=== block 1 ===
==> src/rtl/sbox_scheduler_pkg.sv <==
// sbox_scheduler_pkg: shared widths, FSM encoding, grant constants and the AES S-box function.
package sbox_scheduler_pkg;

    localparam int AES_STATE_W = 128;
    localparam int AES_WORD_W  = 32;

    typedef enum logic [1:0] {
        IDLE    = 2'd0,
        RUN_ST  = 2'd1,
        RUN_KEY = 2'd2
    } state_t;

    localparam logic GRANT_ST  = 1'b0;
    localparam logic GRANT_KEY = 1'b1;

    function automatic logic [7:0] rotl(input logic [7:0] x, input int n);
        return (x << n) | (x >> (8 - n));
    endfunction

    function automatic logic [7:0] gf_mul(input logic [7:0] a, input logic [7:0] b);
        logic [7:0] p;
        logic [7:0] x;
        p = '0;
        x = a;
        for (int k = 0; k < 8; k++) begin
            if (b[k]) p ^= x;
            x = {x[6:0], 1'b0} ^ (x[7] ? 8'h1b : 8'h00);
        end
        return p;
    endfunction

    // x^254 is the multiplicative inverse in GF(2^8); maps 0 to 0 as AES requires
    function automatic logic [7:0] gf_inv(input logic [7:0] x);
        logic [7:0] r;
        logic [7:0] s;
        r = 8'h01;
        s = x;
        for (int k = 0; k < 7; k++) begin
            s = gf_mul(s, s);
            r = gf_mul(r, s);
        end
        return r;
    endfunction

    function automatic logic [7:0] s_box_func(input logic [7:0] b, input logic enc);
        logic [7:0] x;
        if (enc) begin
            x = gf_inv(b);
            return x ^ rotl(x, 1) ^ rotl(x, 2) ^ rotl(x, 3) ^ rotl(x, 4) ^ 8'h63;
        end
        return gf_inv(rotl(b, 1) ^ rotl(b, 3) ^ rotl(b, 6) ^ 8'h05);
    endfunction

endpackage

==> src/rtl/sbox_scheduler_lane.sv <==
// sbox_lane: one combinational S-box lookup, forward when enc=1, inverse otherwise.
module sbox_lane
    import sbox_scheduler_pkg::*;
(
    input  logic [7:0] din,
    input  logic       enc,
    output logic [7:0] dout
);

    assign dout = s_box_func(din, enc);

endmodule

==> src/rtl/sbox_scheduler.sv <==
// sbox_scheduler: shares LANES S-box lanes between the state datapath and the key expander.
// Optional SBOX_FLUSH_EN adds a flush input that abandons the running job.
module sbox_scheduler
    import sbox_scheduler_pkg::*;
#(
    parameter int LANES = 1
) (
    input  logic                   clk,
    input  logic                   rst,
    input  logic                   st_valid,
    output logic                   st_ready,
    input  logic                   st_enc,
    input  logic [AES_STATE_W-1:0] st_in,
    output logic                   st_done,
    output logic [AES_STATE_W-1:0] st_out,
    input  logic                   key_valid,
    output logic                   key_ready,
    input  logic [AES_WORD_W-1:0]  key_in,
    output logic                   key_done,
    output logic [AES_WORD_W-1:0]  key_out,
    output logic                   busy
`ifdef SBOX_FLUSH_EN
    ,
    input  logic                   flush
`endif
);

    if (LANES != 1 && LANES != 2 && LANES != 4) begin : g_bad_lanes
        $error("sbox_scheduler: LANES must be 1, 2 or 4");
    end

    state_t                 state, state_nx;
    logic [3:0]             idx;
    logic                   fin;
    logic                   enc_r;
    logic                   last_grant;
    logic [AES_STATE_W-1:0] work, sub;
    logic [7:0]             lane_in  [LANES];
    logic [7:0]             lane_out [LANES];
    logic                   fl, rdy, accept, pick_key, last_grp;

`ifdef SBOX_FLUSH_EN
    assign fl = flush;
`else
    assign fl = 1'b0;
`endif

    for (genvar i = 0; i < LANES; i++) begin : g_lane
        assign lane_in[i] = work[{idx + 4'(i), 3'b000} +: 8];
        sbox_lane u_lane (.din(lane_in[i]), .enc(enc_r), .dout(lane_out[i]));
    end

    always_comb begin
        sub = work;
        for (int l = 0; l < LANES; l++) sub[{idx + 4'(l), 3'b000} +: 8] = lane_out[l];
    end

    assign busy      = state != IDLE;
    assign rdy       = !busy && !rst && !fl;
    assign st_ready  = rdy;
    assign key_ready = rdy;
    // Round robin on a tie: the requester not served last time wins
    assign pick_key  = key_valid && (!st_valid || last_grant == GRANT_ST);
    assign accept    = rdy && (st_valid || key_valid);
    assign last_grp  = idx == (state == RUN_KEY ? 4'(4 - LANES) : 4'(16 - LANES));

    always_comb begin
        state_nx = state;
        if (fl) state_nx = IDLE;
        else if (accept) state_nx = pick_key ? RUN_KEY : RUN_ST;
        else if (fin) state_nx = IDLE;
    end

    // fin marks the extra cycle between the last substitution and the done pulse
    always_ff @(posedge clk or posedge rst) begin
        if (rst) begin
            state      <= IDLE;
            idx        <= '0;
            fin        <= 1'b0;
            enc_r      <= 1'b0;
            work       <= '0;
            last_grant <= GRANT_ST;
            st_done    <= 1'b0;
            key_done   <= 1'b0;
            st_out     <= '0;
            key_out    <= '0;
        end else begin
            state    <= state_nx;
            st_done  <= 1'b0;
            key_done <= 1'b0;
            if (fl) begin
                fin <= 1'b0;
            end else if (accept) begin
                work  <= pick_key ? AES_STATE_W'(key_in) : st_in;
                enc_r <= pick_key || st_enc;
                idx   <= '0;
                fin   <= 1'b0;
            end else if (fin) begin
                fin <= 1'b0;
                if (state == RUN_KEY) begin
                    key_done   <= 1'b1;
                    key_out    <= work[AES_WORD_W-1:0];
                    last_grant <= GRANT_KEY;
                end else begin
                    st_done    <= 1'b1;
                    st_out     <= work;
                    last_grant <= GRANT_ST;
                end
            end else if (busy) begin
                work <= sub;
                if (last_grp) fin <= 1'b1;
                else idx <= idx + 4'(LANES);
            end
        end
    end

endmodule

==> config.mk <==
export PLATFORM = sky130hd
export DESIGN_NAME = sbox_scheduler
export DESIGN_NICKNAME = d
export VERILOG_FILES = /design/src/rtl/sbox_scheduler_pkg.sv /design/src/rtl/sbox_scheduler_lane.sv /design/src/rtl/sbox_scheduler.sv
export SDC_FILE = /design/constraint.sdc
export NUM_CORES = 2
export LEC_CHECK = 0
export CAP_MARGIN = 10
export CORE_UTILIZATION = 55
export CTS_BUF_LIST = sky130_fd_sc_hd__clkbuf_2 sky130_fd_sc_hd__clkbuf_4 sky130_fd_sc_hd__clkbuf_8
export CTS_CLUSTER_DIAMETER = 120
export DETAILED_ROUTE_END_ITERATION = 16
export PLACE_DENSITY = 0.76
export SLEW_MARGIN = 20
export SYNTH_ARGS = -nofsm -noshare
export SYNTH_HDL_FRONTEND = slang
export SYNTH_SLANG_ARGS = --single-unit
==> constraint.sdc <==
create_clock -name clk -period 46.9 [get_ports clk]
set_clock_uncertainty 0.1 [all_clocks]
set_input_delay 9.38 -clock clk [delete_from_list [all_inputs] [get_ports clk]]
set_output_delay 9.38 -clock clk [all_outputs]
set_load 0.05 [all_outputs]
==> summary.txt <==
Max Freq = 44.7 MHz
clock buffer count = 78
most common logic cells in the final layout = 903 x nand2_1, 759 x nor2_1, 728 x xnor2_1
r2r setup slk = 24.54 ns
worst reg2reg path depth = 59
Non-CTS buffers = 454
startpoint types = register
number of CTS-inserted buffers = 49
Hold Crit Endpoint = st_out[43]
met2 WL = 65,300 um
layout cells sized above 1 = 8.66%
Flops after synth = 299
max-cap violations = 0
global-route track usage on met3 = 5.75%
status = finished clean
synth cell count leaders = 903 x nand2_1, 759 x nor2_1, 747 x xnor2_1, 350 x a21oi_1, 299 x dfrtp_1
Worst Path Max Fanout = 22
Top class by area = logic gates
H-tree depth = 2
Top logic family = XOR/XNOR gates
length of the first detailed-routing pass in iterations = 6
nets = 5,782
Synth top cell by count = nand2_1
io pins = 330
placed insts = 6,578
Top Metal Used = met5
Synth area leaders = dfrtp_1 18%, xnor2_1 15%, xnor3_1 8.2%
final worst slack = 24.54 ns
CTS root buf = clkbuf_8
Area leader share = 17.6%
DP HPWL = 105,000 um
fillers = 6,721
setup_tns = 0 ns
port bufs = 329
Worst Hold Class = reg2reg
Critical Path Max Stage Delay = 0.92 ns
antenna violations before repair = 16
inverters = 59
Figure 1. Logic cells by family (block 1).
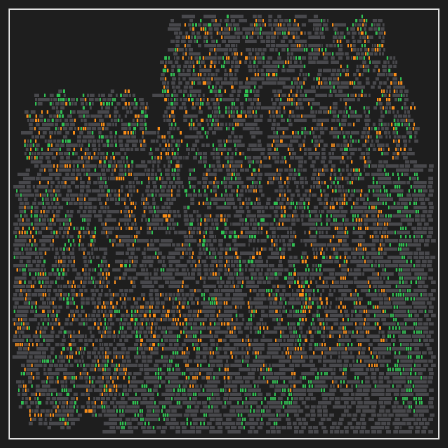
orange -> NOR gates  # cells 927, where all over the die
green -> NAND gates  # cells 1,060, where all over the die
Top cell excl fill/tap: nand2_1
logic share of the area: 70.2%
fin cells: 6,680


=== block 2 ===
--- config.mk ---
export PLATFORM = sky130hd
export DESIGN_NAME = two_level_deframer
export DESIGN_NICKNAME = d
export VERILOG_FILES = /design/src/rtl/two_level_pkg.sv /design/src/rtl/two_level_deframer_word_out_reg.sv /design/src/rtl/two_level_deframer.sv
export SDC_FILE = /design/constraint.sdc
export NUM_CORES = 1
export LEC_CHECK = 0
export ABC_AREA = 1
export CORE_MARGIN = 5
export CORE_UTILIZATION = 52
export CTS_CLUSTER_DIAMETER = 30
export DETAILED_ROUTE_END_ITERATION = 10
export PLACE_DENSITY_LB_ADDON = 0.08
export SLEW_MARGIN = 20
export SYNTH_ARGS = -nofsm -noshare
export SYNTH_HDL_FRONTEND = slang
export SYNTH_SLANG_ARGS = --single-unit
export TNS_END_PERCENT = 50
--- constraint.sdc ---
create_clock -name clk -period 1.6 [get_ports clk]
set_input_delay 0.24 -clock clk [delete_from_list [all_inputs] [get_ports clk]]
set_output_delay 0.24 -clock clk [all_outputs]
set_load 0.1 [all_outputs]
--- src/rtl/two_level_pkg.sv ---
// Shared definitions for the two-level deframer: widths, default sync word,
// hunt/payload state encoding and the sample-to-bit slicer.
package two_level_pkg;

  localparam int TL_SAMPLE_W    = 16;
  localparam int TL_SYNC_W      = 16;
  localparam int TL_WORD_W      = 16;
  localparam int TL_FRAME_WORDS = 8;
  localparam logic [TL_SYNC_W-1:0] TL_SYNC_WORD = 16'hA5F0;

  typedef enum logic [0:0] {
    ST_HUNT    = 1'b0,
    ST_PAYLOAD = 1'b1
  } deframer_state_e;

  // A sample at or above zero is a 1, a negative sample is a 0.
  function automatic logic slice_bit(input logic sign_bit);
    return ~sign_bit;
  endfunction

endpackage

--- src/rtl/two_level_deframer_word_out_reg.sv ---
// One-entry valid/ready holding register. A load is accepted when the entry
// is empty or is being drained in the same cycle; otherwise the new data is
// dropped and a sticky overflow flag is raised.
module word_out_reg #(
  parameter int W = 16
) (
  input  logic         clk,
  input  logic         rst,
  input  logic         load_i,
  input  logic [W-1:0] load_data_i,
  input  logic         out_ready_i,
  output logic [W-1:0] out_data_o,
  output logic         out_valid_o,
  output logic         overflow_o
);

  logic [W-1:0] data_q, data_d;
  logic         valid_q, valid_d;
  logic         ovf_q, ovf_d;
  logic         accept_s;

  // Decide between refill, drain or drop for this cycle.
  always_comb begin
    accept_s = load_i && (!valid_q || out_ready_i);
    data_d   = data_q;
    valid_d  = valid_q;
    ovf_d    = ovf_q;
    if (accept_s) begin
      data_d  = load_data_i;
      valid_d = 1'b1;
    end else if (valid_q && out_ready_i) begin
      valid_d = 1'b0;
    end else begin
      valid_d = valid_q;
    end
    if (load_i && !accept_s) begin
      ovf_d = 1'b1;
    end else begin
      ovf_d = ovf_q;
    end
  end

  // Holding register state; reset discards any pending entry.
  always_ff @(posedge clk) begin
    if (rst) begin
      data_q  <= '0;
      valid_q <= 1'b0;
      ovf_q   <= 1'b0;
    end else begin
      data_q  <= data_d;
      valid_q <= valid_d;
      ovf_q   <= ovf_d;
    end
  end

  assign out_data_o  = data_q;
  assign out_valid_o = valid_q;
  assign overflow_o  = ovf_q;

endmodule

--- src/rtl/two_level_deframer.sv ---
// Two-level deframer: slices rounded samples to bits, hunts for the sync
// word, then packs FRAME_WORDS payload words MSB-first and hands them out
// through a one-entry valid/ready register.
// Optional build macro DEFRAMER_ERASURE_EN adds per-word erasure tagging
// (a sample of exactly zero) with out_erasure_o and erasure_count_o ports.
module two_level_deframer
  import two_level_pkg::*;
#(
  parameter int SAMPLE_W    = TL_SAMPLE_W,
  parameter int SYNC_W      = TL_SYNC_W,
  parameter int WORD_W      = TL_WORD_W,
  parameter int FRAME_WORDS = TL_FRAME_WORDS,
  parameter logic [SYNC_W-1:0] SYNC_WORD = TL_SYNC_WORD
) (
  input  logic                clk,
  input  logic                rst,
  input  logic                en_i,
  input  logic [SAMPLE_W-1:0] in_sample_i,
  input  logic                in_valid_i,
  output logic [WORD_W-1:0]   out_word_o,
  output logic                out_valid_o,
  input  logic                out_ready_i,
  output logic                locked_o,
  output logic                frame_done_o,
`ifdef DEFRAMER_ERASURE_EN
  output logic                out_erasure_o,
  output logic [3:0]          erasure_count_o,
`endif
  output logic                overflow_o
);

  localparam int BIT_CNT_W  = $clog2(WORD_W);
  localparam int WORD_CNT_W = $clog2(FRAME_WORDS);
  localparam logic [BIT_CNT_W-1:0]  LAST_BIT  = BIT_CNT_W'(WORD_W - 1);
  localparam logic [WORD_CNT_W-1:0] LAST_WORD = WORD_CNT_W'(FRAME_WORDS - 1);

`ifdef DEFRAMER_ERASURE_EN
  localparam int OUT_W = WORD_W + 1;
`else
  localparam int OUT_W = WORD_W;
`endif

  deframer_state_e         state_q, state_d;
  logic [SYNC_W-1:0]       sync_q, sync_d;
  logic [WORD_W-1:0]       acc_q, acc_d;
  logic [BIT_CNT_W-1:0]    bit_cnt_q, bit_cnt_d;
  logic [WORD_CNT_W-1:0]   word_cnt_q, word_cnt_d;
  logic                    frame_done_q, frame_done_d;

  logic                    sample_v_s;
  logic                    bit_s;
  logic [SYNC_W-1:0]       sync_shift_s;
  logic [WORD_W-1:0]       acc_shift_s;
  logic                    word_done_s;
  logic [OUT_W-1:0]        load_data_s;
  logic [OUT_W-1:0]        held_data_s;

`ifdef DEFRAMER_ERASURE_EN
  logic                    word_erase_q, word_erase_d;
  logic [3:0]              erasure_count_q, erasure_count_d;
  logic                    word_erase_full_s;
`endif

  assign sample_v_s   = en_i && in_valid_i;
  assign bit_s        = slice_bit(in_sample_i[SAMPLE_W-1]);
  assign sync_shift_s = {sync_q[SYNC_W-2:0], bit_s};
  assign acc_shift_s  = {acc_q[WORD_W-2:0], bit_s};
`ifdef DEFRAMER_ERASURE_EN
  assign word_erase_full_s = word_erase_q | (in_sample_i == '0);
`endif

  // Hunt/payload sequencing, bit and word counting.
  always_comb begin
    state_d      = state_q;
    sync_d       = sync_q;
    acc_d        = acc_q;
    bit_cnt_d    = bit_cnt_q;
    word_cnt_d   = word_cnt_q;
    frame_done_d = 1'b0;
    word_done_s  = 1'b0;
`ifdef DEFRAMER_ERASURE_EN
    word_erase_d    = word_erase_q;
    erasure_count_d = erasure_count_q;
    load_data_s     = {word_erase_full_s, acc_shift_s};
`else
    load_data_s     = acc_shift_s;
`endif
    case (state_q)
      ST_HUNT: begin
        if (sample_v_s) begin
          sync_d = sync_shift_s;
          if (sync_shift_s == SYNC_WORD) begin
            state_d    = ST_PAYLOAD;
            acc_d      = '0;
            bit_cnt_d  = '0;
            word_cnt_d = '0;
`ifdef DEFRAMER_ERASURE_EN
            word_erase_d    = 1'b0;
            erasure_count_d = 4'd0;
`endif
          end else begin
            state_d = ST_HUNT;
          end
        end else begin
          sync_d = sync_q;
        end
      end
      ST_PAYLOAD: begin
        if (sample_v_s) begin
          if (bit_cnt_q == LAST_BIT) begin
            word_done_s = 1'b1;
            acc_d       = '0;
            bit_cnt_d   = '0;
`ifdef DEFRAMER_ERASURE_EN
            word_erase_d = 1'b0;
            if (word_erase_full_s && (erasure_count_q != 4'hF)) begin
              erasure_count_d = erasure_count_q + 4'd1;
            end else begin
              erasure_count_d = erasure_count_q;
            end
`endif
            if (word_cnt_q == LAST_WORD) begin
              frame_done_d = 1'b1;
              state_d      = ST_HUNT;
              sync_d       = '0;
              word_cnt_d   = '0;
            end else begin
              word_cnt_d = word_cnt_q + WORD_CNT_W'(1);
            end
          end else begin
            acc_d     = acc_shift_s;
            bit_cnt_d = bit_cnt_q + BIT_CNT_W'(1);
`ifdef DEFRAMER_ERASURE_EN
            word_erase_d = word_erase_full_s;
`endif
          end
        end else begin
          acc_d = acc_q;
        end
      end
      default: begin
        state_d    = ST_HUNT;
        sync_d     = '0;
        bit_cnt_d  = '0;
        word_cnt_d = '0;
      end
    endcase
  end

  // Framing state; en low freezes everything, rst dominates en.
  always_ff @(posedge clk) begin
    if (rst) begin
      state_q    <= ST_HUNT;
      sync_q     <= '0;
      acc_q      <= '0;
      bit_cnt_q  <= '0;
      word_cnt_q <= '0;
    end else if (en_i) begin
      state_q    <= state_d;
      sync_q     <= sync_d;
      acc_q      <= acc_d;
      bit_cnt_q  <= bit_cnt_d;
      word_cnt_q <= word_cnt_d;
    end else begin
      state_q    <= state_q;
      sync_q     <= sync_q;
      acc_q      <= acc_q;
      bit_cnt_q  <= bit_cnt_q;
      word_cnt_q <= word_cnt_q;
    end
  end

  // frame_done is a pulse, so it is never held across an en-low cycle.
  always_ff @(posedge clk) begin
    if (rst) begin
      frame_done_q <= 1'b0;
    end else begin
      frame_done_q <= frame_done_d;
    end
  end

`ifdef DEFRAMER_ERASURE_EN
  // Per-word erasure tracking and per-frame saturating erased-word count.
  always_ff @(posedge clk) begin
    if (rst) begin
      word_erase_q    <= 1'b0;
      erasure_count_q <= 4'd0;
    end else if (en_i) begin
      word_erase_q    <= word_erase_d;
      erasure_count_q <= erasure_count_d;
    end else begin
      word_erase_q    <= word_erase_q;
      erasure_count_q <= erasure_count_q;
    end
  end
`endif

  word_out_reg #(
    .W (OUT_W)
  ) u_out_reg (
    .clk         (clk),
    .rst         (rst),
    .load_i      (word_done_s),
    .load_data_i (load_data_s),
    .out_ready_i (out_ready_i),
    .out_data_o  (held_data_s),
    .out_valid_o (out_valid_o),
    .overflow_o  (overflow_o)
  );

  assign out_word_o   = held_data_s[WORD_W-1:0];
  assign locked_o     = (state_q == ST_PAYLOAD);
  assign frame_done_o = frame_done_q;
`ifdef DEFRAMER_ERASURE_EN
  assign out_erasure_o   = held_data_s[WORD_W];
  assign erasure_count_o = erasure_count_q;
`endif

endmodule

==> summary.txt <==
length of the first detailed-routing pass in iterations = 4
total chip power = 2.82 mW
layout cells sized above 1 = 20.4%
Post-Synth Adder-Cell Area = 1.61%
Setup crit end kind = primary output
hold slack = 0.125 ns
Sw Ratio = 22.1%
placed instance area = 0.00293 sq mm
Area growth syn-to-layout = 34.2%
Max Freq = 688 MHz
global-route track usage on met3 = 4.57%
Mapped Cells = 296
Reg clk slew, reported paths = 0.06 ns
H-tree depth = 3
fin cells = 391
mi-comb count = 208
crit path launch = locked_o
Register Area = 0.00115 sq mm
setup_tns = 0 ns
startpoint types = register
Log Warnings = 41
RSZ-0062 raised after global routing = false
final worst slack = 0.147 ns
met1 Track Usage GR = 26.1%
non-clk buf share = 20.1%
Latency at later pin = 0.34 ns
net count after synthesis = 320
row count = 24
Clock Tree Buf Depth = 2
Post-Synth AOI/OAI Area = 11.8%
status = finished clean
Hold-fix buffers, CTS = 0
met3 wire length = 228 um
Max Clock Skew = 0.00988 ns
tap cells = 52
synth cell count leaders = 57 x dfxtp_1, 55 x nand2_1, 52 x a21oi_1, 52 x nand3_1
M2 GR Usage = 28.3%
P_leak = 1.15 nW
DRC Markers = 0
Synth Flop Type = dfxtp_1
logic share of the area = 33.3%
Flops after synth = 57
Synth area leader = dfxtp_1
max reg flops = 16
synthesized area per cell = 7.88 sq um
WHS Path Cells = 2
max_slew headroom = 71.2%
Figure 2. Register map, names as in the netlist (block 2).
Bar = 20 um.
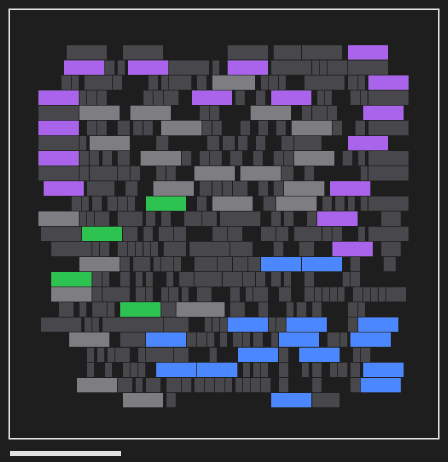
blue -> sync_q  # sequential cells 15
purple -> u_out_reg.out_data_o  # sequential cells 16
green -> bit_cnt_q  # sequential cells 4, where west
not coloured = 22
post-layout util: 71.9%
flop share of the area: 36.6%


=== block 3 ===
`src/rtl/intr_ctrl_if.sv`:
```
// rtl/intr_ctrl_if.sv - CSR access and interrupt handshake bundle between CPU core and intr_ctrl
//
// Signals:
//   w_en/w_addr/w_data   CSR write strobe, index and data (from the CPU)
//   r_addr/r_data        CSR read index (from the CPU) and combinational read data
//   irq_req/irq_id/irq_vec  registered vectored request towards the CPU
//   irq_ack/irq_ret      single-cycle take and return pulses from the CPU
//   intr_en              current global enable
// master = CPU side, slave = interrupt controller side.

interface intr_ctrl_if #(
    parameter int XLEN = 32
);
    logic            w_en;
    logic [3:0]      w_addr;
    logic [XLEN-1:0] w_data;
    logic [3:0]      r_addr;
    logic [XLEN-1:0] r_data;
    logic            irq_req;
    logic [3:0]      irq_id;
    logic [XLEN-1:0] irq_vec;
    logic            irq_ack;
    logic            irq_ret;
    logic            intr_en;

    modport master (
        output w_en, w_addr, w_data, r_addr, irq_ack, irq_ret,
        input  r_data, irq_req, irq_id, irq_vec, intr_en
    );

    modport slave (
        input  w_en, w_addr, w_data, r_addr, irq_ack, irq_ret,
        output r_data, irq_req, irq_id, irq_vec, intr_en
    );
endinterface

```
`src/rtl/intr_ctrl.sv`:
```
// rtl/intr_ctrl.sv - multi-source vectored interrupt controller with CSR block
//
// Ports:
//   clk     in   rising-edge clock
//   reset   in   synchronous reset, active low
//   src     in   NUM_SRC raw interrupt sources, synchronous to clk
//   bus     slave modport of intr_ctrl_if (CSR write/read, irq request/ack/return, intr_en)
//
// CSR indices: 1 EN, 2 VEC, 3 MASK, 4 PEND (write-1-to-clear), 5 EDGE, 6 PREV_EN (read-only).

module intr_ctrl #(
    parameter int NUM_SRC = 4,
    parameter int XLEN    = 32
) (
    input  logic               clk,
    input  logic               reset,
    input  logic [NUM_SRC-1:0] src,
    intr_ctrl_if.slave         bus
);

    typedef enum logic [1:0] {
        IDLE    = 2'd0,
        REQ     = 2'd1,
        SERVICE = 2'd2
    } state_t;

    localparam logic [3:0] A_EN      = 4'd1;
    localparam logic [3:0] A_VEC     = 4'd2;
    localparam logic [3:0] A_MASK    = 4'd3;
    localparam logic [3:0] A_PEND    = 4'd4;
    localparam logic [3:0] A_EDGE    = 4'd5;
    localparam logic [3:0] A_PREV_EN = 4'd6;

    state_t             state;
    logic               en;
    logic               prev_en;
    logic [XLEN-1:0]    vec;
    logic [NUM_SRC-1:0] mask;
    logic [NUM_SRC-1:0] pend;
    logic [NUM_SRC-1:0] edge_mode;
    logic [NUM_SRC-1:0] src_q;

    logic               irq_req_q;
    logic [3:0]         irq_id_q;
    logic [XLEN-1:0]    irq_vec_q;

    logic [NUM_SRC-1:0] cand;
    logic [NUM_SRC-1:0] src_set;
    logic [NUM_SRC-1:0] ack_clr;
    logic [NUM_SRC-1:0] pend_nxt;
    logic [3:0]         win_id;
    logic [XLEN-1:0]    win_vec;
    logic               take_ack;

    logic wr_en_csr;
    logic wr_vec;
    logic wr_mask;
    logic wr_pend;
    logic wr_edge;

    assign wr_en_csr = bus.w_en && (bus.w_addr == A_EN);
    assign wr_vec    = bus.w_en && (bus.w_addr == A_VEC);
    assign wr_mask   = bus.w_en && (bus.w_addr == A_MASK);
    assign wr_pend   = bus.w_en && (bus.w_addr == A_PEND);
    assign wr_edge   = bus.w_en && (bus.w_addr == A_EDGE);

    assign take_ack  = (state == REQ) && bus.irq_ack;

    // Edge-mode sources latch only on a 0->1 transition; level-mode sources
    // latch on every cycle they are high, so they re-pend after a W1C.
    assign src_set   = src & ~(edge_mode & src_q);
    assign cand      = pend & mask;

    // Only the source being acknowledged is cleared, and only when it is an
    // edge source; a level source must be cleared by software once it drops.
    assign ack_clr   = take_ack ? ((NUM_SRC'(1) << irq_id_q) & edge_mode) : '0;

    // Clears are applied first so that a capture in the same cycle survives.
    always_comb begin
        pend_nxt = pend;
        if (wr_pend) begin
            pend_nxt = pend_nxt & ~bus.w_data[NUM_SRC-1:0];
        end
        pend_nxt = pend_nxt & ~ack_clr;
        pend_nxt = pend_nxt | src_set;
    end

    // Lowest set index wins: scanning downward leaves the lowest hit last.
    always_comb begin
        win_id = 4'd0;
        for (int i = NUM_SRC - 1; i >= 0; i--) begin
            if (cand[i]) begin
                win_id = 4'(i);
            end
        end
    end

    assign win_vec = vec + (XLEN'(win_id) << 2);

    always_ff @(posedge clk) begin
        if (!reset) begin
            state     <= IDLE;
            en        <= 1'b0;
            prev_en   <= 1'b0;
            vec       <= '0;
            mask      <= '0;
            pend      <= '0;
            edge_mode <= '0;
            src_q     <= '0;
            irq_req_q <= 1'b0;
            irq_id_q  <= 4'd0;
            irq_vec_q <= '0;
        end else begin
            src_q <= src;
            pend  <= pend_nxt;

            if (wr_vec) begin
                vec <= bus.w_data;
            end
            if (wr_mask) begin
                mask <= bus.w_data[NUM_SRC-1:0];
            end
            if (wr_edge) begin
                edge_mode <= bus.w_data[NUM_SRC-1:0];
            end
            // Software EN write is the default; ack and ret below override it
            // because their assignments come later in this block.
            if (wr_en_csr) begin
                en <= bus.w_data[0];
            end

            case (state)
                IDLE: begin
                    if (en && (cand != '0)) begin
                        state     <= REQ;
                        irq_req_q <= 1'b1;
                        irq_id_q  <= win_id;
                        irq_vec_q <= win_vec;
                    end
                end
                REQ: begin
                    if (bus.irq_ack) begin
                        state     <= SERVICE;
                        irq_req_q <= 1'b0;
                        prev_en   <= en;
                        en        <= 1'b0;
                    end else if (!en || (cand == '0)) begin
                        state     <= IDLE;
                        irq_req_q <= 1'b0;
                    end else begin
                        irq_id_q  <= win_id;
                        irq_vec_q <= win_vec;
                    end
                end
                SERVICE: begin
                    if (bus.irq_ret) begin
                        state <= IDLE;
                        en    <= prev_en;
                    end
                end
                default: begin
                    state     <= IDLE;
                    irq_req_q <= 1'b0;
                end
            endcase
        end
    end

    always_comb begin
        bus.r_data = '0;
        case (bus.r_addr)
            A_EN:      bus.r_data = XLEN'(en);
            A_VEC:     bus.r_data = vec;
            A_MASK:    bus.r_data = XLEN'(mask);
            A_PEND:    bus.r_data = XLEN'(pend);
            A_EDGE:    bus.r_data = XLEN'(edge_mode);
            A_PREV_EN: bus.r_data = XLEN'(prev_en);
            default:   bus.r_data = '0;
        endcase
    end

    assign bus.irq_req = irq_req_q;
    assign bus.irq_id  = irq_id_q;
    assign bus.irq_vec = irq_vec_q;
    assign bus.intr_en = en;

endmodule

```
`src/flat_wrapper.sv`:
```
// flat-port wrapper written by rule: the top's interface ports become plain ports
module intr_ctrl_flat 
#(
    parameter int NUM_SRC = 4,
    parameter int XLEN    = 32
)
  (clk, reset, src, bus_w_en, bus_w_addr, bus_w_data, bus_r_addr, bus_irq_ack, bus_irq_ret, bus_r_data, bus_irq_req, bus_irq_id, bus_irq_vec, bus_intr_en);
  intr_ctrl_if #(.XLEN(XLEN)) bus_i ();
  input  logic clk;
  input  logic reset;
  input  logic [NUM_SRC-1:0] src;
  input wire logic [$bits(bus_i.w_en)-1:0] bus_w_en;
  input wire logic [$bits(bus_i.w_addr)-1:0] bus_w_addr;
  input wire logic [$bits(bus_i.w_data)-1:0] bus_w_data;
  input wire logic [$bits(bus_i.r_addr)-1:0] bus_r_addr;
  input wire logic [$bits(bus_i.irq_ack)-1:0] bus_irq_ack;
  input wire logic [$bits(bus_i.irq_ret)-1:0] bus_irq_ret;
  output wire logic [$bits(bus_i.r_data)-1:0] bus_r_data;
  output wire logic [$bits(bus_i.irq_req)-1:0] bus_irq_req;
  output wire logic [$bits(bus_i.irq_id)-1:0] bus_irq_id;
  output wire logic [$bits(bus_i.irq_vec)-1:0] bus_irq_vec;
  output wire logic [$bits(bus_i.intr_en)-1:0] bus_intr_en;
  assign bus_i.w_en = bus_w_en;
  assign bus_i.w_addr = bus_w_addr;
  assign bus_i.w_data = bus_w_data;
  assign bus_i.r_addr = bus_r_addr;
  assign bus_i.irq_ack = bus_irq_ack;
  assign bus_i.irq_ret = bus_irq_ret;
  assign bus_r_data = bus_i.r_data;
  assign bus_irq_req = bus_i.irq_req;
  assign bus_irq_id = bus_i.irq_id;
  assign bus_irq_vec = bus_i.irq_vec;
  assign bus_intr_en = bus_i.intr_en;
  intr_ctrl #(.NUM_SRC(NUM_SRC), .XLEN(XLEN)) u_core (.clk(clk), .reset(reset), .src(src), .bus(bus_i));
endmodule
```
`config.mk`:
```
export PLATFORM = sky130hd
export DESIGN_NAME = intr_ctrl_flat
export DESIGN_NICKNAME = d
export VERILOG_FILES = /design/src/rtl/intr_ctrl_if.sv /design/src/rtl/intr_ctrl.sv /design/src/flat_wrapper.sv
export SDC_FILE = /design/constraint.sdc
export NUM_CORES = 1
export LEC_CHECK = 0
export CAP_MARGIN = 20
export CORE_MARGIN = 10
export CORE_UTILIZATION = 40
export CTS_CLUSTER_SIZE = 30
export DETAILED_ROUTE_END_ITERATION = 7
export PLACE_DENSITY = 0.66
export SLEW_MARGIN = 20
export SYNTH_ARGS = -nofsm -noshare
export SYNTH_HDL_FRONTEND = slang
export SYNTH_SLANG_ARGS = --single-unit
```
`constraint.sdc`:
```
create_clock -name clk -period 2.9 [get_ports clk]
set_clock_uncertainty 0.1 [all_clocks]
set_input_delay 0.435 -clock clk [delete_from_list [all_inputs] [get_ports clk]]
set_output_delay 0.435 -clock clk [all_outputs]
set_load 0.05 [all_outputs]
```
==> summary.txt <==
global-route layer with the greatest usage = met2
clock share of power = 38.1%
clock buffer count = 12
port bufs = 116
setup slack at placement = 0.278 ns
Top cell excl fill/tap = nand2_1
simple share = 25.9%
net switching power = 0.533 mW
Clock Sinks = 87
DRT antenna net count = 0
io pins = 119
yosys warns = 0
status = finished clean
CP Capture Point = u_core.bus.irq_vec[26]
Area leader share = 39.8%
Met1 Wirelength = 5790 um
layout cells sized above 1 = 11.8%
Post-Synth Adder-Cell Area = 1.89%
Figure 3. Logic cells by family (block 3).
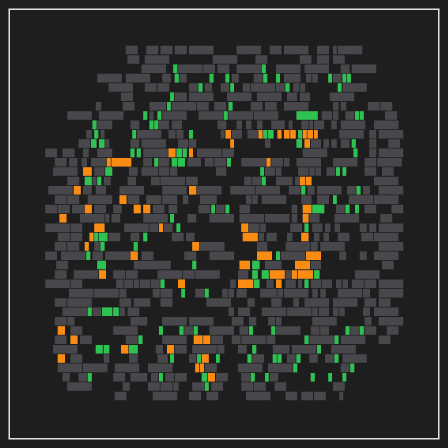
green -> NAND gates  # cells 118
orange -> NOR gates  # cells 58
logic share of the area: 39.3%
fin cells: 762

Figure 4. Cells coloured by class (block 3).
Bar = 20 um.
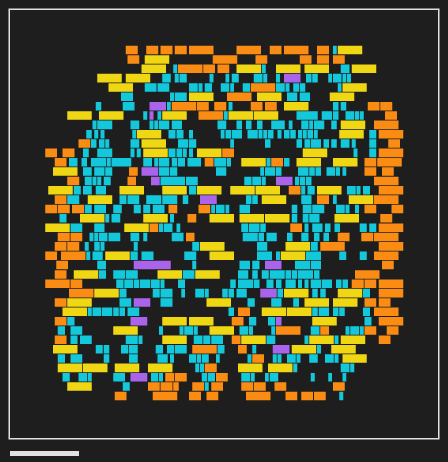
orange -> other buffers and delay cells  # cells 128, share of their area 26%
yellow -> flops  # cells 87, share of their area 29%
cyan -> combinational and other logic  # cells 391, share of their area 41%
purple -> clock drivers and dummy loads  # cells 15, share of their area 3.3%
CORE AREA: 0.0108 sq mm
flop share of the area: 28.3%
post-route cell area: 0.00614 sq mm
row count: 38
post-layout util: 56.9%

Figure 5. Register map, names as in the netlist (block 3).
Bar = 20 um.
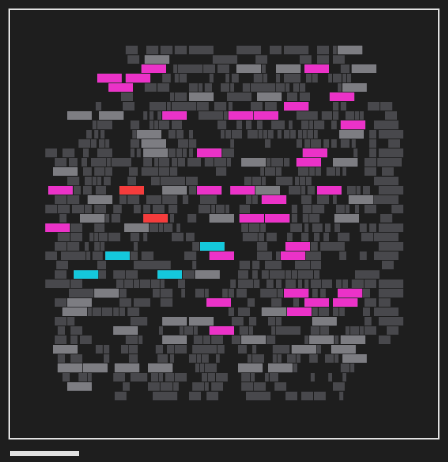
magenta -> u_core.bus.irq_vec  # sequential cells 32
red -> u_core.bus.irq_id  # sequential cells 2
cyan -> u_core.mask  # sequential cells 4
not coloured = 49
Register Area: 0.00174 sq mm
Flop+latch power: 1.23 mW


=== block 4 ===
Figure 6. Track usage over the die (block 4).
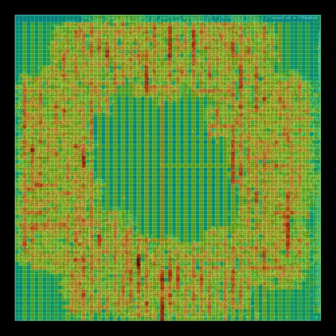
Figure 7. Cells coloured by class (block 4).
Bar = 200 um.
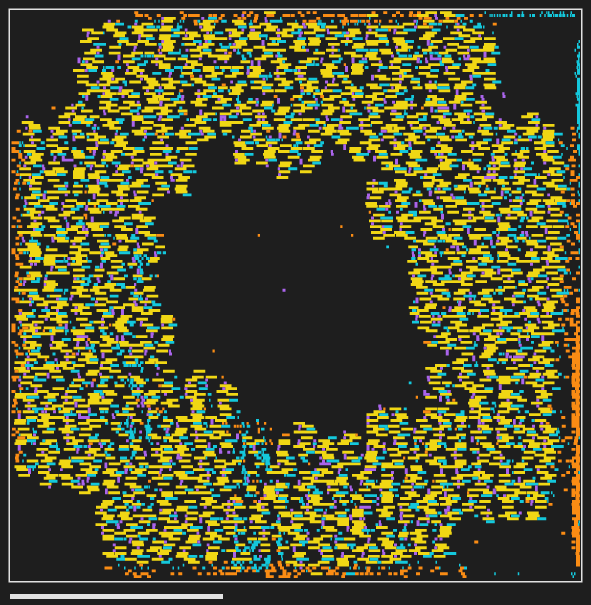
## config.mk

```make
export PLATFORM = sky130hd
export DESIGN_NAME = smem_result_writer
export DESIGN_NICKNAME = d
export VERILOG_FILES = /design/src/rtl/smem_result_writer_pkg.sv /design/src/rtl/smem_result_writer_cl_fifo.sv /design/src/rtl/smem_result_writer.sv
export SDC_FILE = /design/constraint.sdc
export NUM_CORES = 2
export LEC_CHECK = 0
export CAP_MARGIN = 0
export CORE_UTILIZATION = 30
export CTS_BUF_LIST = sky130_fd_sc_hd__clkbuf_4
export DETAILED_ROUTE_END_ITERATION = 12
export PLACE_DENSITY = 0.46
export RECOVER_POWER = 100
export SYNTH_ARGS = -nofsm -noshare
export SYNTH_HDL_FRONTEND = slang
export SYNTH_MEMORY_MAX_BITS = 65536
export SYNTH_SLANG_ARGS = --single-unit
```

## constraint.sdc

```tcl
create_clock -name i_clk -period 31.8 [get_ports i_clk]
set_input_delay 7.95 -clock i_clk [delete_from_list [all_inputs] [get_ports i_clk]]
set_output_delay 7.95 -clock i_clk [all_outputs]
set_load 0.005 [all_outputs]
```

## src/rtl/smem_result_writer_pkg.sv

```systemverilog
// Shared pipeline constants, entry layout and writer state encoding.
// Entry field offsets match the per-batch loader so the host uses one layout.
// No logic beyond the pure pack_entry helper.
package smem_result_writer_pkg;

  localparam int CL             = 512;
  localparam int READ_NUM_WIDTH = 9;
  localparam int ENTRY_W        = 256;
  localparam logic [ENTRY_W-1:0] FILLER_ENTRY = '1;

  // Interval fields carry 33 meaningful bits each.
  localparam int IK_W = 33;

  // Word base offsets inside one 256-bit entry.
  localparam int W0_LSB = 0;
  localparam int W1_LSB = 64;
  localparam int W2_LSB = 128;
  localparam int W3_LSB = 192;

  // Field offsets inside word3.
  localparam int RN_LSB      = 48;
  localparam int INFO_HI_LSB = 32;
  localparam int INFO_LO_LSB = 0;
  localparam int INFO_W      = 7;

  typedef enum logic [2:0] {
    ST_COLLECT,
    ST_FLUSH,
    ST_TRAILER,
    ST_DRAIN,
    ST_DONE
  } state_t;

  // Build one entry; all bits outside the named fields are zero.
  function automatic logic [ENTRY_W-1:0] pack_entry(
    input logic [READ_NUM_WIDTH-1:0] rn,
    input logic [63:0]               x0,
    input logic [63:0]               x1,
    input logic [63:0]               x2,
    input logic [63:0]               info
  );
    logic [ENTRY_W-1:0] e;
    e = '0;
    e[W0_LSB +: IK_W]                   = x0[IK_W-1:0];
    e[W1_LSB +: IK_W]                   = x1[IK_W-1:0];
    e[W2_LSB +: IK_W]                   = x2[IK_W-1:0];
    e[W3_LSB + RN_LSB +: READ_NUM_WIDTH] = rn;
    e[W3_LSB + INFO_HI_LSB +: INFO_W]   = info[INFO_HI_LSB +: INFO_W];
    e[W3_LSB + INFO_LO_LSB +: INFO_W]   = info[INFO_LO_LSB +: INFO_W];
    return e;
  endfunction

endpackage

```

## src/rtl/smem_result_writer_cl_fifo.sv

```systemverilog
// Synchronous show-ahead FIFO holding {last, line} words for the host stream.
// Latency: a pushed word is visible at the head the cycle after the push.
// Backpressure: pushes while full are ignored; the caller must watch o_full.
module smem_result_writer_cl_fifo #(
  parameter int WIDTH = 513,
  parameter int DEPTH = 8
) (
  input  logic                     i_clk,
  input  logic                     i_reset_n,
  input  logic                     i_push,
  input  logic [WIDTH-1:0]         i_push_dat,
  input  logic                     i_pop,
  output logic [WIDTH-1:0]         o_head_dat,
  output logic [$clog2(DEPTH):0]   o_count,
  output logic                     o_full,
  output logic                     o_empty
);

  localparam int AW = $clog2(DEPTH);
  localparam int CW = AW + 1;
  localparam logic [CW-1:0] DEPTH_C = CW'(DEPTH);

  logic [WIDTH-1:0] r_mem [DEPTH];
  logic [AW-1:0]    r_wr_ptr;
  logic [AW-1:0]    r_rd_ptr;
  logic [CW-1:0]    r_count;
  logic             w_do_push;
  logic             w_do_pop;

  assign o_empty   = (r_count == '0);
  assign o_full    = (r_count == DEPTH_C);
  assign o_count   = r_count;
  assign w_do_push = i_push && !o_full;
  assign w_do_pop  = i_pop && !o_empty;
  // Head reads as zero when empty so reset also clears the presented line.
  assign o_head_dat = o_empty ? '0 : r_mem[r_rd_ptr];

  // Storage array; contents are don't-care until counted as valid.
  always_ff @(posedge i_clk) begin
    if (w_do_push) r_mem[r_wr_ptr] <= i_push_dat;
  end

  // Pointer and occupancy bookkeeping.
  always_ff @(posedge i_clk or negedge i_reset_n) begin
    if (!i_reset_n) begin
      r_wr_ptr <= '0;
      r_rd_ptr <= '0;
      r_count  <= '0;
    end else begin
      if (w_do_push) r_wr_ptr <= r_wr_ptr + 1'b1;
      if (w_do_pop)  r_rd_ptr <= r_rd_ptr + 1'b1;
      case ({w_do_push, w_do_pop})
        2'b10:   r_count <= r_count + 1'b1;
        2'b01:   r_count <= r_count - 1'b1;
        default: r_count <= r_count;
      endcase
    end
  end

endmodule

```

## src/rtl/smem_result_writer.sv

```systemverilog
// Packs SMEM results two per cache line, then flushes, appends a trailer and flags batch done.
// Latency: a completed pair appears on o_out_data one cycle after its second result is accepted.
// Backpressure: registered o_stall at FIFO_DEPTH-2 lines; host throttles with i_out_ready.
module smem_result_writer
  import smem_result_writer_pkg::*;
#(
  parameter int FIFO_DEPTH = 8
) (
  input  logic                      i_clk,
  input  logic                      i_reset_n,
  input  logic [READ_NUM_WIDTH:0]   i_batch_size,
  input  logic                      i_res_valid,
  input  logic [READ_NUM_WIDTH-1:0] i_res_read_num,
  input  logic [63:0]               i_res_ik_x0,
  input  logic [63:0]               i_res_ik_x1,
  input  logic [63:0]               i_res_ik_x2,
  input  logic [63:0]               i_res_ik_info,
  input  logic                      i_read_done,
  output logic                      o_stall,
  output logic                      o_out_valid,
  output logic [CL-1:0]             o_out_data,
  output logic                      o_out_last,
  input  logic                      i_out_ready,
  output logic                      o_batch_done
);

  localparam int CW = $clog2(FIFO_DEPTH) + 1;
  // Two lines of headroom: one in-flight result cycle plus the flush/trailer pair.
  localparam logic [CW-1:0] STALL_LVL = CW'(FIFO_DEPTH - 2);

  state_t               r_state;
  state_t               w_state_nxt;
  logic [ENTRY_W-1:0]   r_half;
  logic                 r_half_vld;
  logic [31:0]          r_entry_cnt;
  logic [READ_NUM_WIDTH:0] r_reads_fin;
  logic                 r_stall;
  logic                 r_trailer_acc;

  logic [ENTRY_W-1:0]   w_entry;
  logic                 w_accept;
  logic                 w_pair_push;
  logic                 w_fsm_push;
  logic [CL:0]          w_fsm_dat;
  logic                 w_push;
  logic [CL:0]          w_push_dat;
  logic                 w_pop;
  logic [CL:0]          w_head;
  logic [CW-1:0]        w_count;
  logic                 w_full;
  logic                 w_empty;

  assign w_entry     = pack_entry(i_res_read_num, i_res_ik_x0, i_res_ik_x1,
                                  i_res_ik_x2, i_res_ik_info);
  assign w_accept    = i_res_valid && (r_state == ST_COLLECT);
  assign w_pair_push = w_accept && r_half_vld;
  assign w_push      = w_pair_push || w_fsm_push;
  assign w_push_dat  = w_pair_push ? {1'b0, w_entry, r_half} : w_fsm_dat;
  assign w_pop       = !w_empty && i_out_ready;

  assign o_stall      = r_stall;
  assign o_out_valid  = !w_empty;
  assign o_out_data   = w_head[CL-1:0];
  assign o_out_last   = w_head[CL];
  assign o_batch_done = (r_state == ST_DONE);

  smem_result_writer_cl_fifo #(
    .WIDTH (CL + 1),
    .DEPTH (FIFO_DEPTH)
  ) u_fifo (
    .i_clk      (i_clk),
    .i_reset_n  (i_reset_n),
    .i_push     (w_push),
    .i_push_dat (w_push_dat),
    .i_pop      (w_pop),
    .o_head_dat (w_head),
    .o_count    (w_count),
    .o_full     (w_full),
    .o_empty    (w_empty)
  );

  // Batch state register.
  always_ff @(posedge i_clk or negedge i_reset_n) begin
    if (!i_reset_n) r_state <= ST_COLLECT;
    else            r_state <= w_state_nxt;
  end

  // Next state plus the flush and trailer pushes.
  always_comb begin
    w_state_nxt = r_state;
    w_fsm_push  = 1'b0;
    w_fsm_dat   = '0;
    case (r_state)
      ST_COLLECT: begin
        if ((r_reads_fin == i_batch_size) && (i_batch_size != '0) && !i_res_valid)
          w_state_nxt = ST_FLUSH;
      end
      ST_FLUSH: begin
        if (!r_half_vld) begin
          w_state_nxt = ST_TRAILER;
        end else if (!w_full) begin
          w_fsm_push  = 1'b1;
          w_fsm_dat   = {1'b0, FILLER_ENTRY, r_half};
          w_state_nxt = ST_TRAILER;
        end
      end
      ST_TRAILER: begin
        if (!w_full) begin
          w_fsm_push  = 1'b1;
          w_fsm_dat   = {1'b1, {(CL-32){1'b0}}, r_entry_cnt};
          w_state_nxt = ST_DRAIN;
        end
      end
      ST_DRAIN: begin
        if (w_empty && r_trailer_acc) w_state_nxt = ST_DONE;
      end
      ST_DONE:  w_state_nxt = ST_DONE;
      default:  w_state_nxt = ST_COLLECT;
    endcase
  end

  // Half register, counters, registered stall and trailer handshake tracking.
  always_ff @(posedge i_clk or negedge i_reset_n) begin
    if (!i_reset_n) begin
      r_half        <= '0;
      r_half_vld    <= 1'b0;
      r_entry_cnt   <= '0;
      r_reads_fin   <= '0;
      r_stall       <= 1'b0;
      r_trailer_acc <= 1'b0;
    end else begin
      if (w_accept) begin
        r_entry_cnt <= r_entry_cnt + 32'd1;
        if (r_half_vld) begin
          r_half_vld <= 1'b0;
        end else begin
          r_half     <= w_entry;
          r_half_vld <= 1'b1;
        end
      end else if (w_fsm_push && (r_state == ST_FLUSH)) begin
        r_half_vld <= 1'b0;
      end
      if (i_read_done) r_reads_fin <= r_reads_fin + 1'b1;
      r_stall <= (w_count >= STALL_LVL);
      if (w_pop && w_head[CL]) r_trailer_acc <= 1'b1;
    end
  end

`ifndef SYNTHESIS
  // A push into a full line FIFO would lose a line.
  a_no_overflow: assert property (@(posedge i_clk) disable iff (!i_reset_n)
    !(w_push && w_full));
  // Results must not arrive after the batch has been closed.
  a_no_late_result: assert property (@(posedge i_clk) disable iff (!i_reset_n)
    !(i_res_valid && ((r_state == ST_FLUSH) || (r_state == ST_TRAILER) ||
                      (r_state == ST_DRAIN))));
`endif

endmodule

```

==> summary.txt <==
status = finished, violations left
failing checks = capacitance limit, slew limit
max-cap violations = 72
Worst Hold Class = reg2reg
number of CTS-inserted buffers = 585
DP HPWL = 116,000 um
port bufs = 518
antenna violations before repair = 24
vias = 43,600
final worst slack = 9.03 ns
Top logic family = multiplexers
met3 wire length = 12,000 um
Critical Path Max Stage Delay = 2.74 ns
Logic pwr share = 34.4%
setup_tns = 0 ns
Hold Crit Start = r_entry_cnt[31]
WS Path Type = reg2out
length of the first detailed-routing pass in iterations = 5
area reported by Yosys stat = 0.0858 sq mm
Sw Ratio = 31.8%
Non-CTS buffers = 601
comb. cell area = 0.0195 sq mm
non-clk buf share = 5.55%
max-slew violation count = 3,461
die width = 537 um
largest net degree at the start of global routing = 135
GRT Total Usage = 15.3%
Reg clk slew, reported paths = 0.06 ns
startpoint types = register
peak supply drop = 69.4 uV
max reg flops = 1,968
simple share = 2.57%
Latency at later pin = 1.45 ns
flip-flop and latch count = 2,148
Post-synth EDFFs = 1,968
Setup crit end kind = primary output
Log Warnings = 188
CTS tree = done
Post-CTS Setup Inserts = 0
Synth area leader = edfxtp_1
Final period util = 71.6%
reg2reg end = u_fifo.r_mem[6][511]
DRT antenna net count = 0
fin cells = 9,272
About Figure 6:
met1 Track Usage GR: 20.1%
post-layout util: 35.5%
DR WL/cell: 24.0 um

About Figure 7:
orange -> other buffers and delay cells  # cells 601, share of their area 5.8%
cyan -> combinational and other logic  # cells 1,695, share of their area 20%
purple -> clock drivers and dummy loads  # cells 1,051, share of their area 8.0%
yellow -> flops  # cells 2,148, share of their area 66%
post-route cell area: 0.101 sq mm
row count: 196
CORE AREA: 0.285 sq mm
flop share of the area: 62.8%


=== block 5 ===
<file path="src/rtl/alu_sequencer_if.sv">
// Bundle of the sequencer's handshake, register-load and ALU-side signals.
// The master side issues commands, loads registers, consumes responses and
// hosts the combinational ALU; the slave side is the sequencer itself.
interface alu_sequencer_if #(
  parameter int DATA_W = 8,
  parameter int NREG   = 4
);
  localparam int AW = $clog2(NREG);

  logic              ld_en;
  logic [AW-1:0]     ld_addr;
  logic [DATA_W-1:0] ld_data;

  logic              cmd_valid;
  logic              cmd_ready;
  logic [2:0]        cmd_op;
  logic [AW-1:0]     cmd_ra;
  logic [AW-1:0]     cmd_rb;
  logic [AW-1:0]     cmd_rd;
  logic [2:0]        cmd_count;

  logic [DATA_W-1:0] alu_a;
  logic [DATA_W-1:0] alu_b;
  logic [2:0]        alu_control;
  logic [DATA_W-1:0] alu_result;
  logic              alu_zero;

  logic              rsp_valid;
  logic              rsp_ready;
  logic [DATA_W-1:0] rsp_data;
  logic              rsp_zero;
  logic [AW-1:0]     rsp_rd;

  modport master (
    output ld_en, ld_addr, ld_data,
    output cmd_valid, cmd_op, cmd_ra, cmd_rb, cmd_rd, cmd_count,
    input  cmd_ready,
    input  alu_a, alu_b, alu_control,
    output alu_result, alu_zero,
    input  rsp_valid, rsp_data, rsp_zero, rsp_rd,
    output rsp_ready
  );

  modport slave (
    input  ld_en, ld_addr, ld_data,
    input  cmd_valid, cmd_op, cmd_ra, cmd_rb, cmd_rd, cmd_count,
    output cmd_ready,
    output alu_a, alu_b, alu_control,
    input  alu_result, alu_zero,
    output rsp_valid, rsp_data, rsp_zero, rsp_rd,
    input  rsp_ready
  );
endinterface

</file>
<file path="src/rtl/alu_sequencer.sv">
// Command front-end for the 8-bit combinational ALU. Accepts a command,
// runs the ALU cmd_count+1 times feeding the result back as operand A,
// writes the final result to the register file and returns it.
module alu_sequencer #(
  parameter int DATA_W = 8,
  parameter int NREG   = 4
) (
  input logic            clk,
  input logic            rst,
  alu_sequencer_if.slave bus
);
  localparam int AW = $clog2(NREG);

  typedef enum logic [1:0] {
    IDLE = 2'd0,
    EXEC = 2'd1,
    RESP = 2'd2
  } state_t;

  state_t            state_q;
  logic [DATA_W-1:0] acc_q;
  logic [DATA_W-1:0] bval_q;
  logic [2:0]        op_q;
  logic [2:0]        iter_q;
  logic [AW-1:0]     rd_q;
  logic [DATA_W-1:0] rsp_data_q;
  logic              rsp_zero_q;
  logic [AW-1:0]     rsp_rd_q;

  logic [DATA_W-1:0] rf_q [NREG];
  logic [DATA_W-1:0] rf_d [NREG];

  logic              last_pass;

  assign last_pass = (state_q == EXEC) && (iter_q == 3'd0);

  // ALU is only driven while a pass is actually running; quiet otherwise.
  assign bus.alu_a       = (state_q == EXEC) ? acc_q  : '0;
  assign bus.alu_b       = (state_q == EXEC) ? bval_q : '0;
  assign bus.alu_control = (state_q == EXEC) ? op_q   : 3'd0;

  assign bus.cmd_ready = (state_q == IDLE);
  assign bus.rsp_valid = (state_q == RESP);
  assign bus.rsp_data  = rsp_data_q;
  assign bus.rsp_zero  = rsp_zero_q;
  assign bus.rsp_rd    = rsp_rd_q;

  // Register-file next state: external load first, writeback last so it wins a same-address collision.
  always_comb begin
    rf_d = rf_q;
    if (bus.ld_en) begin
      rf_d[bus.ld_addr] = bus.ld_data;
    end
    if (last_pass) begin
      rf_d[rd_q] = bus.alu_result;
    end
  end

  // Register file storage; cleared by reset so an abandoned command leaves nothing behind.
  always_ff @(posedge clk or posedge rst) begin
    if (rst) begin
      for (int i = 0; i < NREG; i++) begin
        rf_q[i] <= '0;
      end
    end else begin
      rf_q <= rf_d;
    end
  end

  // Command FSM: latch operands at accept (old register values), iterate, then hold the response.
  always_ff @(posedge clk or posedge rst) begin
    if (rst) begin
      state_q    <= IDLE;
      acc_q      <= '0;
      bval_q     <= '0;
      op_q       <= 3'd0;
      iter_q     <= 3'd0;
      rd_q       <= '0;
      rsp_data_q <= '0;
      rsp_zero_q <= 1'b0;
      rsp_rd_q   <= '0;
    end else begin
      case (state_q)
        IDLE: begin
          if (bus.cmd_valid) begin
            op_q    <= bus.cmd_op;
            rd_q    <= bus.cmd_rd;
            iter_q  <= bus.cmd_count;
            acc_q   <= rf_q[bus.cmd_ra];
            bval_q  <= rf_q[bus.cmd_rb];
            state_q <= EXEC;
          end
        end
        EXEC: begin
          acc_q <= bus.alu_result;
          if (iter_q == 3'd0) begin
            rsp_data_q <= bus.alu_result;
            rsp_zero_q <= bus.alu_zero;
            rsp_rd_q   <= rd_q;
            state_q    <= RESP;
          end else begin
            iter_q <= iter_q - 3'd1;
          end
        end
        RESP: begin
          if (bus.rsp_ready) begin
            state_q <= IDLE;
          end
        end
        default: state_q <= IDLE;
      endcase
    end
  end
endmodule

</file>
<file path="src/flat_wrapper.sv">
// flat-port wrapper written by rule: the top's interface ports become plain ports
module alu_sequencer_flat 
#(
  parameter int DATA_W = 8,
  parameter int NREG   = 4
)
  (clk, rst, bus_ld_en, bus_ld_addr, bus_ld_data, bus_cmd_valid, bus_cmd_op, bus_cmd_ra, bus_cmd_rb, bus_cmd_rd, bus_cmd_count, bus_cmd_ready, bus_alu_a, bus_alu_b, bus_alu_control, bus_alu_result, bus_alu_zero, bus_rsp_valid, bus_rsp_data, bus_rsp_zero, bus_rsp_rd, bus_rsp_ready);
  alu_sequencer_if #(.DATA_W(DATA_W), .NREG(NREG)) bus_i ();
  input logic clk;
  input logic rst;
  input wire logic [$bits(bus_i.ld_en)-1:0] bus_ld_en;
  input wire logic [$bits(bus_i.ld_addr)-1:0] bus_ld_addr;
  input wire logic [$bits(bus_i.ld_data)-1:0] bus_ld_data;
  input wire logic [$bits(bus_i.cmd_valid)-1:0] bus_cmd_valid;
  input wire logic [$bits(bus_i.cmd_op)-1:0] bus_cmd_op;
  input wire logic [$bits(bus_i.cmd_ra)-1:0] bus_cmd_ra;
  input wire logic [$bits(bus_i.cmd_rb)-1:0] bus_cmd_rb;
  input wire logic [$bits(bus_i.cmd_rd)-1:0] bus_cmd_rd;
  input wire logic [$bits(bus_i.cmd_count)-1:0] bus_cmd_count;
  output wire logic [$bits(bus_i.cmd_ready)-1:0] bus_cmd_ready;
  output wire logic [$bits(bus_i.alu_a)-1:0] bus_alu_a;
  output wire logic [$bits(bus_i.alu_b)-1:0] bus_alu_b;
  output wire logic [$bits(bus_i.alu_control)-1:0] bus_alu_control;
  input wire logic [$bits(bus_i.alu_result)-1:0] bus_alu_result;
  input wire logic [$bits(bus_i.alu_zero)-1:0] bus_alu_zero;
  output wire logic [$bits(bus_i.rsp_valid)-1:0] bus_rsp_valid;
  output wire logic [$bits(bus_i.rsp_data)-1:0] bus_rsp_data;
  output wire logic [$bits(bus_i.rsp_zero)-1:0] bus_rsp_zero;
  output wire logic [$bits(bus_i.rsp_rd)-1:0] bus_rsp_rd;
  input wire logic [$bits(bus_i.rsp_ready)-1:0] bus_rsp_ready;
  assign bus_i.ld_en = bus_ld_en;
  assign bus_i.ld_addr = bus_ld_addr;
  assign bus_i.ld_data = bus_ld_data;
  assign bus_i.cmd_valid = bus_cmd_valid;
  assign bus_i.cmd_op = bus_cmd_op;
  assign bus_i.cmd_ra = bus_cmd_ra;
  assign bus_i.cmd_rb = bus_cmd_rb;
  assign bus_i.cmd_rd = bus_cmd_rd;
  assign bus_i.cmd_count = bus_cmd_count;
  assign bus_cmd_ready = bus_i.cmd_ready;
  assign bus_alu_a = bus_i.alu_a;
  assign bus_alu_b = bus_i.alu_b;
  assign bus_alu_control = bus_i.alu_control;
  assign bus_i.alu_result = bus_alu_result;
  assign bus_i.alu_zero = bus_alu_zero;
  assign bus_rsp_valid = bus_i.rsp_valid;
  assign bus_rsp_data = bus_i.rsp_data;
  assign bus_rsp_zero = bus_i.rsp_zero;
  assign bus_rsp_rd = bus_i.rsp_rd;
  assign bus_i.rsp_ready = bus_rsp_ready;
  alu_sequencer #(.DATA_W(DATA_W), .NREG(NREG)) u_core (.clk(clk), .rst(rst), .bus(bus_i));
endmodule
</file>
<file path="config.mk">
export PLATFORM = sky130hd
export DESIGN_NAME = alu_sequencer_flat
export DESIGN_NICKNAME = d
export VERILOG_FILES = /design/src/rtl/alu_sequencer_if.sv /design/src/rtl/alu_sequencer.sv /design/src/flat_wrapper.sv
export SDC_FILE = /design/constraint.sdc
export NUM_CORES = 1
export LEC_CHECK = 0
export CAP_MARGIN = 20
export CORE_ASPECT_RATIO = 2
export CORE_UTILIZATION = 57
export DETAILED_ROUTE_END_ITERATION = 10
export PLACE_DENSITY = 0.86
export SLEW_MARGIN = 20
export SYNTH_ARGS = -nofsm -noshare
export SYNTH_HDL_FRONTEND = slang
export SYNTH_SLANG_ARGS = --single-unit
</file>
<file path="constraint.sdc">
create_clock -name clk -period 5.9 [get_ports clk]
set_input_delay 1.18 -clock clk [delete_from_list [all_inputs] [get_ports clk]]
set_output_delay 1.18 -clock clk [all_outputs]
set_load 0.1 [all_outputs]
</file>
Figure 8. Register map, names as in the netlist (block 5).
Bar = 20 um.
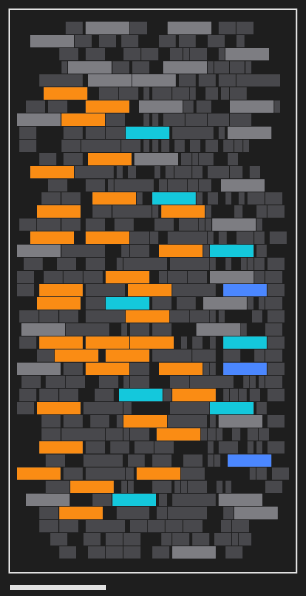
blue -> u_core.op_q  # sequential cells 3
orange -> u_core.rf_q  # sequential cells 32
cyan -> u_core.acc_q  # sequential cells 8
not coloured = 26
post-layout util: 75.4%
flop share of the area: 36.3%
Register Area: 0.00173 sq mm

Figure 9. Signal wires by layer (block 5).
Bar = 20 um. Only two layers are drawn.
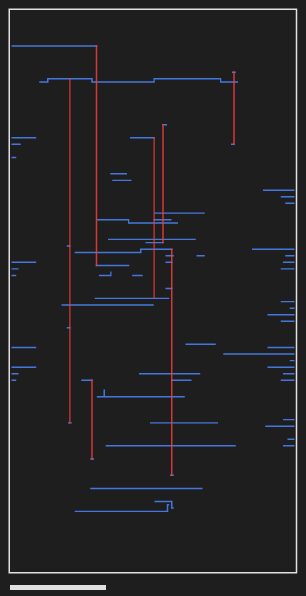
red -> metal 4  # wire length 253 um
blue -> metal 3  # wire length 435 um
vias: 2,667
GRT Total Usage: 27.4%
DR WL/cell: 18.3 um
Post-Route WL: 8490 um

Figure 10. Cells coloured by class (block 5).
Bar = 20 um.
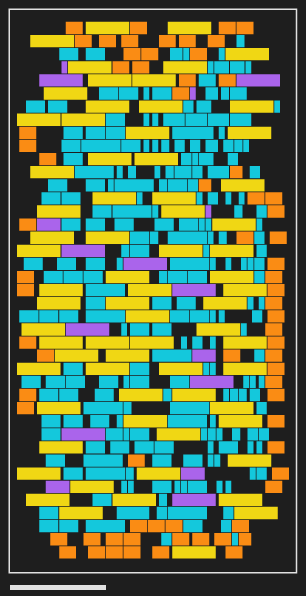
orange -> other buffers and delay cells  # cells 70, share of their area 15%
purple -> clock drivers and dummy loads  # cells 16, share of their area 6.3%
cyan -> combinational and other logic  # cells 222, share of their area 42%
yellow -> flops  # cells 69, share of their area 37%
post-route cell area: 0.00476 sq mm
row count: 41

==> summary.txt <==
yosys warns = 0
Setup crit end kind = primary output
most common logic cells in the final layout = 75 x mux2_2, 69 x dfrtp_1, 67 x clkdlybuf4s50_1
CTS tree = done
CORE AREA = 0.00631 sq mm
met1 Track Usage GR = 31.2%
grt total ovfl = 0
Post-Synthesis Cell Area = 0.00374 sq mm
number of CTS-inserted buffers = 9
Reg clk slew, reported paths = 0.06 ns
status = finished clean
Non-CTS buffers = 70
antenna violations before repair = 0
area reported by Yosys stat = 0.00374 sq mm
Synth area leader = dfrtp_1
WS Path Type = reg2out
setup slack at placement = 2.40 ns
flip-flop and latch count = 69
layout cells sized above 1 = 31.6%
placed insts = 447
CTS root buf = clkbuf_16
global-route track usage on met3 = 5.09%
M2 GR Usage = 47.0%
fillers = 432
Mux cell area share = 32.5%
Area leader share = 46.1%
fp util = 59.3%
Hold Crit Endpoint = u_core.bval_q[2]
RSZ-0062 raised after global routing = false
Max Clock Skew = 0.00753 ns
cells resized by post-CTS repair = 0
reg2reg end = u_core.bus.rsp_data[0]
CP Capture Point = bus_alu_a[2]
startpoint types = register
hold slack = 0.461 ns
synth cell count leaders = 75 x mux2_2, 69 x dfrtp_1, 48 x nand2_1, 20 x and2_1, 19 x a21oi_1
vias in the first global route = 2,744
Max Freq = 258 MHz
nets = 410
Synth top cell by count = mux2_2
Hold-fix buffers, CTS = 0
Hold Crit Start = u_core.bval_q[2]

=== block 6 ===
### src/rtl/adc_capture.sv
// rtl/adc_capture.sv - parallel ADC clock/power control, sample capture and read FIFO
module adc_capture #(
    parameter int DATA_WIDTH = 10,
    parameter int CLK_DIV    = 4,
    parameter int PIPE_DLY   = 2,
    parameter int FIFO_DEPTH = 16
) (
    input  logic                          sys_clk,
    input  logic                          sys_rst,
    input  logic                          enable,
    input  logic                          fmt_twos,
    input  logic [DATA_WIDTH-1:0]         A_Data_pin,
    output logic                          A_Clk_pin,
    output logic                          A_PWRDN_pin,
    input  logic                          rd_en,
    output logic [DATA_WIDTH-1:0]         rd_data,
    output logic                          rd_valid,
    output logic                          fifo_empty,
    output logic                          fifo_full,
    output logic [$clog2(FIFO_DEPTH):0]   fifo_count,
    output logic                          overflow,
    input  logic                          clr_ovf
);

    localparam int AW = $clog2(FIFO_DEPTH);
    localparam int CW = (CLK_DIV > 2) ? $clog2(CLK_DIV) : 1;

    typedef enum logic {IDLE, RUN} state_t;

    state_t                state_q;
    logic [CW-1:0]         div_q, div_d;
    logic                  a_clk_q, a_clk_d;
    logic                  pwrdn_q;
    logic [3:0]            discard_q;
    logic                  cap_valid_q;
    logic [DATA_WIDTH-1:0] cap_data_q;

    logic [DATA_WIDTH-1:0] mem_q [FIFO_DEPTH];
    logic [AW-1:0]         wr_ptr_q, rd_ptr_q;
    logic [AW:0]           count_q;
    logic [DATA_WIDTH-1:0] rd_data_q;
    logic                  rd_valid_q;
    logic                  ovf_q;
    logic                  full, empty, push, pop;

    // Divider next state: wraps modulo CLK_DIV, clock high for the first half of the period
    always_comb begin
        div_d   = (div_q == CW'(CLK_DIV - 1)) ? '0 : div_q + 1'b1;
        a_clk_d = (div_d < CW'(CLK_DIV / 2));
    end

    // Run/idle control, ADC pin drive, capture at the end of the ADC clock low phase
    always_ff @(posedge sys_clk or negedge sys_rst) begin
        if (!sys_rst) begin
            state_q     <= IDLE;
            div_q       <= '0;
            a_clk_q     <= 1'b0;
            pwrdn_q     <= 1'b1;
            discard_q   <= 4'(PIPE_DLY);
            cap_valid_q <= 1'b0;
            cap_data_q  <= '0;
        end else begin
            cap_valid_q <= 1'b0;
            case (state_q)
                IDLE: begin
                    if (enable) begin
                        state_q <= RUN;
                        div_q   <= '0;
                        a_clk_q <= 1'b1;
                        pwrdn_q <= 1'b0;
                    end else begin
                        div_q     <= '0;
                        a_clk_q   <= 1'b0;
                        pwrdn_q   <= 1'b1;
                        discard_q <= 4'(PIPE_DLY);
                    end
                end
                RUN: begin
                    if (!enable) begin
                        state_q   <= IDLE;
                        div_q     <= '0;
                        a_clk_q   <= 1'b0;
                        pwrdn_q   <= 1'b1;
                        discard_q <= 4'(PIPE_DLY);
                    end else begin
                        div_q   <= div_d;
                        a_clk_q <= a_clk_d;
                        if (div_q == CW'(CLK_DIV - 1)) begin
                            // The first PIPE_DLY samples after start are stale pipeline contents
                            if (discard_q != 4'd0) begin
                                discard_q <= discard_q - 4'd1;
                            end else begin
                                cap_valid_q <= 1'b1;
                                cap_data_q  <= {A_Data_pin[DATA_WIDTH-1] ^ fmt_twos,
                                                A_Data_pin[DATA_WIDTH-2:0]};
                            end
                        end
                    end
                end
                default: state_q <= IDLE;
            endcase
        end
    end

    // FIFO handshake: a full FIFO still accepts a push when a pop frees a slot on the same edge
    always_comb begin
        full  = (count_q == (AW+1)'(FIFO_DEPTH));
        empty = (count_q == '0);
        pop   = rd_en && !empty;
        push  = cap_valid_q && (!full || pop);
    end

    // Sample storage, not reset: occupancy is tracked by the pointers and count
    always_ff @(posedge sys_clk) begin
        if (push) begin
            mem_q[wr_ptr_q] <= cap_data_q;
        end
    end

    // FIFO pointers, occupancy, read port and sticky overflow
    always_ff @(posedge sys_clk or negedge sys_rst) begin
        if (!sys_rst) begin
            wr_ptr_q   <= '0;
            rd_ptr_q   <= '0;
            count_q    <= '0;
            rd_data_q  <= '0;
            rd_valid_q <= 1'b0;
            ovf_q      <= 1'b0;
        end else begin
            rd_valid_q <= pop;
            if (pop) begin
                rd_data_q <= mem_q[rd_ptr_q];
                rd_ptr_q  <= rd_ptr_q + 1'b1;
            end
            if (push) begin
                wr_ptr_q <= wr_ptr_q + 1'b1;
            end
            case ({push, pop})
                2'b10:   count_q <= count_q + 1'b1;
                2'b01:   count_q <= count_q - 1'b1;
                default: count_q <= count_q;
            endcase
            // A new drop takes priority over a clear on the same edge
            if (cap_valid_q && !push) begin
                ovf_q <= 1'b1;
            end else if (clr_ovf) begin
                ovf_q <= 1'b0;
            end
        end
    end

    assign A_Clk_pin   = a_clk_q;
    assign A_PWRDN_pin = pwrdn_q;
    assign rd_data     = rd_data_q;
    assign rd_valid    = rd_valid_q;
    assign fifo_empty  = empty;
    assign fifo_full   = full;
    assign fifo_count  = count_q;
    assign overflow    = ovf_q;

endmodule

### config.mk
export PLATFORM = sky130hd
export DESIGN_NAME = adc_capture
export DESIGN_NICKNAME = d
export VERILOG_FILES = /design/src/rtl/adc_capture.sv
export SDC_FILE = /design/constraint.sdc
export NUM_CORES = 1
export LEC_CHECK = 0
export CAP_MARGIN = 20
export CORE_MARGIN = 1.5
export CORE_UTILIZATION = 57
export CTS_BUF_LIST = sky130_fd_sc_hd__clkbuf_16
export DETAILED_ROUTE_END_ITERATION = 8
export PLACE_DENSITY = 0.76
export SYNTH_ARGS = -nofsm -noshare
export SYNTH_HDL_FRONTEND = slang
export SYNTH_SLANG_ARGS = --single-unit
### constraint.sdc
create_clock -name sys_clk -period 4.2 [get_ports sys_clk]
set_clock_uncertainty 0.15 [all_clocks]
set_input_delay 0.84 -clock sys_clk [delete_from_list [all_inputs] [get_ports sys_clk]]
set_output_delay 0.84 -clock sys_clk [all_outputs]
set_load 0.01 [all_outputs]
Figure 11. Logic cells by family (block 6).
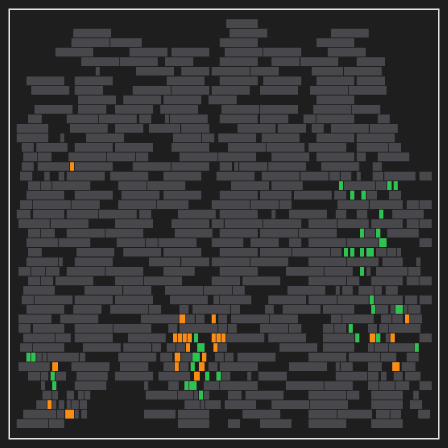
orange -> NOR gates  # cells 24
green -> NAND gates  # cells 34
fin cells: 682
logic share of the area: 21.8%
Top cell excl fill/tap: edfxtp_1

==> summary.txt <==
Final Hold Fails = 0
Non-CTS buffers = 58
Post-Synth Adder-Cell Area = 1.79%
Post-Synthesis Cell Area = 0.00810 sq mm
startpoint types = register
Sw Ratio = 26.6%
yosys warns = 0
cells resized by post-CTS repair = 0
Top delay family on crit path = simple AND/OR/NAND/NOR gates
number of CTS-inserted buffers = 20
Avg Vias per Cell = 5.92
WP data arrival = 3.68 ns
comb pwr = 1.09 mW
Mapped Cells = 428
Clock buf/inv share = 6.20%
chip height = 122 um
sequential share of power = 48.3%
Synth Flop Type = edfxtp_1
Top pwr grp = sequential cells
first-pass GRT wire length = 23,700 um
setup_tns = 0 ns
Setup crit end kind = register
status = finished clean
max_slew headroom = 26.3%
Top Metal Used = met4
most common logic cells in the final layout = 160 x edfxtp_1, 42 x dfrtp_1, 40 x mux4_2
Post-synth EDFFs = 160
Top class by area = flip-flops and latches
met3 wire length = 869 um
Int Pwr = 3.80 mW
Log Warnings = 29
DP HPWL = 9390 um
M2 GR Usage = 36.3%
synth cell count leaders = 160 x edfxtp_1, 43 x dfrtp_1, 40 x mux4_2, 28 x nand2_1, 22 x mux2i_1
antenna violations before repair = 0
Reg-to-Reg Start = fifo_count[1]
DR WL/cell = 21.6 um
layout cells sized above 1 = 20.7%
Clock Tree Buf Depth = 3
grt total ovfl = 0
Power Clock = 1.58 mW
vias in the first global route = 4,198
post-route cell area = 0.00937 sq mm
final worst slack = 0.715 ns
flip-flop and latch count = 205
area reported by Yosys stat = 0.00810 sq mm
CP max stage cell = or4_4
Area leader share = 59.3%
r2r setup slk = 0.72 ns
Flops after synth = 205
fillers = 917
DRC Markers = 0
die width = 122 um
stages on the worst setup path = 8
CORE AREA = 0.0139 sq mm
Post-Synth XOR/XNOR Area = 1.08%
Figure 12. Register map, names as in the netlist (block 6).
Bar = 20 um.
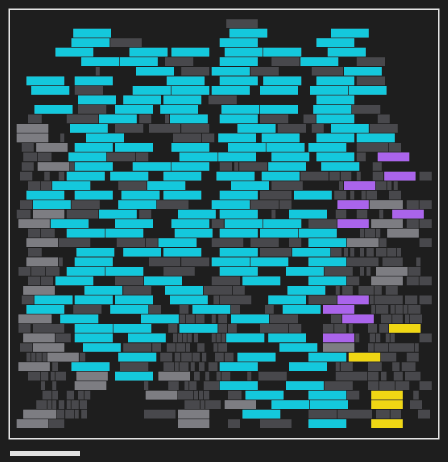
cyan -> mem_q  # sequential cells 160
purple -> rd_data  # sequential cells 10, where east
yellow -> fifo_count  # sequential cells 5, where south-east
Register Area: 0.00593 sq mm
post-layout util: 67.5%
Flop+latch power: 2.50 mW
flop share of the area: 63.3%


=== block 7 ===
Figure 13. Track usage over the die (block 7).
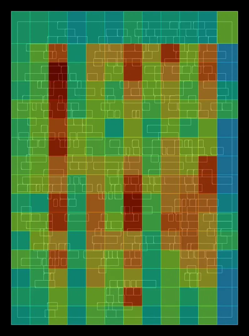
Figure 14. Register map, names as in the netlist (block 7).
Bar = 20 um.
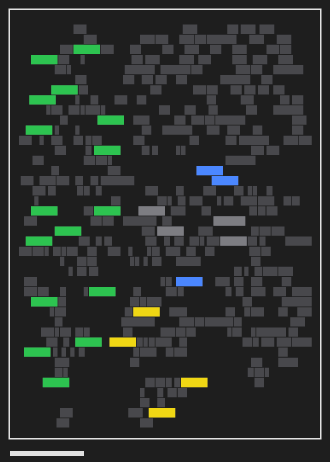
Figure 15. Cells coloured by class (block 7).
Bar = 20 um.
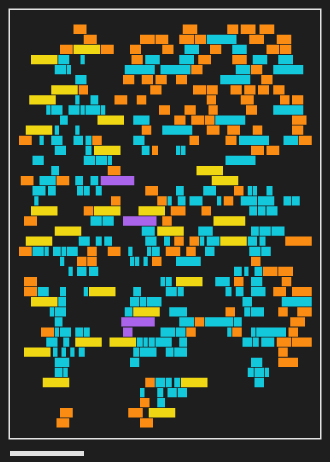
--- src/rtl/fifo_arb_pkg.sv ---
// Shared types, widths and helpers for the round-robin FIFO write arbiter.
package fifo_arb_pkg;

   typedef enum logic {
      IDLE  = 1'b0,
      GRANT = 1'b1
   } arb_state_t;

   localparam int GRANT_ID_W = 3;
   localparam int STALL_W    = 16;
   localparam int BURST_W    = 4;
   localparam int MAX_REQ    = 8;

   function automatic logic [STALL_W-1:0] sat_inc(input logic [STALL_W-1:0] v);
      return (&v) ? v : v + STALL_W'(1);
   endfunction

endpackage

--- src/rtl/fifo_wr_arbiter_if.sv ---
// Producer streams plus FIFO write port; master is the arbiter side.
interface fifo_wr_arbiter_if #(
   parameter int NUM_REQ = 4,
   parameter int DATA_W  = 8
);
   logic [NUM_REQ-1:0]        req_valid;
   logic [NUM_REQ*DATA_W-1:0] req_data;
   logic [NUM_REQ-1:0]        req_last;
   logic [NUM_REQ-1:0]        req_ready;
   logic                      fifo_full;
   logic                      fifo_wr_en;
   logic [DATA_W-1:0]         fifo_din;

   modport master (
      input  req_valid, req_data, req_last, fifo_full,
      output req_ready, fifo_wr_en, fifo_din
   );

   modport slave (
      output req_valid, req_data, req_last, fifo_full,
      input  req_ready, fifo_wr_en, fifo_din
   );
endinterface

--- src/rtl/rr_pick.sv ---
// Combinational round-robin picker: first valid index after last_ptr, wrapping.
module rr_pick
   import fifo_arb_pkg::*;
#(
   parameter int NUM_REQ = 4
) (
   input  logic [NUM_REQ-1:0]    req_valid,
   input  logic [GRANT_ID_W-1:0] last_ptr,
   output logic                  found,
   output logic [GRANT_ID_W-1:0] index
);
   localparam int SW = GRANT_ID_W + 1;

   logic [MAX_REQ-1:0]    valid_pad;
   logic [NUM_REQ-1:0]    rot;
   logic [GRANT_ID_W-1:0] pos [NUM_REQ];

   always_comb begin
      valid_pad = '0;
      valid_pad[NUM_REQ-1:0] = req_valid;
   end

   // rot[gi] is the request gi+1 places after last_ptr
   generate
      for (genvar gi = 0; gi < NUM_REQ; gi++) begin : g_rot
         logic [SW-1:0] sum;
         assign sum     = {1'b0, last_ptr} + SW'(gi + 1);
         assign pos[gi] = (sum >= SW'(NUM_REQ)) ? GRANT_ID_W'(sum - SW'(NUM_REQ))
                                                : sum[GRANT_ID_W-1:0];
         assign rot[gi] = valid_pad[pos[gi]];
      end
   endgenerate

   always_comb begin
      found = |rot;
      index = '0;
      for (int k = NUM_REQ - 1; k >= 0; k--) begin
         if (rot[k]) index = pos[k];
      end
   end
endmodule

--- src/rtl/fifo_wr_arbiter.sv ---
// Round-robin burst arbiter sharing one FIFO write port among NUM_REQ producers.
module fifo_wr_arbiter
   import fifo_arb_pkg::*;
#(
   parameter int NUM_REQ   = 4,
   parameter int DATA_W    = 8,
   parameter int MAX_BURST = 4
) (
   input  logic                  clk,
   input  logic                  rst,
   input  logic                  arb_en,
   fifo_wr_arbiter_if.master     bus,
   output logic [GRANT_ID_W-1:0] grant_id,
   output logic                  busy,
   output logic [STALL_W-1:0]    stall_cnt
);
   arb_state_t            state_reg, state_next;
   logic [GRANT_ID_W-1:0] grant_id_reg, grant_id_next;
   logic [GRANT_ID_W-1:0] last_ptr_reg, last_ptr_next;
   logic [BURST_W-1:0]    burst_cnt_reg, burst_cnt_next;
   logic [BURST_W-1:0]    burst_inc;
   logic [STALL_W-1:0]    stall_cnt_reg, stall_cnt_next;

   logic [MAX_REQ-1:0]    valid_pad, last_pad;
   logic [DATA_W-1:0]     data_arr [MAX_REQ];
   logic                  pick_found;
   logic [GRANT_ID_W-1:0] pick_idx;
   logic                  in_grant, cur_valid, cur_last, wr_en;

   always_comb begin
      valid_pad = '0;
      last_pad  = '0;
      valid_pad[NUM_REQ-1:0] = bus.req_valid;
      last_pad[NUM_REQ-1:0]  = bus.req_last;
   end

   generate
      for (genvar gi = 0; gi < MAX_REQ; gi++) begin : g_data
         if (gi < NUM_REQ) begin : g_used
            assign data_arr[gi] = bus.req_data[gi*DATA_W +: DATA_W];
         end else begin : g_pad
            assign data_arr[gi] = '0;
         end
      end
   endgenerate

   rr_pick #(
      .NUM_REQ (NUM_REQ)
   ) u_pick (
      .req_valid (bus.req_valid),
      .last_ptr  (last_ptr_reg),
      .found     (pick_found),
      .index     (pick_idx)
   );

   assign in_grant  = (state_reg == GRANT);
   assign cur_valid = valid_pad[grant_id_reg];
   assign cur_last  = last_pad[grant_id_reg];
   assign wr_en     = in_grant && cur_valid && !bus.fifo_full;
   assign burst_inc = burst_cnt_reg + BURST_W'(1);

   generate
      for (genvar gi = 0; gi < NUM_REQ; gi++) begin : g_ready
         assign bus.req_ready[gi] = in_grant && !bus.fifo_full &&
                                    (grant_id_reg == GRANT_ID_W'(gi));
      end
   endgenerate

   assign bus.fifo_wr_en = wr_en;
   assign bus.fifo_din   = wr_en ? data_arr[grant_id_reg] : '0;
   assign grant_id       = grant_id_reg;
   assign busy           = in_grant;
   assign stall_cnt      = stall_cnt_reg;

   always_comb begin
      state_next     = state_reg;
      grant_id_next  = grant_id_reg;
      last_ptr_next  = last_ptr_reg;
      burst_cnt_next = burst_cnt_reg;
      stall_cnt_next = stall_cnt_reg;
      case (state_reg)
         IDLE: begin
            if (arb_en && pick_found) begin
               state_next     = GRANT;
               grant_id_next  = pick_idx;
               burst_cnt_next = '0;
            end
         end
         GRANT: begin
            // An idle producer releases even if the FIFO is full at the same time
            if (!cur_valid) begin
               state_next    = IDLE;
               last_ptr_next = grant_id_reg;
            end else if (bus.fifo_full) begin
               stall_cnt_next = sat_inc(stall_cnt_reg);
            end else begin
               burst_cnt_next = burst_inc;
               if (cur_last || (burst_inc == BURST_W'(MAX_BURST))) begin
                  state_next    = IDLE;
                  last_ptr_next = grant_id_reg;
               end
            end
         end
         default: state_next = IDLE;
      endcase
   end

   always_ff @(posedge clk) begin
      if (rst) begin
         state_reg     <= IDLE;
         grant_id_reg  <= '0;
         last_ptr_reg  <= GRANT_ID_W'(NUM_REQ - 1);
         burst_cnt_reg <= '0;
         stall_cnt_reg <= '0;
      end else begin
         state_reg     <= state_next;
         grant_id_reg  <= grant_id_next;
         last_ptr_reg  <= last_ptr_next;
         burst_cnt_reg <= burst_cnt_next;
         stall_cnt_reg <= stall_cnt_next;
      end
   end
endmodule

--- src/flat_wrapper.sv ---
// flat-port wrapper written by rule: the top's interface ports become plain ports
module fifo_wr_arbiter_flat import fifo_arb_pkg::*;
#(
   parameter int NUM_REQ   = 4,
   parameter int DATA_W    = 8,
   parameter int MAX_BURST = 4
)
  (clk, rst, arb_en, grant_id, busy, stall_cnt, bus_req_valid, bus_req_data, bus_req_last, bus_fifo_full, bus_req_ready, bus_fifo_wr_en, bus_fifo_din);
  fifo_wr_arbiter_if #(.NUM_REQ(NUM_REQ), .DATA_W(DATA_W)) bus_i ();
  input  logic clk;
  input  logic rst;
  input  logic arb_en;
  output logic [GRANT_ID_W-1:0] grant_id;
  output logic busy;
  output logic [STALL_W-1:0] stall_cnt;
  input wire logic [$bits(bus_i.req_valid)-1:0] bus_req_valid;
  input wire logic [$bits(bus_i.req_data)-1:0] bus_req_data;
  input wire logic [$bits(bus_i.req_last)-1:0] bus_req_last;
  input wire logic [$bits(bus_i.fifo_full)-1:0] bus_fifo_full;
  output wire logic [$bits(bus_i.req_ready)-1:0] bus_req_ready;
  output wire logic [$bits(bus_i.fifo_wr_en)-1:0] bus_fifo_wr_en;
  output wire logic [$bits(bus_i.fifo_din)-1:0] bus_fifo_din;
  assign bus_i.req_valid = bus_req_valid;
  assign bus_i.req_data = bus_req_data;
  assign bus_i.req_last = bus_req_last;
  assign bus_i.fifo_full = bus_fifo_full;
  assign bus_req_ready = bus_i.req_ready;
  assign bus_fifo_wr_en = bus_i.fifo_wr_en;
  assign bus_fifo_din = bus_i.fifo_din;
  fifo_wr_arbiter #(.NUM_REQ(NUM_REQ), .DATA_W(DATA_W), .MAX_BURST(MAX_BURST)) u_core (.clk(clk), .rst(rst), .arb_en(arb_en), .bus(bus_i), .grant_id(grant_id), .busy(busy), .stall_cnt(stall_cnt));
endmodule
--- config.mk ---
export PLATFORM = sky130hd
export DESIGN_NAME = fifo_wr_arbiter_flat
export DESIGN_NICKNAME = d
export VERILOG_FILES = /design/src/rtl/fifo_arb_pkg.sv /design/src/rtl/fifo_wr_arbiter_if.sv /design/src/rtl/rr_pick.sv /design/src/rtl/fifo_wr_arbiter.sv /design/src/flat_wrapper.sv
export SDC_FILE = /design/constraint.sdc
export NUM_CORES = 1
export LEC_CHECK = 0
export CELL_PAD_IN_SITES_DETAIL_PLACEMENT = 0
export CELL_PAD_IN_SITES_GLOBAL_PLACEMENT = 2
export CORE_ASPECT_RATIO = 1.4
export CORE_MARGIN = 2
export CORE_UTILIZATION = 23
export CTS_CLUSTER_DIAMETER = 100
export DETAILED_ROUTE_END_ITERATION = 6
export HOLD_SLACK_MARGIN = 0.1
export PLACE_DENSITY_LB_ADDON = 0.1
export SYNTH_ARGS = -nofsm -noshare
export SYNTH_HDL_FRONTEND = slang
export SYNTH_SLANG_ARGS = --single-unit
export TNS_END_PERCENT = 30
--- constraint.sdc ---
create_clock -name clk -period 2.5 [get_ports clk]
set_input_delay 0.75 -clock clk [delete_from_list [all_inputs] [get_ports clk]]
set_output_delay 0.75 -clock clk [all_outputs]
set_load 0.02 [all_outputs]
==> summary.txt <==
Critical Path Max Stage Delay = 0.57 ns
ant diodes = 0
status = finished, violations left
Synth area leader = dfxtp_1
antenna violations before repair = 0
Top logic family = simple AND/OR/NAND/NOR gates
synth cell count leaders = 27 x dfxtp_1, 20 x nor2_1, 13 x nand2_1, 12 x and3_1, 11 x clkbuf_1
clock buffer count = 3
Non-CTS buffers = 116
final setup violation count = 6
hold slack = 0.513 ns
final worst slack = -0.0915 ns
failing checks = setup timing
Post-Synth Adder-Cell Area = 3.07%
net switching power = 0.441 mW
vias in the first global route = 2,322
CP dominant cell by count = buf_6
Area growth syn-to-layout = 63.7%
placed instance area = 0.00312 sq mm
reg2reg end = u_core.grant_id[0]
tap cells = 105
sequential share of power = 32.8%
Top Metal Used = met4
P_leak = 1.33 nW
inverters = 9
Worst Path Max Fanout = 5
## Picture notes: Figure 13
DR WL/cell: 17.6 um
global-route track usage on met3: 2.01%
post-layout util: 38.7%
met1 Track Usage GR: 17.6%

## Picture notes: Figure 14
yellow -> u_core.burst_cnt_reg  # sequential cells 4, where south
blue -> u_core.last_ptr_reg  # sequential cells 3
green -> u_core.stall_cnt  # sequential cells 16
Register Area: 544 sq um
flop share of the area: 16.3%
Flop+latch power: 0.461 mW

## Picture notes: Figure 15
orange -> other buffers and delay cells  # cells 116, share of their area 34%
purple -> clock drivers and dummy loads  # cells 4, share of their area 2.6%
yellow -> flops  # cells 27, share of their area 17%
cyan -> combinational and other logic  # cells 186, share of their area 47%
post-route cell area: 0.00333 sq mm
row count: 40


=== block 8 ===
Figure 16. Register map, names as in the netlist (block 8).
Bar = 50 um.
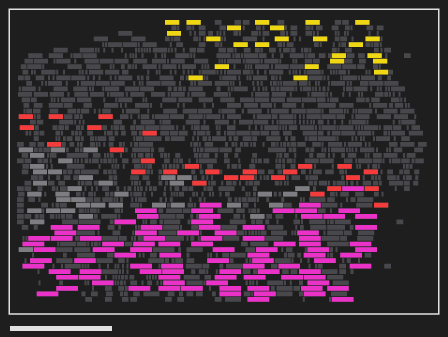
Figure 17. Signal wires by layer (block 8).
Bar = 50 um. Only two layers are drawn.
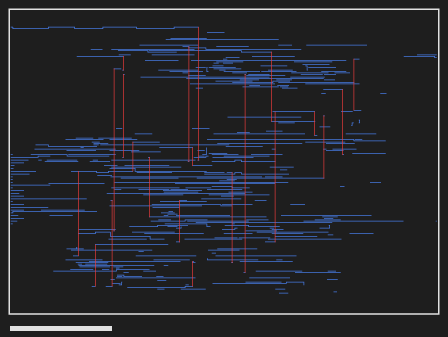
Figure 18. Track usage over the die (block 8).
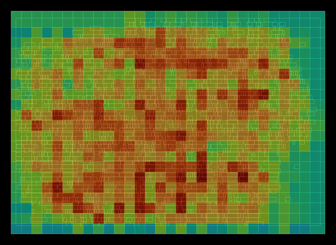
## src/rtl/dense_layer_seq.sv

```systemverilog
// Time-multiplexed fully-connected layer. One shared MAC walks each neuron's weights in turn.
// Weights and biases live in a writable bank; input and output use valid/ready handshakes.
module dense_layer_seq #(
   parameter int  DATA_WIDTH  = 12,
   parameter int  FRAC_BITS   = 9,
   parameter int  NUM_INPUTS  = 2,
   parameter int  NUM_NEURONS = 2,
   parameter int  RELU        = 1,
   localparam int NUM_WORDS   = NUM_NEURONS * (NUM_INPUTS + 1),
   localparam int ADDR_W      = (NUM_WORDS > 1) ? $clog2(NUM_WORDS) : 1
) (
   input  logic                              clk,
   input  logic                              rst,
   input  logic [NUM_INPUTS*DATA_WIDTH-1:0]  in_data,
   input  logic                              in_valid,
   output logic                              in_ready,
   output logic [NUM_NEURONS*DATA_WIDTH-1:0] out_data,
   output logic                              out_valid,
   input  logic                              out_ready,
   input  logic                              wr_en,
   input  logic [ADDR_W-1:0]                 wr_addr,
   input  logic [DATA_WIDTH-1:0]             wr_data,
   output logic                              busy
);

   localparam int ACC_W = 2 * DATA_WIDTH + $clog2(NUM_INPUTS + 1) + 1;
   localparam int IW    = (NUM_INPUTS > 1) ? $clog2(NUM_INPUTS) : 1;
   localparam int NW    = (NUM_NEURONS > 1) ? $clog2(NUM_NEURONS) : 1;

   typedef enum logic [1:0] {IDLE, MAC, ACT, OUT} state_t;

   state_t                           state;
   logic [DATA_WIDTH-1:0]            bank [NUM_WORDS];
   logic [NUM_INPUTS*DATA_WIDTH-1:0] x_reg;
   logic signed [ACC_W-1:0]          acc;
   logic [IW-1:0]                    i_cnt;
   logic [NW-1:0]                    n_cnt;
   logic [ADDR_W-1:0]                w_ptr;

   logic signed [DATA_WIDTH-1:0]     x_cur;
   logic signed [DATA_WIDTH-1:0]     w_cur;
   logic signed [2*DATA_WIDTH-1:0]   prod;
   logic [DATA_WIDTH-1:0]            bias_first;
   logic [DATA_WIDTH-1:0]            bias_next;
   logic [ADDR_W-1:0]                next_bias_ptr;
   logic signed [ACC_W-1:0]          shifted;
   logic signed [ACC_W-1:0]          rect;
   logic [DATA_WIDTH-1:0]            sat;
   logic                             wr_hit;
   logic                             sat_pos;
   logic                             sat_neg;

   function automatic logic signed [ACC_W-1:0] bias_ext(input logic [DATA_WIDTH-1:0] b);
      logic signed [ACC_W-1:0] e;
      e = {{(ACC_W-DATA_WIDTH){b[DATA_WIDTH-1]}}, b};
      return e <<< FRAC_BITS;
   endfunction

   assign x_cur  = x_reg[i_cnt*DATA_WIDTH +: DATA_WIDTH];
   assign w_cur  = bank[w_ptr];
   assign prod   = x_cur * w_cur;
   assign wr_hit = wr_en && ({1'b0, wr_addr} < (ADDR_W+1)'(NUM_WORDS));

   // A write landing on bias[0] in the accept cycle must already be seen by the first neuron.
   assign bias_first = (wr_hit && wr_addr == ADDR_W'(NUM_INPUTS)) ? wr_data : bank[NUM_INPUTS];

   // In ACT, w_ptr sits on bias[n]; bias[n+1] is one full neuron stride further on.
   assign next_bias_ptr = w_ptr + ADDR_W'(NUM_INPUTS + 1);
   assign bias_next     = bank[next_bias_ptr];

   assign shifted = acc >>> FRAC_BITS;
   assign rect    = (RELU != 0 && shifted[ACC_W-1]) ? '0 : shifted;
   assign sat_pos = !rect[ACC_W-1] && (|rect[ACC_W-2:DATA_WIDTH-1]);
   assign sat_neg = rect[ACC_W-1] && !(&rect[ACC_W-2:DATA_WIDTH-1]);
   assign sat     = sat_pos ? {1'b0, {(DATA_WIDTH-1){1'b1}}} :
                    sat_neg ? {1'b1, {(DATA_WIDTH-1){1'b0}}} : rect[DATA_WIDTH-1:0];

   always_ff @(posedge clk) begin
      if (!rst) begin
         state     <= IDLE;
         in_ready  <= 1'b1;
         out_valid <= 1'b0;
         busy      <= 1'b0;
         out_data  <= '0;
         x_reg     <= '0;
         acc       <= '0;
         i_cnt     <= '0;
         n_cnt     <= '0;
         w_ptr     <= '0;
         for (int k = 0; k < NUM_WORDS; k++) bank[k] <= '0;
      end else begin
         case (state)
            IDLE: begin
               if (wr_hit) bank[wr_addr] <= wr_data;
               if (in_valid) begin
                  x_reg    <= in_data;
                  acc      <= bias_ext(bias_first);
                  i_cnt    <= '0;
                  n_cnt    <= '0;
                  w_ptr    <= '0;
                  in_ready <= 1'b0;
                  busy     <= 1'b1;
                  state    <= MAC;
               end
            end
            MAC: begin
               acc   <= acc + ACC_W'(prod);
               i_cnt <= i_cnt + 1'b1;
               w_ptr <= w_ptr + 1'b1;
               if (i_cnt == IW'(NUM_INPUTS - 1)) state <= ACT;
            end
            ACT: begin
               out_data[n_cnt*DATA_WIDTH +: DATA_WIDTH] <= sat;
               if (n_cnt == NW'(NUM_NEURONS - 1)) begin
                  out_valid <= 1'b1;
                  state     <= OUT;
               end else begin
                  n_cnt <= n_cnt + 1'b1;
                  i_cnt <= '0;
                  w_ptr <= w_ptr + 1'b1;
                  acc   <= bias_ext(bias_next);
                  state <= MAC;
               end
            end
            OUT: begin
               if (out_ready) begin
                  out_valid <= 1'b0;
                  in_ready  <= 1'b1;
                  busy      <= 1'b0;
                  state     <= IDLE;
               end
            end
            default: state <= IDLE;
         endcase
      end
   end

endmodule

```

## config.mk

```make
export PLATFORM = sky130hd
export DESIGN_NAME = dense_layer_seq
export DESIGN_NICKNAME = d
export VERILOG_FILES = /design/src/rtl/dense_layer_seq.sv
export SDC_FILE = /design/constraint.sdc
export NUM_CORES = 1
export LEC_CHECK = 0
export ABC_CLOCK_PERIOD_IN_PS = 19300
export CAP_MARGIN = 20
export CORE_ASPECT_RATIO = 0.7
export CORE_MARGIN = 3
export CORE_UTILIZATION = 53
export CTS_CLUSTER_SIZE = 12
export DETAILED_ROUTE_END_ITERATION = 10
export GPL_TIMING_DRIVEN = 0
export PLACE_DENSITY = 0.71
export SETUP_SLACK_MARGIN = 0.2
export SYNTH_ARGS = -nofsm -noshare
export SYNTH_HDL_FRONTEND = slang
export SYNTH_SLANG_ARGS = --single-unit
```

## constraint.sdc

```tcl
create_clock -name clk -period 19.3 [get_ports clk]
set_input_delay 4.825 -clock clk [delete_from_list [all_inputs] [get_ports clk]]
set_output_delay 4.825 -clock clk [all_outputs]
set_load 0.1 [all_outputs]
```

==> summary.txt <==
status = finished clean
area reported by Yosys stat = 0.0155 sq mm
logic share of the area = 56.4%
Flop+latch power = 0.498 mW
yosys warns = 0
H-tree depth = 4
post-route cell area = 0.0174 sq mm
Final Hold Fails = 0
DP HPWL = 33,800 um
Clock Tree Buf Depth = 2
r2r setup slk = 11.32 ns
Top pwr grp = combinational cells
grt total ovfl = 0
Non-CTS buffers = 142
Synth area leaders = fa_1 23%, edfxtp_1 19%, dfxtp_1 11%
setup_tns = 0 ns
fillers = 2,327
sequential share of power = 16.4%
reg2reg end = acc[24]
CTS root buf = clkbuf_16
Hold-fix buffers, CTS = 0
comb. cell area = 0.00979 sq mm
Synth area leader = fa_1
placed insts = 1,952
Top class by area = logic gates
worst reg2reg path depth = 20
P_leak = 7.61 nW
port bufs = 70
Hold Crit Endpoint = acc[8]
DR WL/cell = 21.1 um
DRT antenna net count = 0
Logic pwr share = 70.4%
Critical Path Max Stage Delay = 1.17 ns
peak supply drop = 191 uV
Int Pwr = 1.53 mW
chip height = 149 um
first-pass GRT wire length = 66,400 um
comb pwr = 2.13 mW
Max Freq = 125 MHz
largest net degree at the start of global routing = 18
io pins = 71
Sw Ratio = 49.4%
Clock Sinks = 184
yosys stat cell total = 1,486
1st-iter DRT viols = 1,111
met3 wire length = 5180 um
total chip power = 3.03 mW
Top logic family = adder cells
most common logic cells in the final layout = 215 x inv_1, 186 x nand2_1, 175 x fa_1
clock share of power = 13.1%
layout cells sized above 1 = 8.99%
About Figure 16:
red -> acc  # sequential cells 27
yellow -> x_reg  # sequential cells 24
magenta -> bank  # sequential cells 96, where a horizontal strip, bottom
flop share of the area: 26.7%
Register Area: 0.00464 sq mm

About Figure 17:
red -> metal 4  # wire length 777 um
blue -> metal 3  # wire length 5,180 um
GRT Total Usage: 27.9%
vias: 11,500

About Figure 18:
M2 GR Usage: 40.3%
met1 Track Usage GR: 41.1%
global-route layer with the greatest usage: met1


=== block 9 ===
Figure 19. Logic cells by family (block 9).
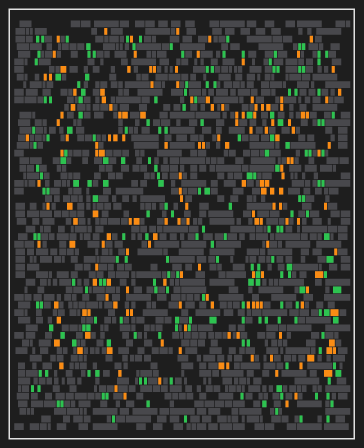
Figure 20. Track usage over the die (block 9).
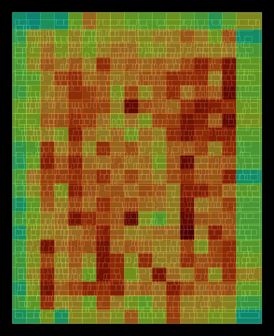
[src/rtl/alu_seq_unit_if.sv]
// Request/response bundle for alu_seq_unit.
// valid/ready: a transfer happens on a rising clk edge where both are 1; the producer holds valid and payload until then.
interface alu_seq_unit_if;
   logic        req_valid;
   logic        req_ready;
   logic [2:0]  req_funct3;
   logic        req_funct7b5;
   logic [31:0] req_rs1;
   logic [31:0] req_rs2;
   logic        rsp_valid;
   logic        rsp_ready;
   logic [31:0] rsp_rd;
   logic        busy;

   modport master (
      output req_valid, req_funct3, req_funct7b5, req_rs1, req_rs2, rsp_ready,
      input  req_ready, rsp_valid, rsp_rd, busy
   );

   modport slave (
      input  req_valid, req_funct3, req_funct7b5, req_rs1, req_rs2, rsp_ready,
      output req_ready, rsp_valid, rsp_rd, busy
   );
endinterface

[src/rtl/alu_seq_unit.sv]
// RV32I ALU issue/response unit.
// Logic and arithmetic ops finish in one cycle; shifts step SHIFT_STEP bits per cycle.
module alu_seq_unit #(
   parameter int SHIFT_STEP = 1
) (
   input  logic           clk,
   input  logic           rst,
   alu_seq_unit_if.slave  bus,
   output logic [1:0]     o_dbg_state
);

   generate
      if (!(SHIFT_STEP == 1 || SHIFT_STEP == 2 || SHIFT_STEP == 4 ||
            SHIFT_STEP == 8 || SHIFT_STEP == 16)) begin : g_bad_step
         $error("alu_seq_unit: SHIFT_STEP must be 1, 2, 4, 8 or 16");
      end
   endgenerate

   localparam logic [4:0] STEP = 5'(SHIFT_STEP);

   typedef enum logic [1:0] {IDLE = 2'd0, SHIFT = 2'd1, DONE = 2'd2} state_t;

   state_t      r_state;
   state_t      w_state_nxt;
   logic [31:0] r_rd;
   logic [31:0] r_shreg;
   logic [4:0]  r_cnt;
   logic        r_left;
   logic        r_arith;

   logic        w_accept;
   logic        w_is_shift;
   logic [4:0]  w_amt;
   logic [31:0] w_alu;
   logic [4:0]  w_s;
   logic [4:0]  w_cnt_nxt;
   logic [31:0] w_shifted;
   logic        w_unused_rs2;

   assign w_accept     = bus.req_valid && (r_state == IDLE);
   assign w_is_shift   = (bus.req_funct3 == 3'b001) || (bus.req_funct3 == 3'b101);
   assign w_amt        = bus.req_rs2[4:0];
   assign w_unused_rs2 = &{1'b0, bus.req_rs2[31:5]};

   always_comb begin
      w_alu = 32'h0;
      case (bus.req_funct3)
         3'b000:  w_alu = bus.req_funct7b5 ? (bus.req_rs1 - bus.req_rs2)
                                           : (bus.req_rs1 + bus.req_rs2);
         3'b010:  w_alu = {31'h0, $signed(bus.req_rs1) < $signed(bus.req_rs2)};
         3'b011:  w_alu = {31'h0, bus.req_rs1 < bus.req_rs2};
         3'b100:  w_alu = bus.req_rs1 ^ bus.req_rs2;
         3'b110:  w_alu = bus.req_rs1 | bus.req_rs2;
         3'b111:  w_alu = bus.req_rs1 & bus.req_rs2;
         default: w_alu = 32'h0;
      endcase
   end

   // The last step may be shorter than STEP; arithmetic right shift keeps re-copying rs1[31].
   always_comb begin
      w_s       = (r_cnt >= STEP) ? STEP : r_cnt;
      w_cnt_nxt = r_cnt - w_s;
      if (r_left)
         w_shifted = r_shreg << w_s;
      else if (r_arith)
         w_shifted = $signed(r_shreg) >>> w_s;
      else
         w_shifted = r_shreg >> w_s;
   end

   always_ff @(posedge clk or posedge rst) begin
      if (rst) r_state <= IDLE;
      else     r_state <= w_state_nxt;
   end

   always_comb begin
      w_state_nxt = r_state;
      case (r_state)
         IDLE: begin
            if (w_accept)
               w_state_nxt = (w_is_shift && (w_amt != 5'd0)) ? SHIFT : DONE;
         end
         SHIFT: begin
            if (w_cnt_nxt == 5'd0) w_state_nxt = DONE;
         end
         DONE: begin
            if (bus.rsp_ready) w_state_nxt = IDLE;
         end
         default: w_state_nxt = IDLE;
      endcase
   end

   always_ff @(posedge clk or posedge rst) begin
      if (rst) begin
         r_rd    <= 32'h0;
         r_shreg <= 32'h0;
         r_cnt   <= 5'd0;
         r_left  <= 1'b0;
         r_arith <= 1'b0;
      end else begin
         case (r_state)
            IDLE: begin
               if (w_accept) begin
                  if (!w_is_shift) begin
                     r_rd <= w_alu;
                  end else if (w_amt == 5'd0) begin
                     r_rd <= bus.req_rs1;
                  end else begin
                     r_shreg <= bus.req_rs1;
                     r_cnt   <= w_amt;
                     r_left  <= (bus.req_funct3 == 3'b001);
                     r_arith <= (bus.req_funct3 == 3'b101) && bus.req_funct7b5;
                  end
               end
            end
            SHIFT: begin
               r_shreg <= w_shifted;
               r_cnt   <= w_cnt_nxt;
               if (w_cnt_nxt == 5'd0) r_rd <= w_shifted;
            end
            default: ;
         endcase
      end
   end

   assign bus.req_ready = (r_state == IDLE);
   assign bus.rsp_valid = (r_state == DONE);
   assign bus.busy      = (r_state != IDLE);
   assign bus.rsp_rd    = r_rd;
   assign o_dbg_state   = r_state;

endmodule

[src/flat_wrapper.sv]
// flat-port wrapper written by rule: the top's interface ports become plain ports
module alu_seq_unit_flat 
#(
   parameter int SHIFT_STEP = 1
)
  (clk, rst, o_dbg_state, bus_req_valid, bus_req_funct3, bus_req_funct7b5, bus_req_rs1, bus_req_rs2, bus_rsp_ready, bus_req_ready, bus_rsp_valid, bus_rsp_rd, bus_busy);
  alu_seq_unit_if bus_i ();
  input  logic clk;
  input  logic rst;
  output logic [1:0] o_dbg_state;
  input wire logic [$bits(bus_i.req_valid)-1:0] bus_req_valid;
  input wire logic [$bits(bus_i.req_funct3)-1:0] bus_req_funct3;
  input wire logic [$bits(bus_i.req_funct7b5)-1:0] bus_req_funct7b5;
  input wire logic [$bits(bus_i.req_rs1)-1:0] bus_req_rs1;
  input wire logic [$bits(bus_i.req_rs2)-1:0] bus_req_rs2;
  input wire logic [$bits(bus_i.rsp_ready)-1:0] bus_rsp_ready;
  output wire logic [$bits(bus_i.req_ready)-1:0] bus_req_ready;
  output wire logic [$bits(bus_i.rsp_valid)-1:0] bus_rsp_valid;
  output wire logic [$bits(bus_i.rsp_rd)-1:0] bus_rsp_rd;
  output wire logic [$bits(bus_i.busy)-1:0] bus_busy;
  assign bus_i.req_valid = bus_req_valid;
  assign bus_i.req_funct3 = bus_req_funct3;
  assign bus_i.req_funct7b5 = bus_req_funct7b5;
  assign bus_i.req_rs1 = bus_req_rs1;
  assign bus_i.req_rs2 = bus_req_rs2;
  assign bus_i.rsp_ready = bus_rsp_ready;
  assign bus_req_ready = bus_i.req_ready;
  assign bus_rsp_valid = bus_i.rsp_valid;
  assign bus_rsp_rd = bus_i.rsp_rd;
  assign bus_busy = bus_i.busy;
  alu_seq_unit #(.SHIFT_STEP(SHIFT_STEP)) u_core (.clk(clk), .rst(rst), .bus(bus_i), .o_dbg_state(o_dbg_state));
endmodule
[config.mk]
export PLATFORM = sky130hd
export DESIGN_NAME = alu_seq_unit_flat
export DESIGN_NICKNAME = d
export VERILOG_FILES = /design/src/rtl/alu_seq_unit_if.sv /design/src/rtl/alu_seq_unit.sv /design/src/flat_wrapper.sv
export SDC_FILE = /design/constraint.sdc
export NUM_CORES = 1
export LEC_CHECK = 0
export CORE_ASPECT_RATIO = 1.25
export CORE_UTILIZATION = 50
export DETAILED_ROUTE_END_ITERATION = 7
export PLACE_DENSITY_LB_ADDON = 0.05
export SYNTH_ARGS = -nofsm -noshare
export SYNTH_HDL_FRONTEND = slang
export SYNTH_SLANG_ARGS = --single-unit
export TNS_END_PERCENT = 1
[constraint.sdc]
create_clock -name clk -period 3.9 [get_ports clk]
set_input_delay 0.78 -clock clk [delete_from_list [all_inputs] [get_ports clk]]
set_output_delay 0.78 -clock clk [all_outputs]
set_load 0.05 [all_outputs]
==> summary.txt <==
status = finished clean
placed insts = 1,710
met1 Track Usage GR = 51.7%
io pins = 109
max-slew violation count = 0
met3 wire length = 2940 um
Reg-to-Reg Start = u_core.r_cnt[1]
Final Hold Fails = 0
Sw Ratio = 50.9%
RSZ-0062 raised after global routing = true
DP HPWL = 26,500 um
largest net degree at the start of global routing = 44
grt total ovfl = 0
CORE AREA = 0.0177 sq mm
Register Area = 0.00183 sq mm
nets = 1,668
Clock Tree Buf Depth = 2
net switching power = 3.06 mW
Top Metal Used = met4
Post-Route WL = 35,100 um
Latency at later pin = 0.34 ns
Max Freq = 260 MHz
flop share of the area = 15.5%
ant diodes = 0
Top class by area = logic gates
fillers = 1,577
Power Clock = 0.810 mW
net count after synthesis = 1,468
Worst Hold Class = reg2reg
Reg clk slew, reported paths = 0.07 ns
CTS root buf = clkbuf_16
number of CTS-inserted buffers = 9
die area = 0.0188 sq mm
antenna violations before repair = 1
Notes on Figure 19 above:
orange -> NOR gates  # cells 168, where all over the die
green -> NAND gates  # cells 202, where all over the die
fin cells: 1,726
Top cell excl fill/tap: buf_4
logic share of the area: 56.0%

Notes on Figure 20 above:
global-route track usage on met3: 7.01%
GRT Total Usage: 37.9%
global-route layer with the greatest usage: met2
DR WL/cell: 20.3 um
M2 GR Usage: 59.2%


=== block 10 ===
Figure 21. Cells coloured by class (block 10).
Bar = 20 um.
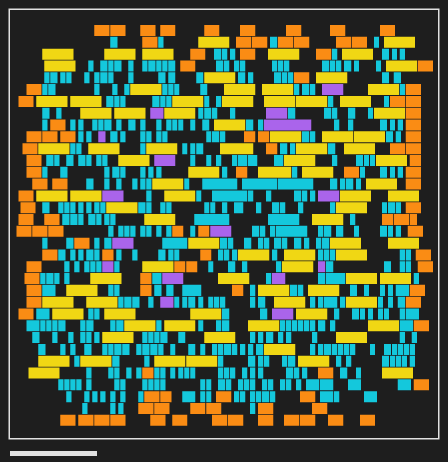
Figure 22. Track usage over the die (block 10).
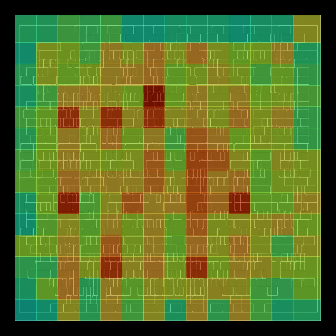
===== config.mk =====
export PLATFORM = sky130hd
export DESIGN_NAME = sum7_seq_ctrl
export DESIGN_NICKNAME = d
export VERILOG_FILES = /design/src/rtl/sum7_pkg.sv /design/src/rtl/sum_7r.sv /design/src/rtl/sum7_seq_ctrl.sv
export SDC_FILE = /design/constraint.sdc
export NUM_CORES = 1
export LEC_CHECK = 0
export ABC_AREA = 1
export CORE_UTILIZATION = 46
export DETAILED_ROUTE_END_ITERATION = 12
export PLACE_DENSITY_LB_ADDON = 0.08
export SLEW_MARGIN = 30
export SYNTH_ARGS = -nofsm -noshare
export SYNTH_HDL_FRONTEND = slang
export SYNTH_SLANG_ARGS = --single-unit
export TNS_END_PERCENT = 30

===== constraint.sdc =====
create_clock -name clk -period 3 [get_ports clk]
set_input_delay 0.75 -clock clk [delete_from_list [all_inputs] [get_ports clk]]
set_output_delay 0.75 -clock clk [all_outputs]
set_load 0.03 [all_outputs]

===== src/rtl/sum7_pkg.sv =====
// Shared definitions for the multi-precision add/subtract sequencer:
// FSM state encoding and default limb geometry.
package sum7_pkg;

  localparam int DEF_W     = 7;
  localparam int DEF_LIMBS = 4;
  localparam int IDX_W     = (DEF_LIMBS > 1) ? $clog2(DEF_LIMBS) : 1;

  typedef enum logic [1:0] {
    S_IDLE = 2'd0,
    S_RUN  = 2'd1,
    S_DONE = 2'd2
  } state_t;

endpackage


===== src/rtl/sum_7r.sv =====
// W-bit ripple-carry adder (7 bits by default); the single shared datapath
// adder driven by the sequencer.
module sum_7r #(
  parameter int W = 7
) (
  input  logic [W-1:0] A,
  input  logic [W-1:0] B,
  input  logic         Ci,
  output logic [W-1:0] S,
  output logic         Co
);

  logic carry;

  always_comb begin
    S     = '0;
    carry = Ci;
    // NOTE: blocking assignments here are intentional; 'carry' is a
    // combinational temporary that ripples bit to bit within one evaluation.
    for (int i = 0; i < W; i++) begin
      S[i]  = A[i] ^ B[i] ^ carry;
      carry = (A[i] & B[i]) | (carry & (A[i] ^ B[i]));
    end
    Co = carry;
  end

endmodule


===== src/rtl/sum7_seq_ctrl.sv =====
// Multi-precision add/subtract sequencer: streams LIMBS limbs of W bits
// through one shared sum_7r adder, LSB limb first, carry chained in a register.
module sum7_seq_ctrl
  import sum7_pkg::*;
#(
  parameter  int W     = DEF_W,
  parameter  int LIMBS = DEF_LIMBS,   // must be >= 2
  localparam int N     = W * LIMBS
) (
  input  logic         clk,
  input  logic         rst,
  input  logic         start,
  input  logic [N-1:0] op_a,
  input  logic [N-1:0] op_b,
  input  logic         cin,
  input  logic         sub,
  output logic         busy,
  output logic         done,
  output logic [N-1:0] result,
  output logic         cout,
  output logic         ovf
);

  localparam int IW = (LIMBS > 1) ? $clog2(LIMBS) : 1;

  state_t         state, state_nx;
  logic [N-1:0]   a_q, b_q, res_q;
  logic [IW-1:0]  idx;
  logic           carry_q, cout_q, ovf_q;
  logic [W-1:0]   sum_s;
  logic           co_s;
  logic           last;

  // Operands shift right one limb per RUN cycle, so the adder always sees bit 0 up.
  sum_7r #(.W(W)) u_adder (
    .A  (a_q[W-1:0]),
    .B  (b_q[W-1:0]),
    .Ci (carry_q),
    .S  (sum_s),
    .Co (co_s)
  );

  assign last = (idx == IW'(LIMBS - 1));

  always_ff @(posedge clk) begin
    if (rst) state <= S_IDLE;
    else     state <= state_nx;
  end

  always_comb begin
    // NOTE: default assigned first so every path drives state_nx; no latch.
    state_nx = state;
    case (state)
      S_IDLE:  if (start) state_nx = S_RUN;
      S_RUN:   if (last)  state_nx = S_DONE;
      S_DONE:  state_nx = S_IDLE;
      default: state_nx = S_IDLE;
    endcase
  end

  // NOTE: sequential state uses non-blocking assignments only.
  always_ff @(posedge clk) begin
    if (rst) begin
      a_q     <= '0;
      b_q     <= '0;
      res_q   <= '0;
      idx     <= '0;
      carry_q <= 1'b0;
      cout_q  <= 1'b0;
      ovf_q   <= 1'b0;
    end else begin
      case (state)
        S_IDLE: if (start) begin
          a_q     <= op_a;
          b_q     <= sub ? ~op_b : op_b;
          carry_q <= sub | cin;
          idx     <= '0;
          res_q   <= '0;
        end
        S_RUN: begin
          a_q     <= a_q >> W;
          b_q     <= b_q >> W;
          carry_q <= co_s;
          idx     <= idx + IW'(1);
          // Result fills from the top; after LIMBS cycles limb 0 sits at the bottom.
          res_q   <= {sum_s, res_q[N-1:W]};
          if (last) begin
            cout_q <= co_s;
            // Top limb is now at bit 0 of the shifted operands: W-1 is the sign.
            ovf_q  <= (a_q[W-1] == b_q[W-1]) && (sum_s[W-1] != a_q[W-1]);
          end
        end
        default: ;
      endcase
    end
  end

  assign busy   = (state == S_RUN);
  assign done   = (state == S_DONE);
  assign result = res_q;
  assign cout   = cout_q;
  assign ovf    = ovf_q;

endmodule


==> summary.txt <==
status = finished, violations left
failing checks = setup timing
final worst slack = -0.120 ns
clock share of power = 32.2%
Worst Path Max Fanout = 2
Clock Tree Buf Depth = 2
comb. cell area = 0.00207 sq mm
fillers = 878
Area growth syn-to-layout = 28.0%
CTS tree = done
first-pass GRT wire length = 16,900 um
final setup violation count = 2
Clock buf/inv share = 3.60%
hold slack = 0.463 ns
Reg clk slew, reported paths = 0.09 ns
Critical Path Max Stage Delay = 0.49 ns
Post-Synth AOI/OAI Area = 7.23%
Mapped Cells = 640
Hold Crit Endpoint = result[1]
row count = 34
non-clk buf share = 18.8%
DRC Markers = 0
CP Buf/Inv Count = 4
distinct lib cells = 21
## Picture notes: Figure 21
purple -> clock drivers and dummy loads  # cells 16, share of their area 3.7%
yellow -> flops  # cells 91, share of their area 34%
cyan -> combinational and other logic  # cells 510, share of their area 43%
orange -> other buffers and delay cells  # cells 108, share of their area 19%
post-layout util: 61.8%
post-route cell area: 0.00549 sq mm

## Picture notes: Figure 22
global-route track usage on met3: 3.76%
GRT Total Usage: 21.5%


=== block 11 ===
Figure 23. Signal wires by layer (block 11).
Bar = 20 um. Only two layers are drawn.
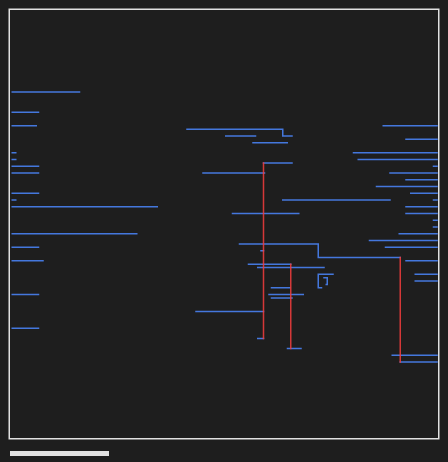
`src/rtl/cla_pipe.sv`:
```
// Pipelined carry-lookahead adder/subtractor with saturating modes and Z/N/V/C flags.
// Each register stage resolves one WIDTH/STAGES-bit slice and forwards its carry onward.
module cla_pipe #(
  parameter int WIDTH  = 16,
  parameter int STAGES = 2
) (
  input  logic             clk,
  input  logic             rst_n,
  input  logic             flush,
  input  logic             in_valid,
  output logic             in_ready,
  input  logic [WIDTH-1:0] A,
  input  logic [WIDTH-1:0] B,
  input  logic [1:0]       op,
  output logic             out_valid,
  input  logic             out_ready,
  output logic [WIDTH-1:0] Sum,
  output logic             Z,
  output logic             N,
  output logic             V,
  output logic             C
);

  localparam int SW = WIDTH / STAGES;
  localparam int NG = SW / 4;

  // Stage registers; index k holds what has been resolved after k slices.
  logic [WIDTH-1:0] a_q   [1:STAGES];
  logic [WIDTH-1:0] b_q   [1:STAGES];
  logic [WIDTH-1:0] sum_q [1:STAGES];
  logic [1:0]       op_q  [1:STAGES];
  logic             c_q   [1:STAGES];
  logic [STAGES:1]  v_q;
  logic             z_q, n_q, vf_q, cf_q;

  logic [WIDTH-1:0] src_a   [0:STAGES-1];
  logic [WIDTH-1:0] src_b   [0:STAGES-1];
  logic [WIDTH-1:0] src_sum [0:STAGES-1];
  logic [1:0]       src_op  [0:STAGES-1];
  logic             src_c   [0:STAGES-1];
  logic [STAGES:1]  src_v;

  logic [WIDTH-1:0] nxt_sum [1:STAGES];
  logic             nxt_c   [1:STAGES];
  logic             nxt_z, nxt_n, nxt_v, nxt_cf;
  logic [SW+1:0]    res;
  logic [STAGES:1]  adv;

  // Returns {carry_out, carry_into_msb, sum} for one slice of 4-bit groups.
  function automatic logic [SW+1:0] slice_add(input logic [SW-1:0] a,
                                              input logic [SW-1:0] b,
                                              input logic          cin);
    logic [SW-1:0] g, p, s;
    logic [NG-1:0] gg, gp;
    logic [NG:0]   gc;
    logic          term, prod, bc, cmsb;
    g = a & b;
    p = a ^ b;
    for (int j = 0; j < NG; j++) begin
      gg[j] = 1'b0;
      gp[j] = 1'b1;
      for (int i = 0; i < 4; i++) begin
        gg[j] = g[4*j+i] | (p[4*j+i] & gg[j]);
        gp[j] = gp[j] & p[4*j+i];
      end
    end
    gc[0] = cin;
    for (int j = 1; j <= NG; j++) begin
      term = 1'b0;
      prod = 1'b1;
      for (int i = j - 1; i >= 0; i--) begin
        term = term | (gg[i] & prod);
        prod = prod & gp[i];
      end
      gc[j] = term | (prod & cin);
    end
    s    = '0;
    cmsb = 1'b0;
    for (int j = 0; j < NG; j++) begin
      bc = gc[j];
      for (int i = 0; i < 4; i++) begin
        s[4*j+i] = p[4*j+i] ^ bc;
        if (4*j + i == SW - 1) cmsb = bc;
        bc = g[4*j+i] | (p[4*j+i] & bc);
      end
    end
    return {gc[NG], cmsb, s};
  endfunction

  // Slice 0 reads the ports; later slices read the skewed operands of the previous stage.
  always_comb begin
    src_a[0]   = A;
    src_b[0]   = B ^ {WIDTH{op[0]}};
    src_sum[0] = '0;
    src_op[0]  = op;
    src_c[0]   = op[0];
    src_v[1]   = in_valid;
    for (int k = 1; k < STAGES; k++) begin
      src_a[k]   = a_q[k];
      src_b[k]   = b_q[k];
      src_sum[k] = sum_q[k];
      src_op[k]  = op_q[k];
      src_c[k]   = c_q[k];
      src_v[k+1] = v_q[k];
    end
  end

  always_comb begin
    res    = '0;
    nxt_cf = 1'b0;
    nxt_v  = 1'b0;
    for (int s = 0; s < STAGES; s++) begin
      res = slice_add(src_a[s][s*SW +: SW], src_b[s][s*SW +: SW], src_c[s]);
      nxt_sum[s+1]            = src_sum[s];
      nxt_sum[s+1][s*SW +: SW] = res[SW-1:0];
      nxt_c[s+1]              = res[SW+1];
      if (s == STAGES - 1) begin
        nxt_cf = res[SW+1];
        nxt_v  = res[SW+1] ^ res[SW];
        // Saturating ops clamp toward the sign of A; C keeps the raw carry.
        if (src_op[s][1] && nxt_v)
          nxt_sum[s+1] = src_a[s][WIDTH-1] ? {1'b1, {(WIDTH-1){1'b0}}}
                                           : {1'b0, {(WIDTH-1){1'b1}}};
      end
    end
    nxt_z = (nxt_sum[STAGES] == '0);
    nxt_n = nxt_sum[STAGES][WIDTH-1];
  end

  // A stage may load when it is empty or its occupant moves on, so bubbles collapse.
  always_comb begin : flow_ctl
    logic acc;
    acc = out_ready;
    adv = '0;
    for (int k = STAGES; k >= 1; k--) begin
      acc    = !v_q[k] | acc;
      adv[k] = acc;
    end
  end

  assign in_ready = adv[1];

  always_ff @(posedge clk or negedge rst_n) begin
    if (!rst_n) begin
      v_q <= '0;
      for (int k = 1; k <= STAGES; k++) begin
        a_q[k]   <= '0;
        b_q[k]   <= '0;
        sum_q[k] <= '0;
        op_q[k]  <= '0;
        c_q[k]   <= 1'b0;
      end
      z_q  <= 1'b0;
      n_q  <= 1'b0;
      vf_q <= 1'b0;
      cf_q <= 1'b0;
    end else if (flush) begin
      v_q <= '0;
    end else begin
      for (int k = 1; k <= STAGES; k++) begin
        if (adv[k]) begin
          v_q[k] <= src_v[k];
          if (src_v[k]) begin
            a_q[k]   <= src_a[k-1];
            b_q[k]   <= src_b[k-1];
            sum_q[k] <= nxt_sum[k];
            op_q[k]  <= src_op[k-1];
            c_q[k]   <= nxt_c[k];
          end
        end
      end
      if (adv[STAGES] && src_v[STAGES]) begin
        z_q  <= nxt_z;
        n_q  <= nxt_n;
        vf_q <= nxt_v;
        cf_q <= nxt_cf;
      end
    end
  end

  assign out_valid = v_q[STAGES];
  assign Sum       = sum_q[STAGES];
  assign Z         = z_q;
  assign N         = n_q;
  assign V         = vf_q;
  assign C         = cf_q;

endmodule

```
`config.mk`:
```
export PLATFORM = sky130hd
export DESIGN_NAME = cla_pipe
export DESIGN_NICKNAME = d
export VERILOG_FILES = /design/src/rtl/cla_pipe.sv
export SDC_FILE = /design/constraint.sdc
export NUM_CORES = 1
export LEC_CHECK = 0
export ABC_AREA = 0
export ABC_CLOCK_PERIOD_IN_PS = 3600
export CAP_MARGIN = 0
export CORE_MARGIN = 4
export CORE_UTILIZATION = 46
export DETAILED_ROUTE_END_ITERATION = 6
export PLACE_DENSITY = 0.81
export SKIP_CTS_REPAIR_TIMING = 1
export SYNTH_ARGS = -nofsm -noshare
export SYNTH_HDL_FRONTEND = slang
export SYNTH_SLANG_ARGS = --single-unit
```
`constraint.sdc`:
```
create_clock -name clk -period 3.6 [get_ports clk]
set_input_delay 0.36 -clock clk [delete_from_list [all_inputs] [get_ports clk]]
set_output_delay 0.36 -clock clk [all_outputs]
set_load 0.05 [all_outputs]
```
==> summary.txt <==
synth cell count leaders = 48 x dfrtp_1, 20 x nand2_1, 20 x o21ai_0, 19 x inv_1, 16 x ha_1
Max Clock Skew = 0.00822 ns
nets = 385
Final Hold Fails = 0
net count after synthesis = 317
max_slew headroom = 30.5%
CP max stage cell = dfrtp_1
WS Path Type = reg2reg
setup slack at placement = -0.0821 ns
DP HPWL = 4480 um
die width = 86.2 um
Top logic family = AND-OR/OR-AND gates
status = finished clean
met2 WL = 2970 um
Mux cell area share = 4.49%
PwrDens = 647 mW/mm^2
Post-Synthesis Cell Area = 0.00282 sq mm
CP dominant cell by count = fa_2
About Figure 23:
red -> metal 4  # wire length 73.4 um
blue -> metal 3  # wire length 465 um
DR WL/cell: 15.3 um
GRT Total Usage: 17.0%
vias: 2,149
Post-Route WL: 6060 um



==> notes/layouts.md <==
Pictures saved along the way, in no particular order.

Logic cells by family.
Plate I
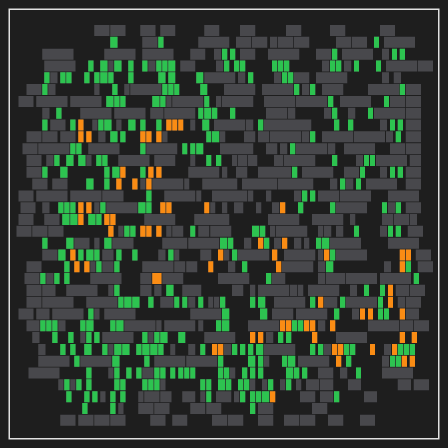
Plate II
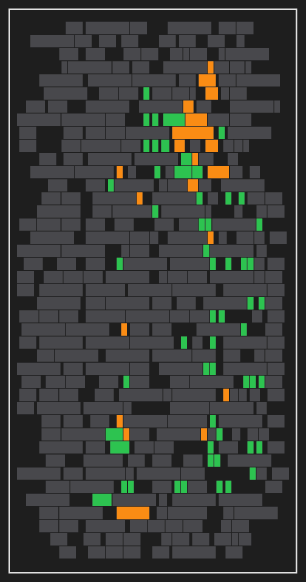
Plate III
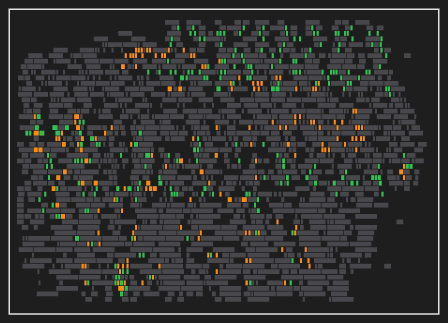
Plate IV
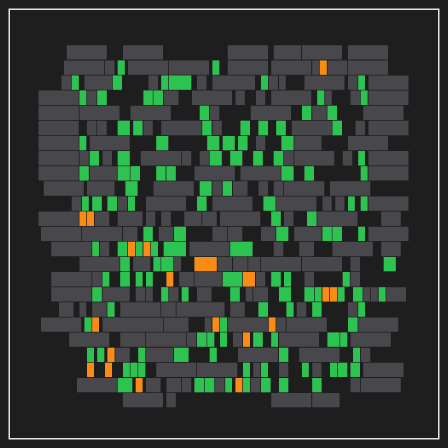
Plate V
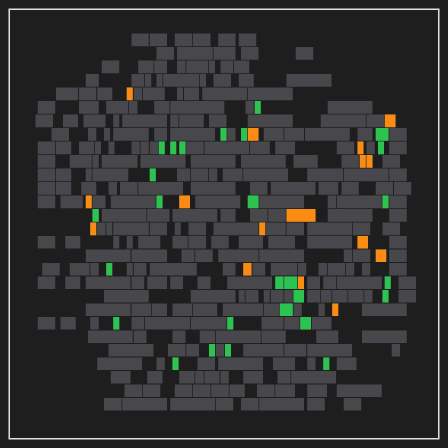
Plate VI
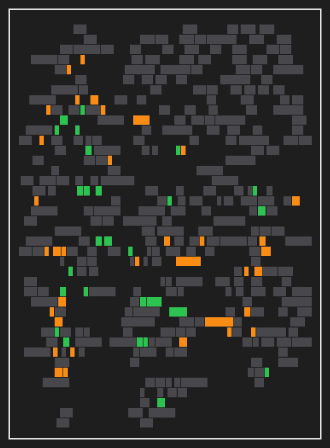
- Plate III = block 8
- Plate VI = block 7
- Plate II = block 5
- Plate V = block 11
- Plate IV = block 2
- Plate I = block 10
The one with the most cells is Plate III.

Key to Plate III:
orange -> NOR gates  # cells 162, where all over the die
green -> NAND gates  # cells 226, where all over the die


==> notes/layouts.md <==
Pictures saved along the way, in no particular order.

Cells coloured by class.
image #1
Bar = 20 um.
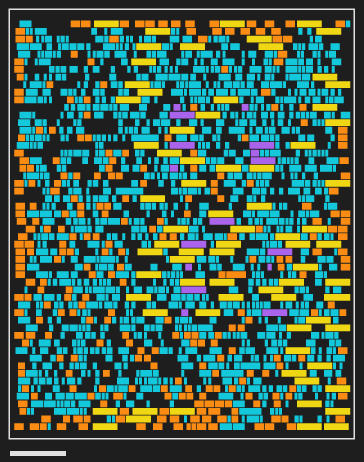
image #2
Bar = 100 um.
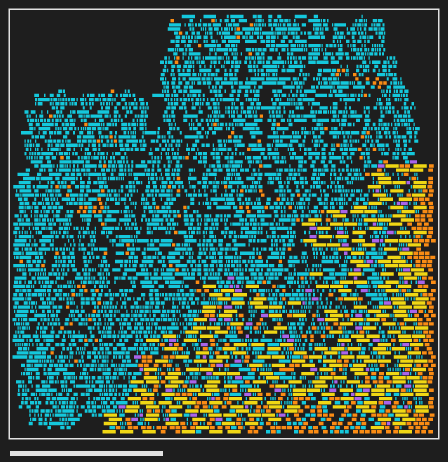
image #3
Bar = 20 um.
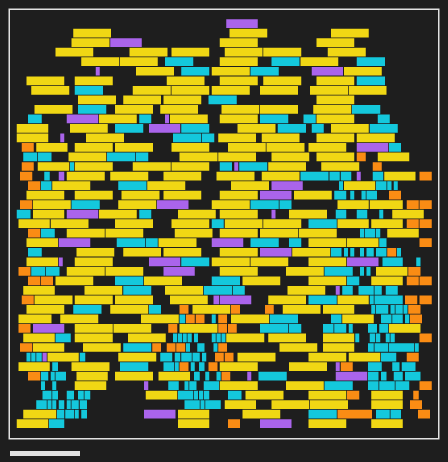
image #4
Bar = 20 um.
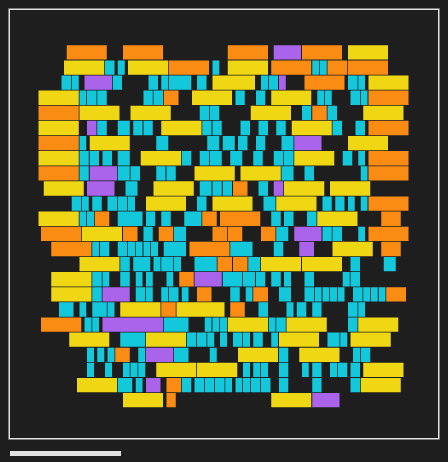
image #5
Bar = 50 um.
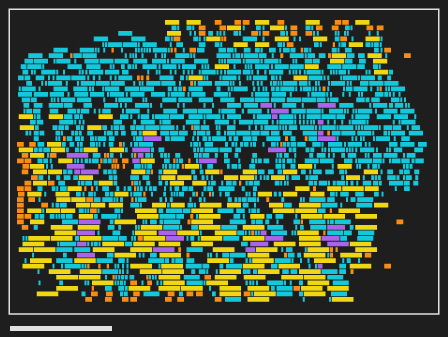
image #6
Bar = 20 um.
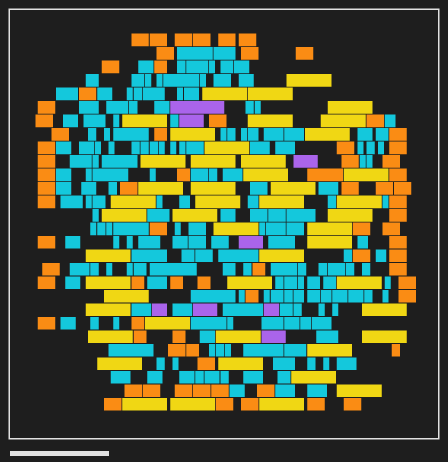
image #3: block 6
image #2: block 1
image #6: block 11
image #1: block 9
image #5: block 8
image #4: block 2
- smallest die: image #4

No activity file was given, so power comes from the tool's default toggle rates.
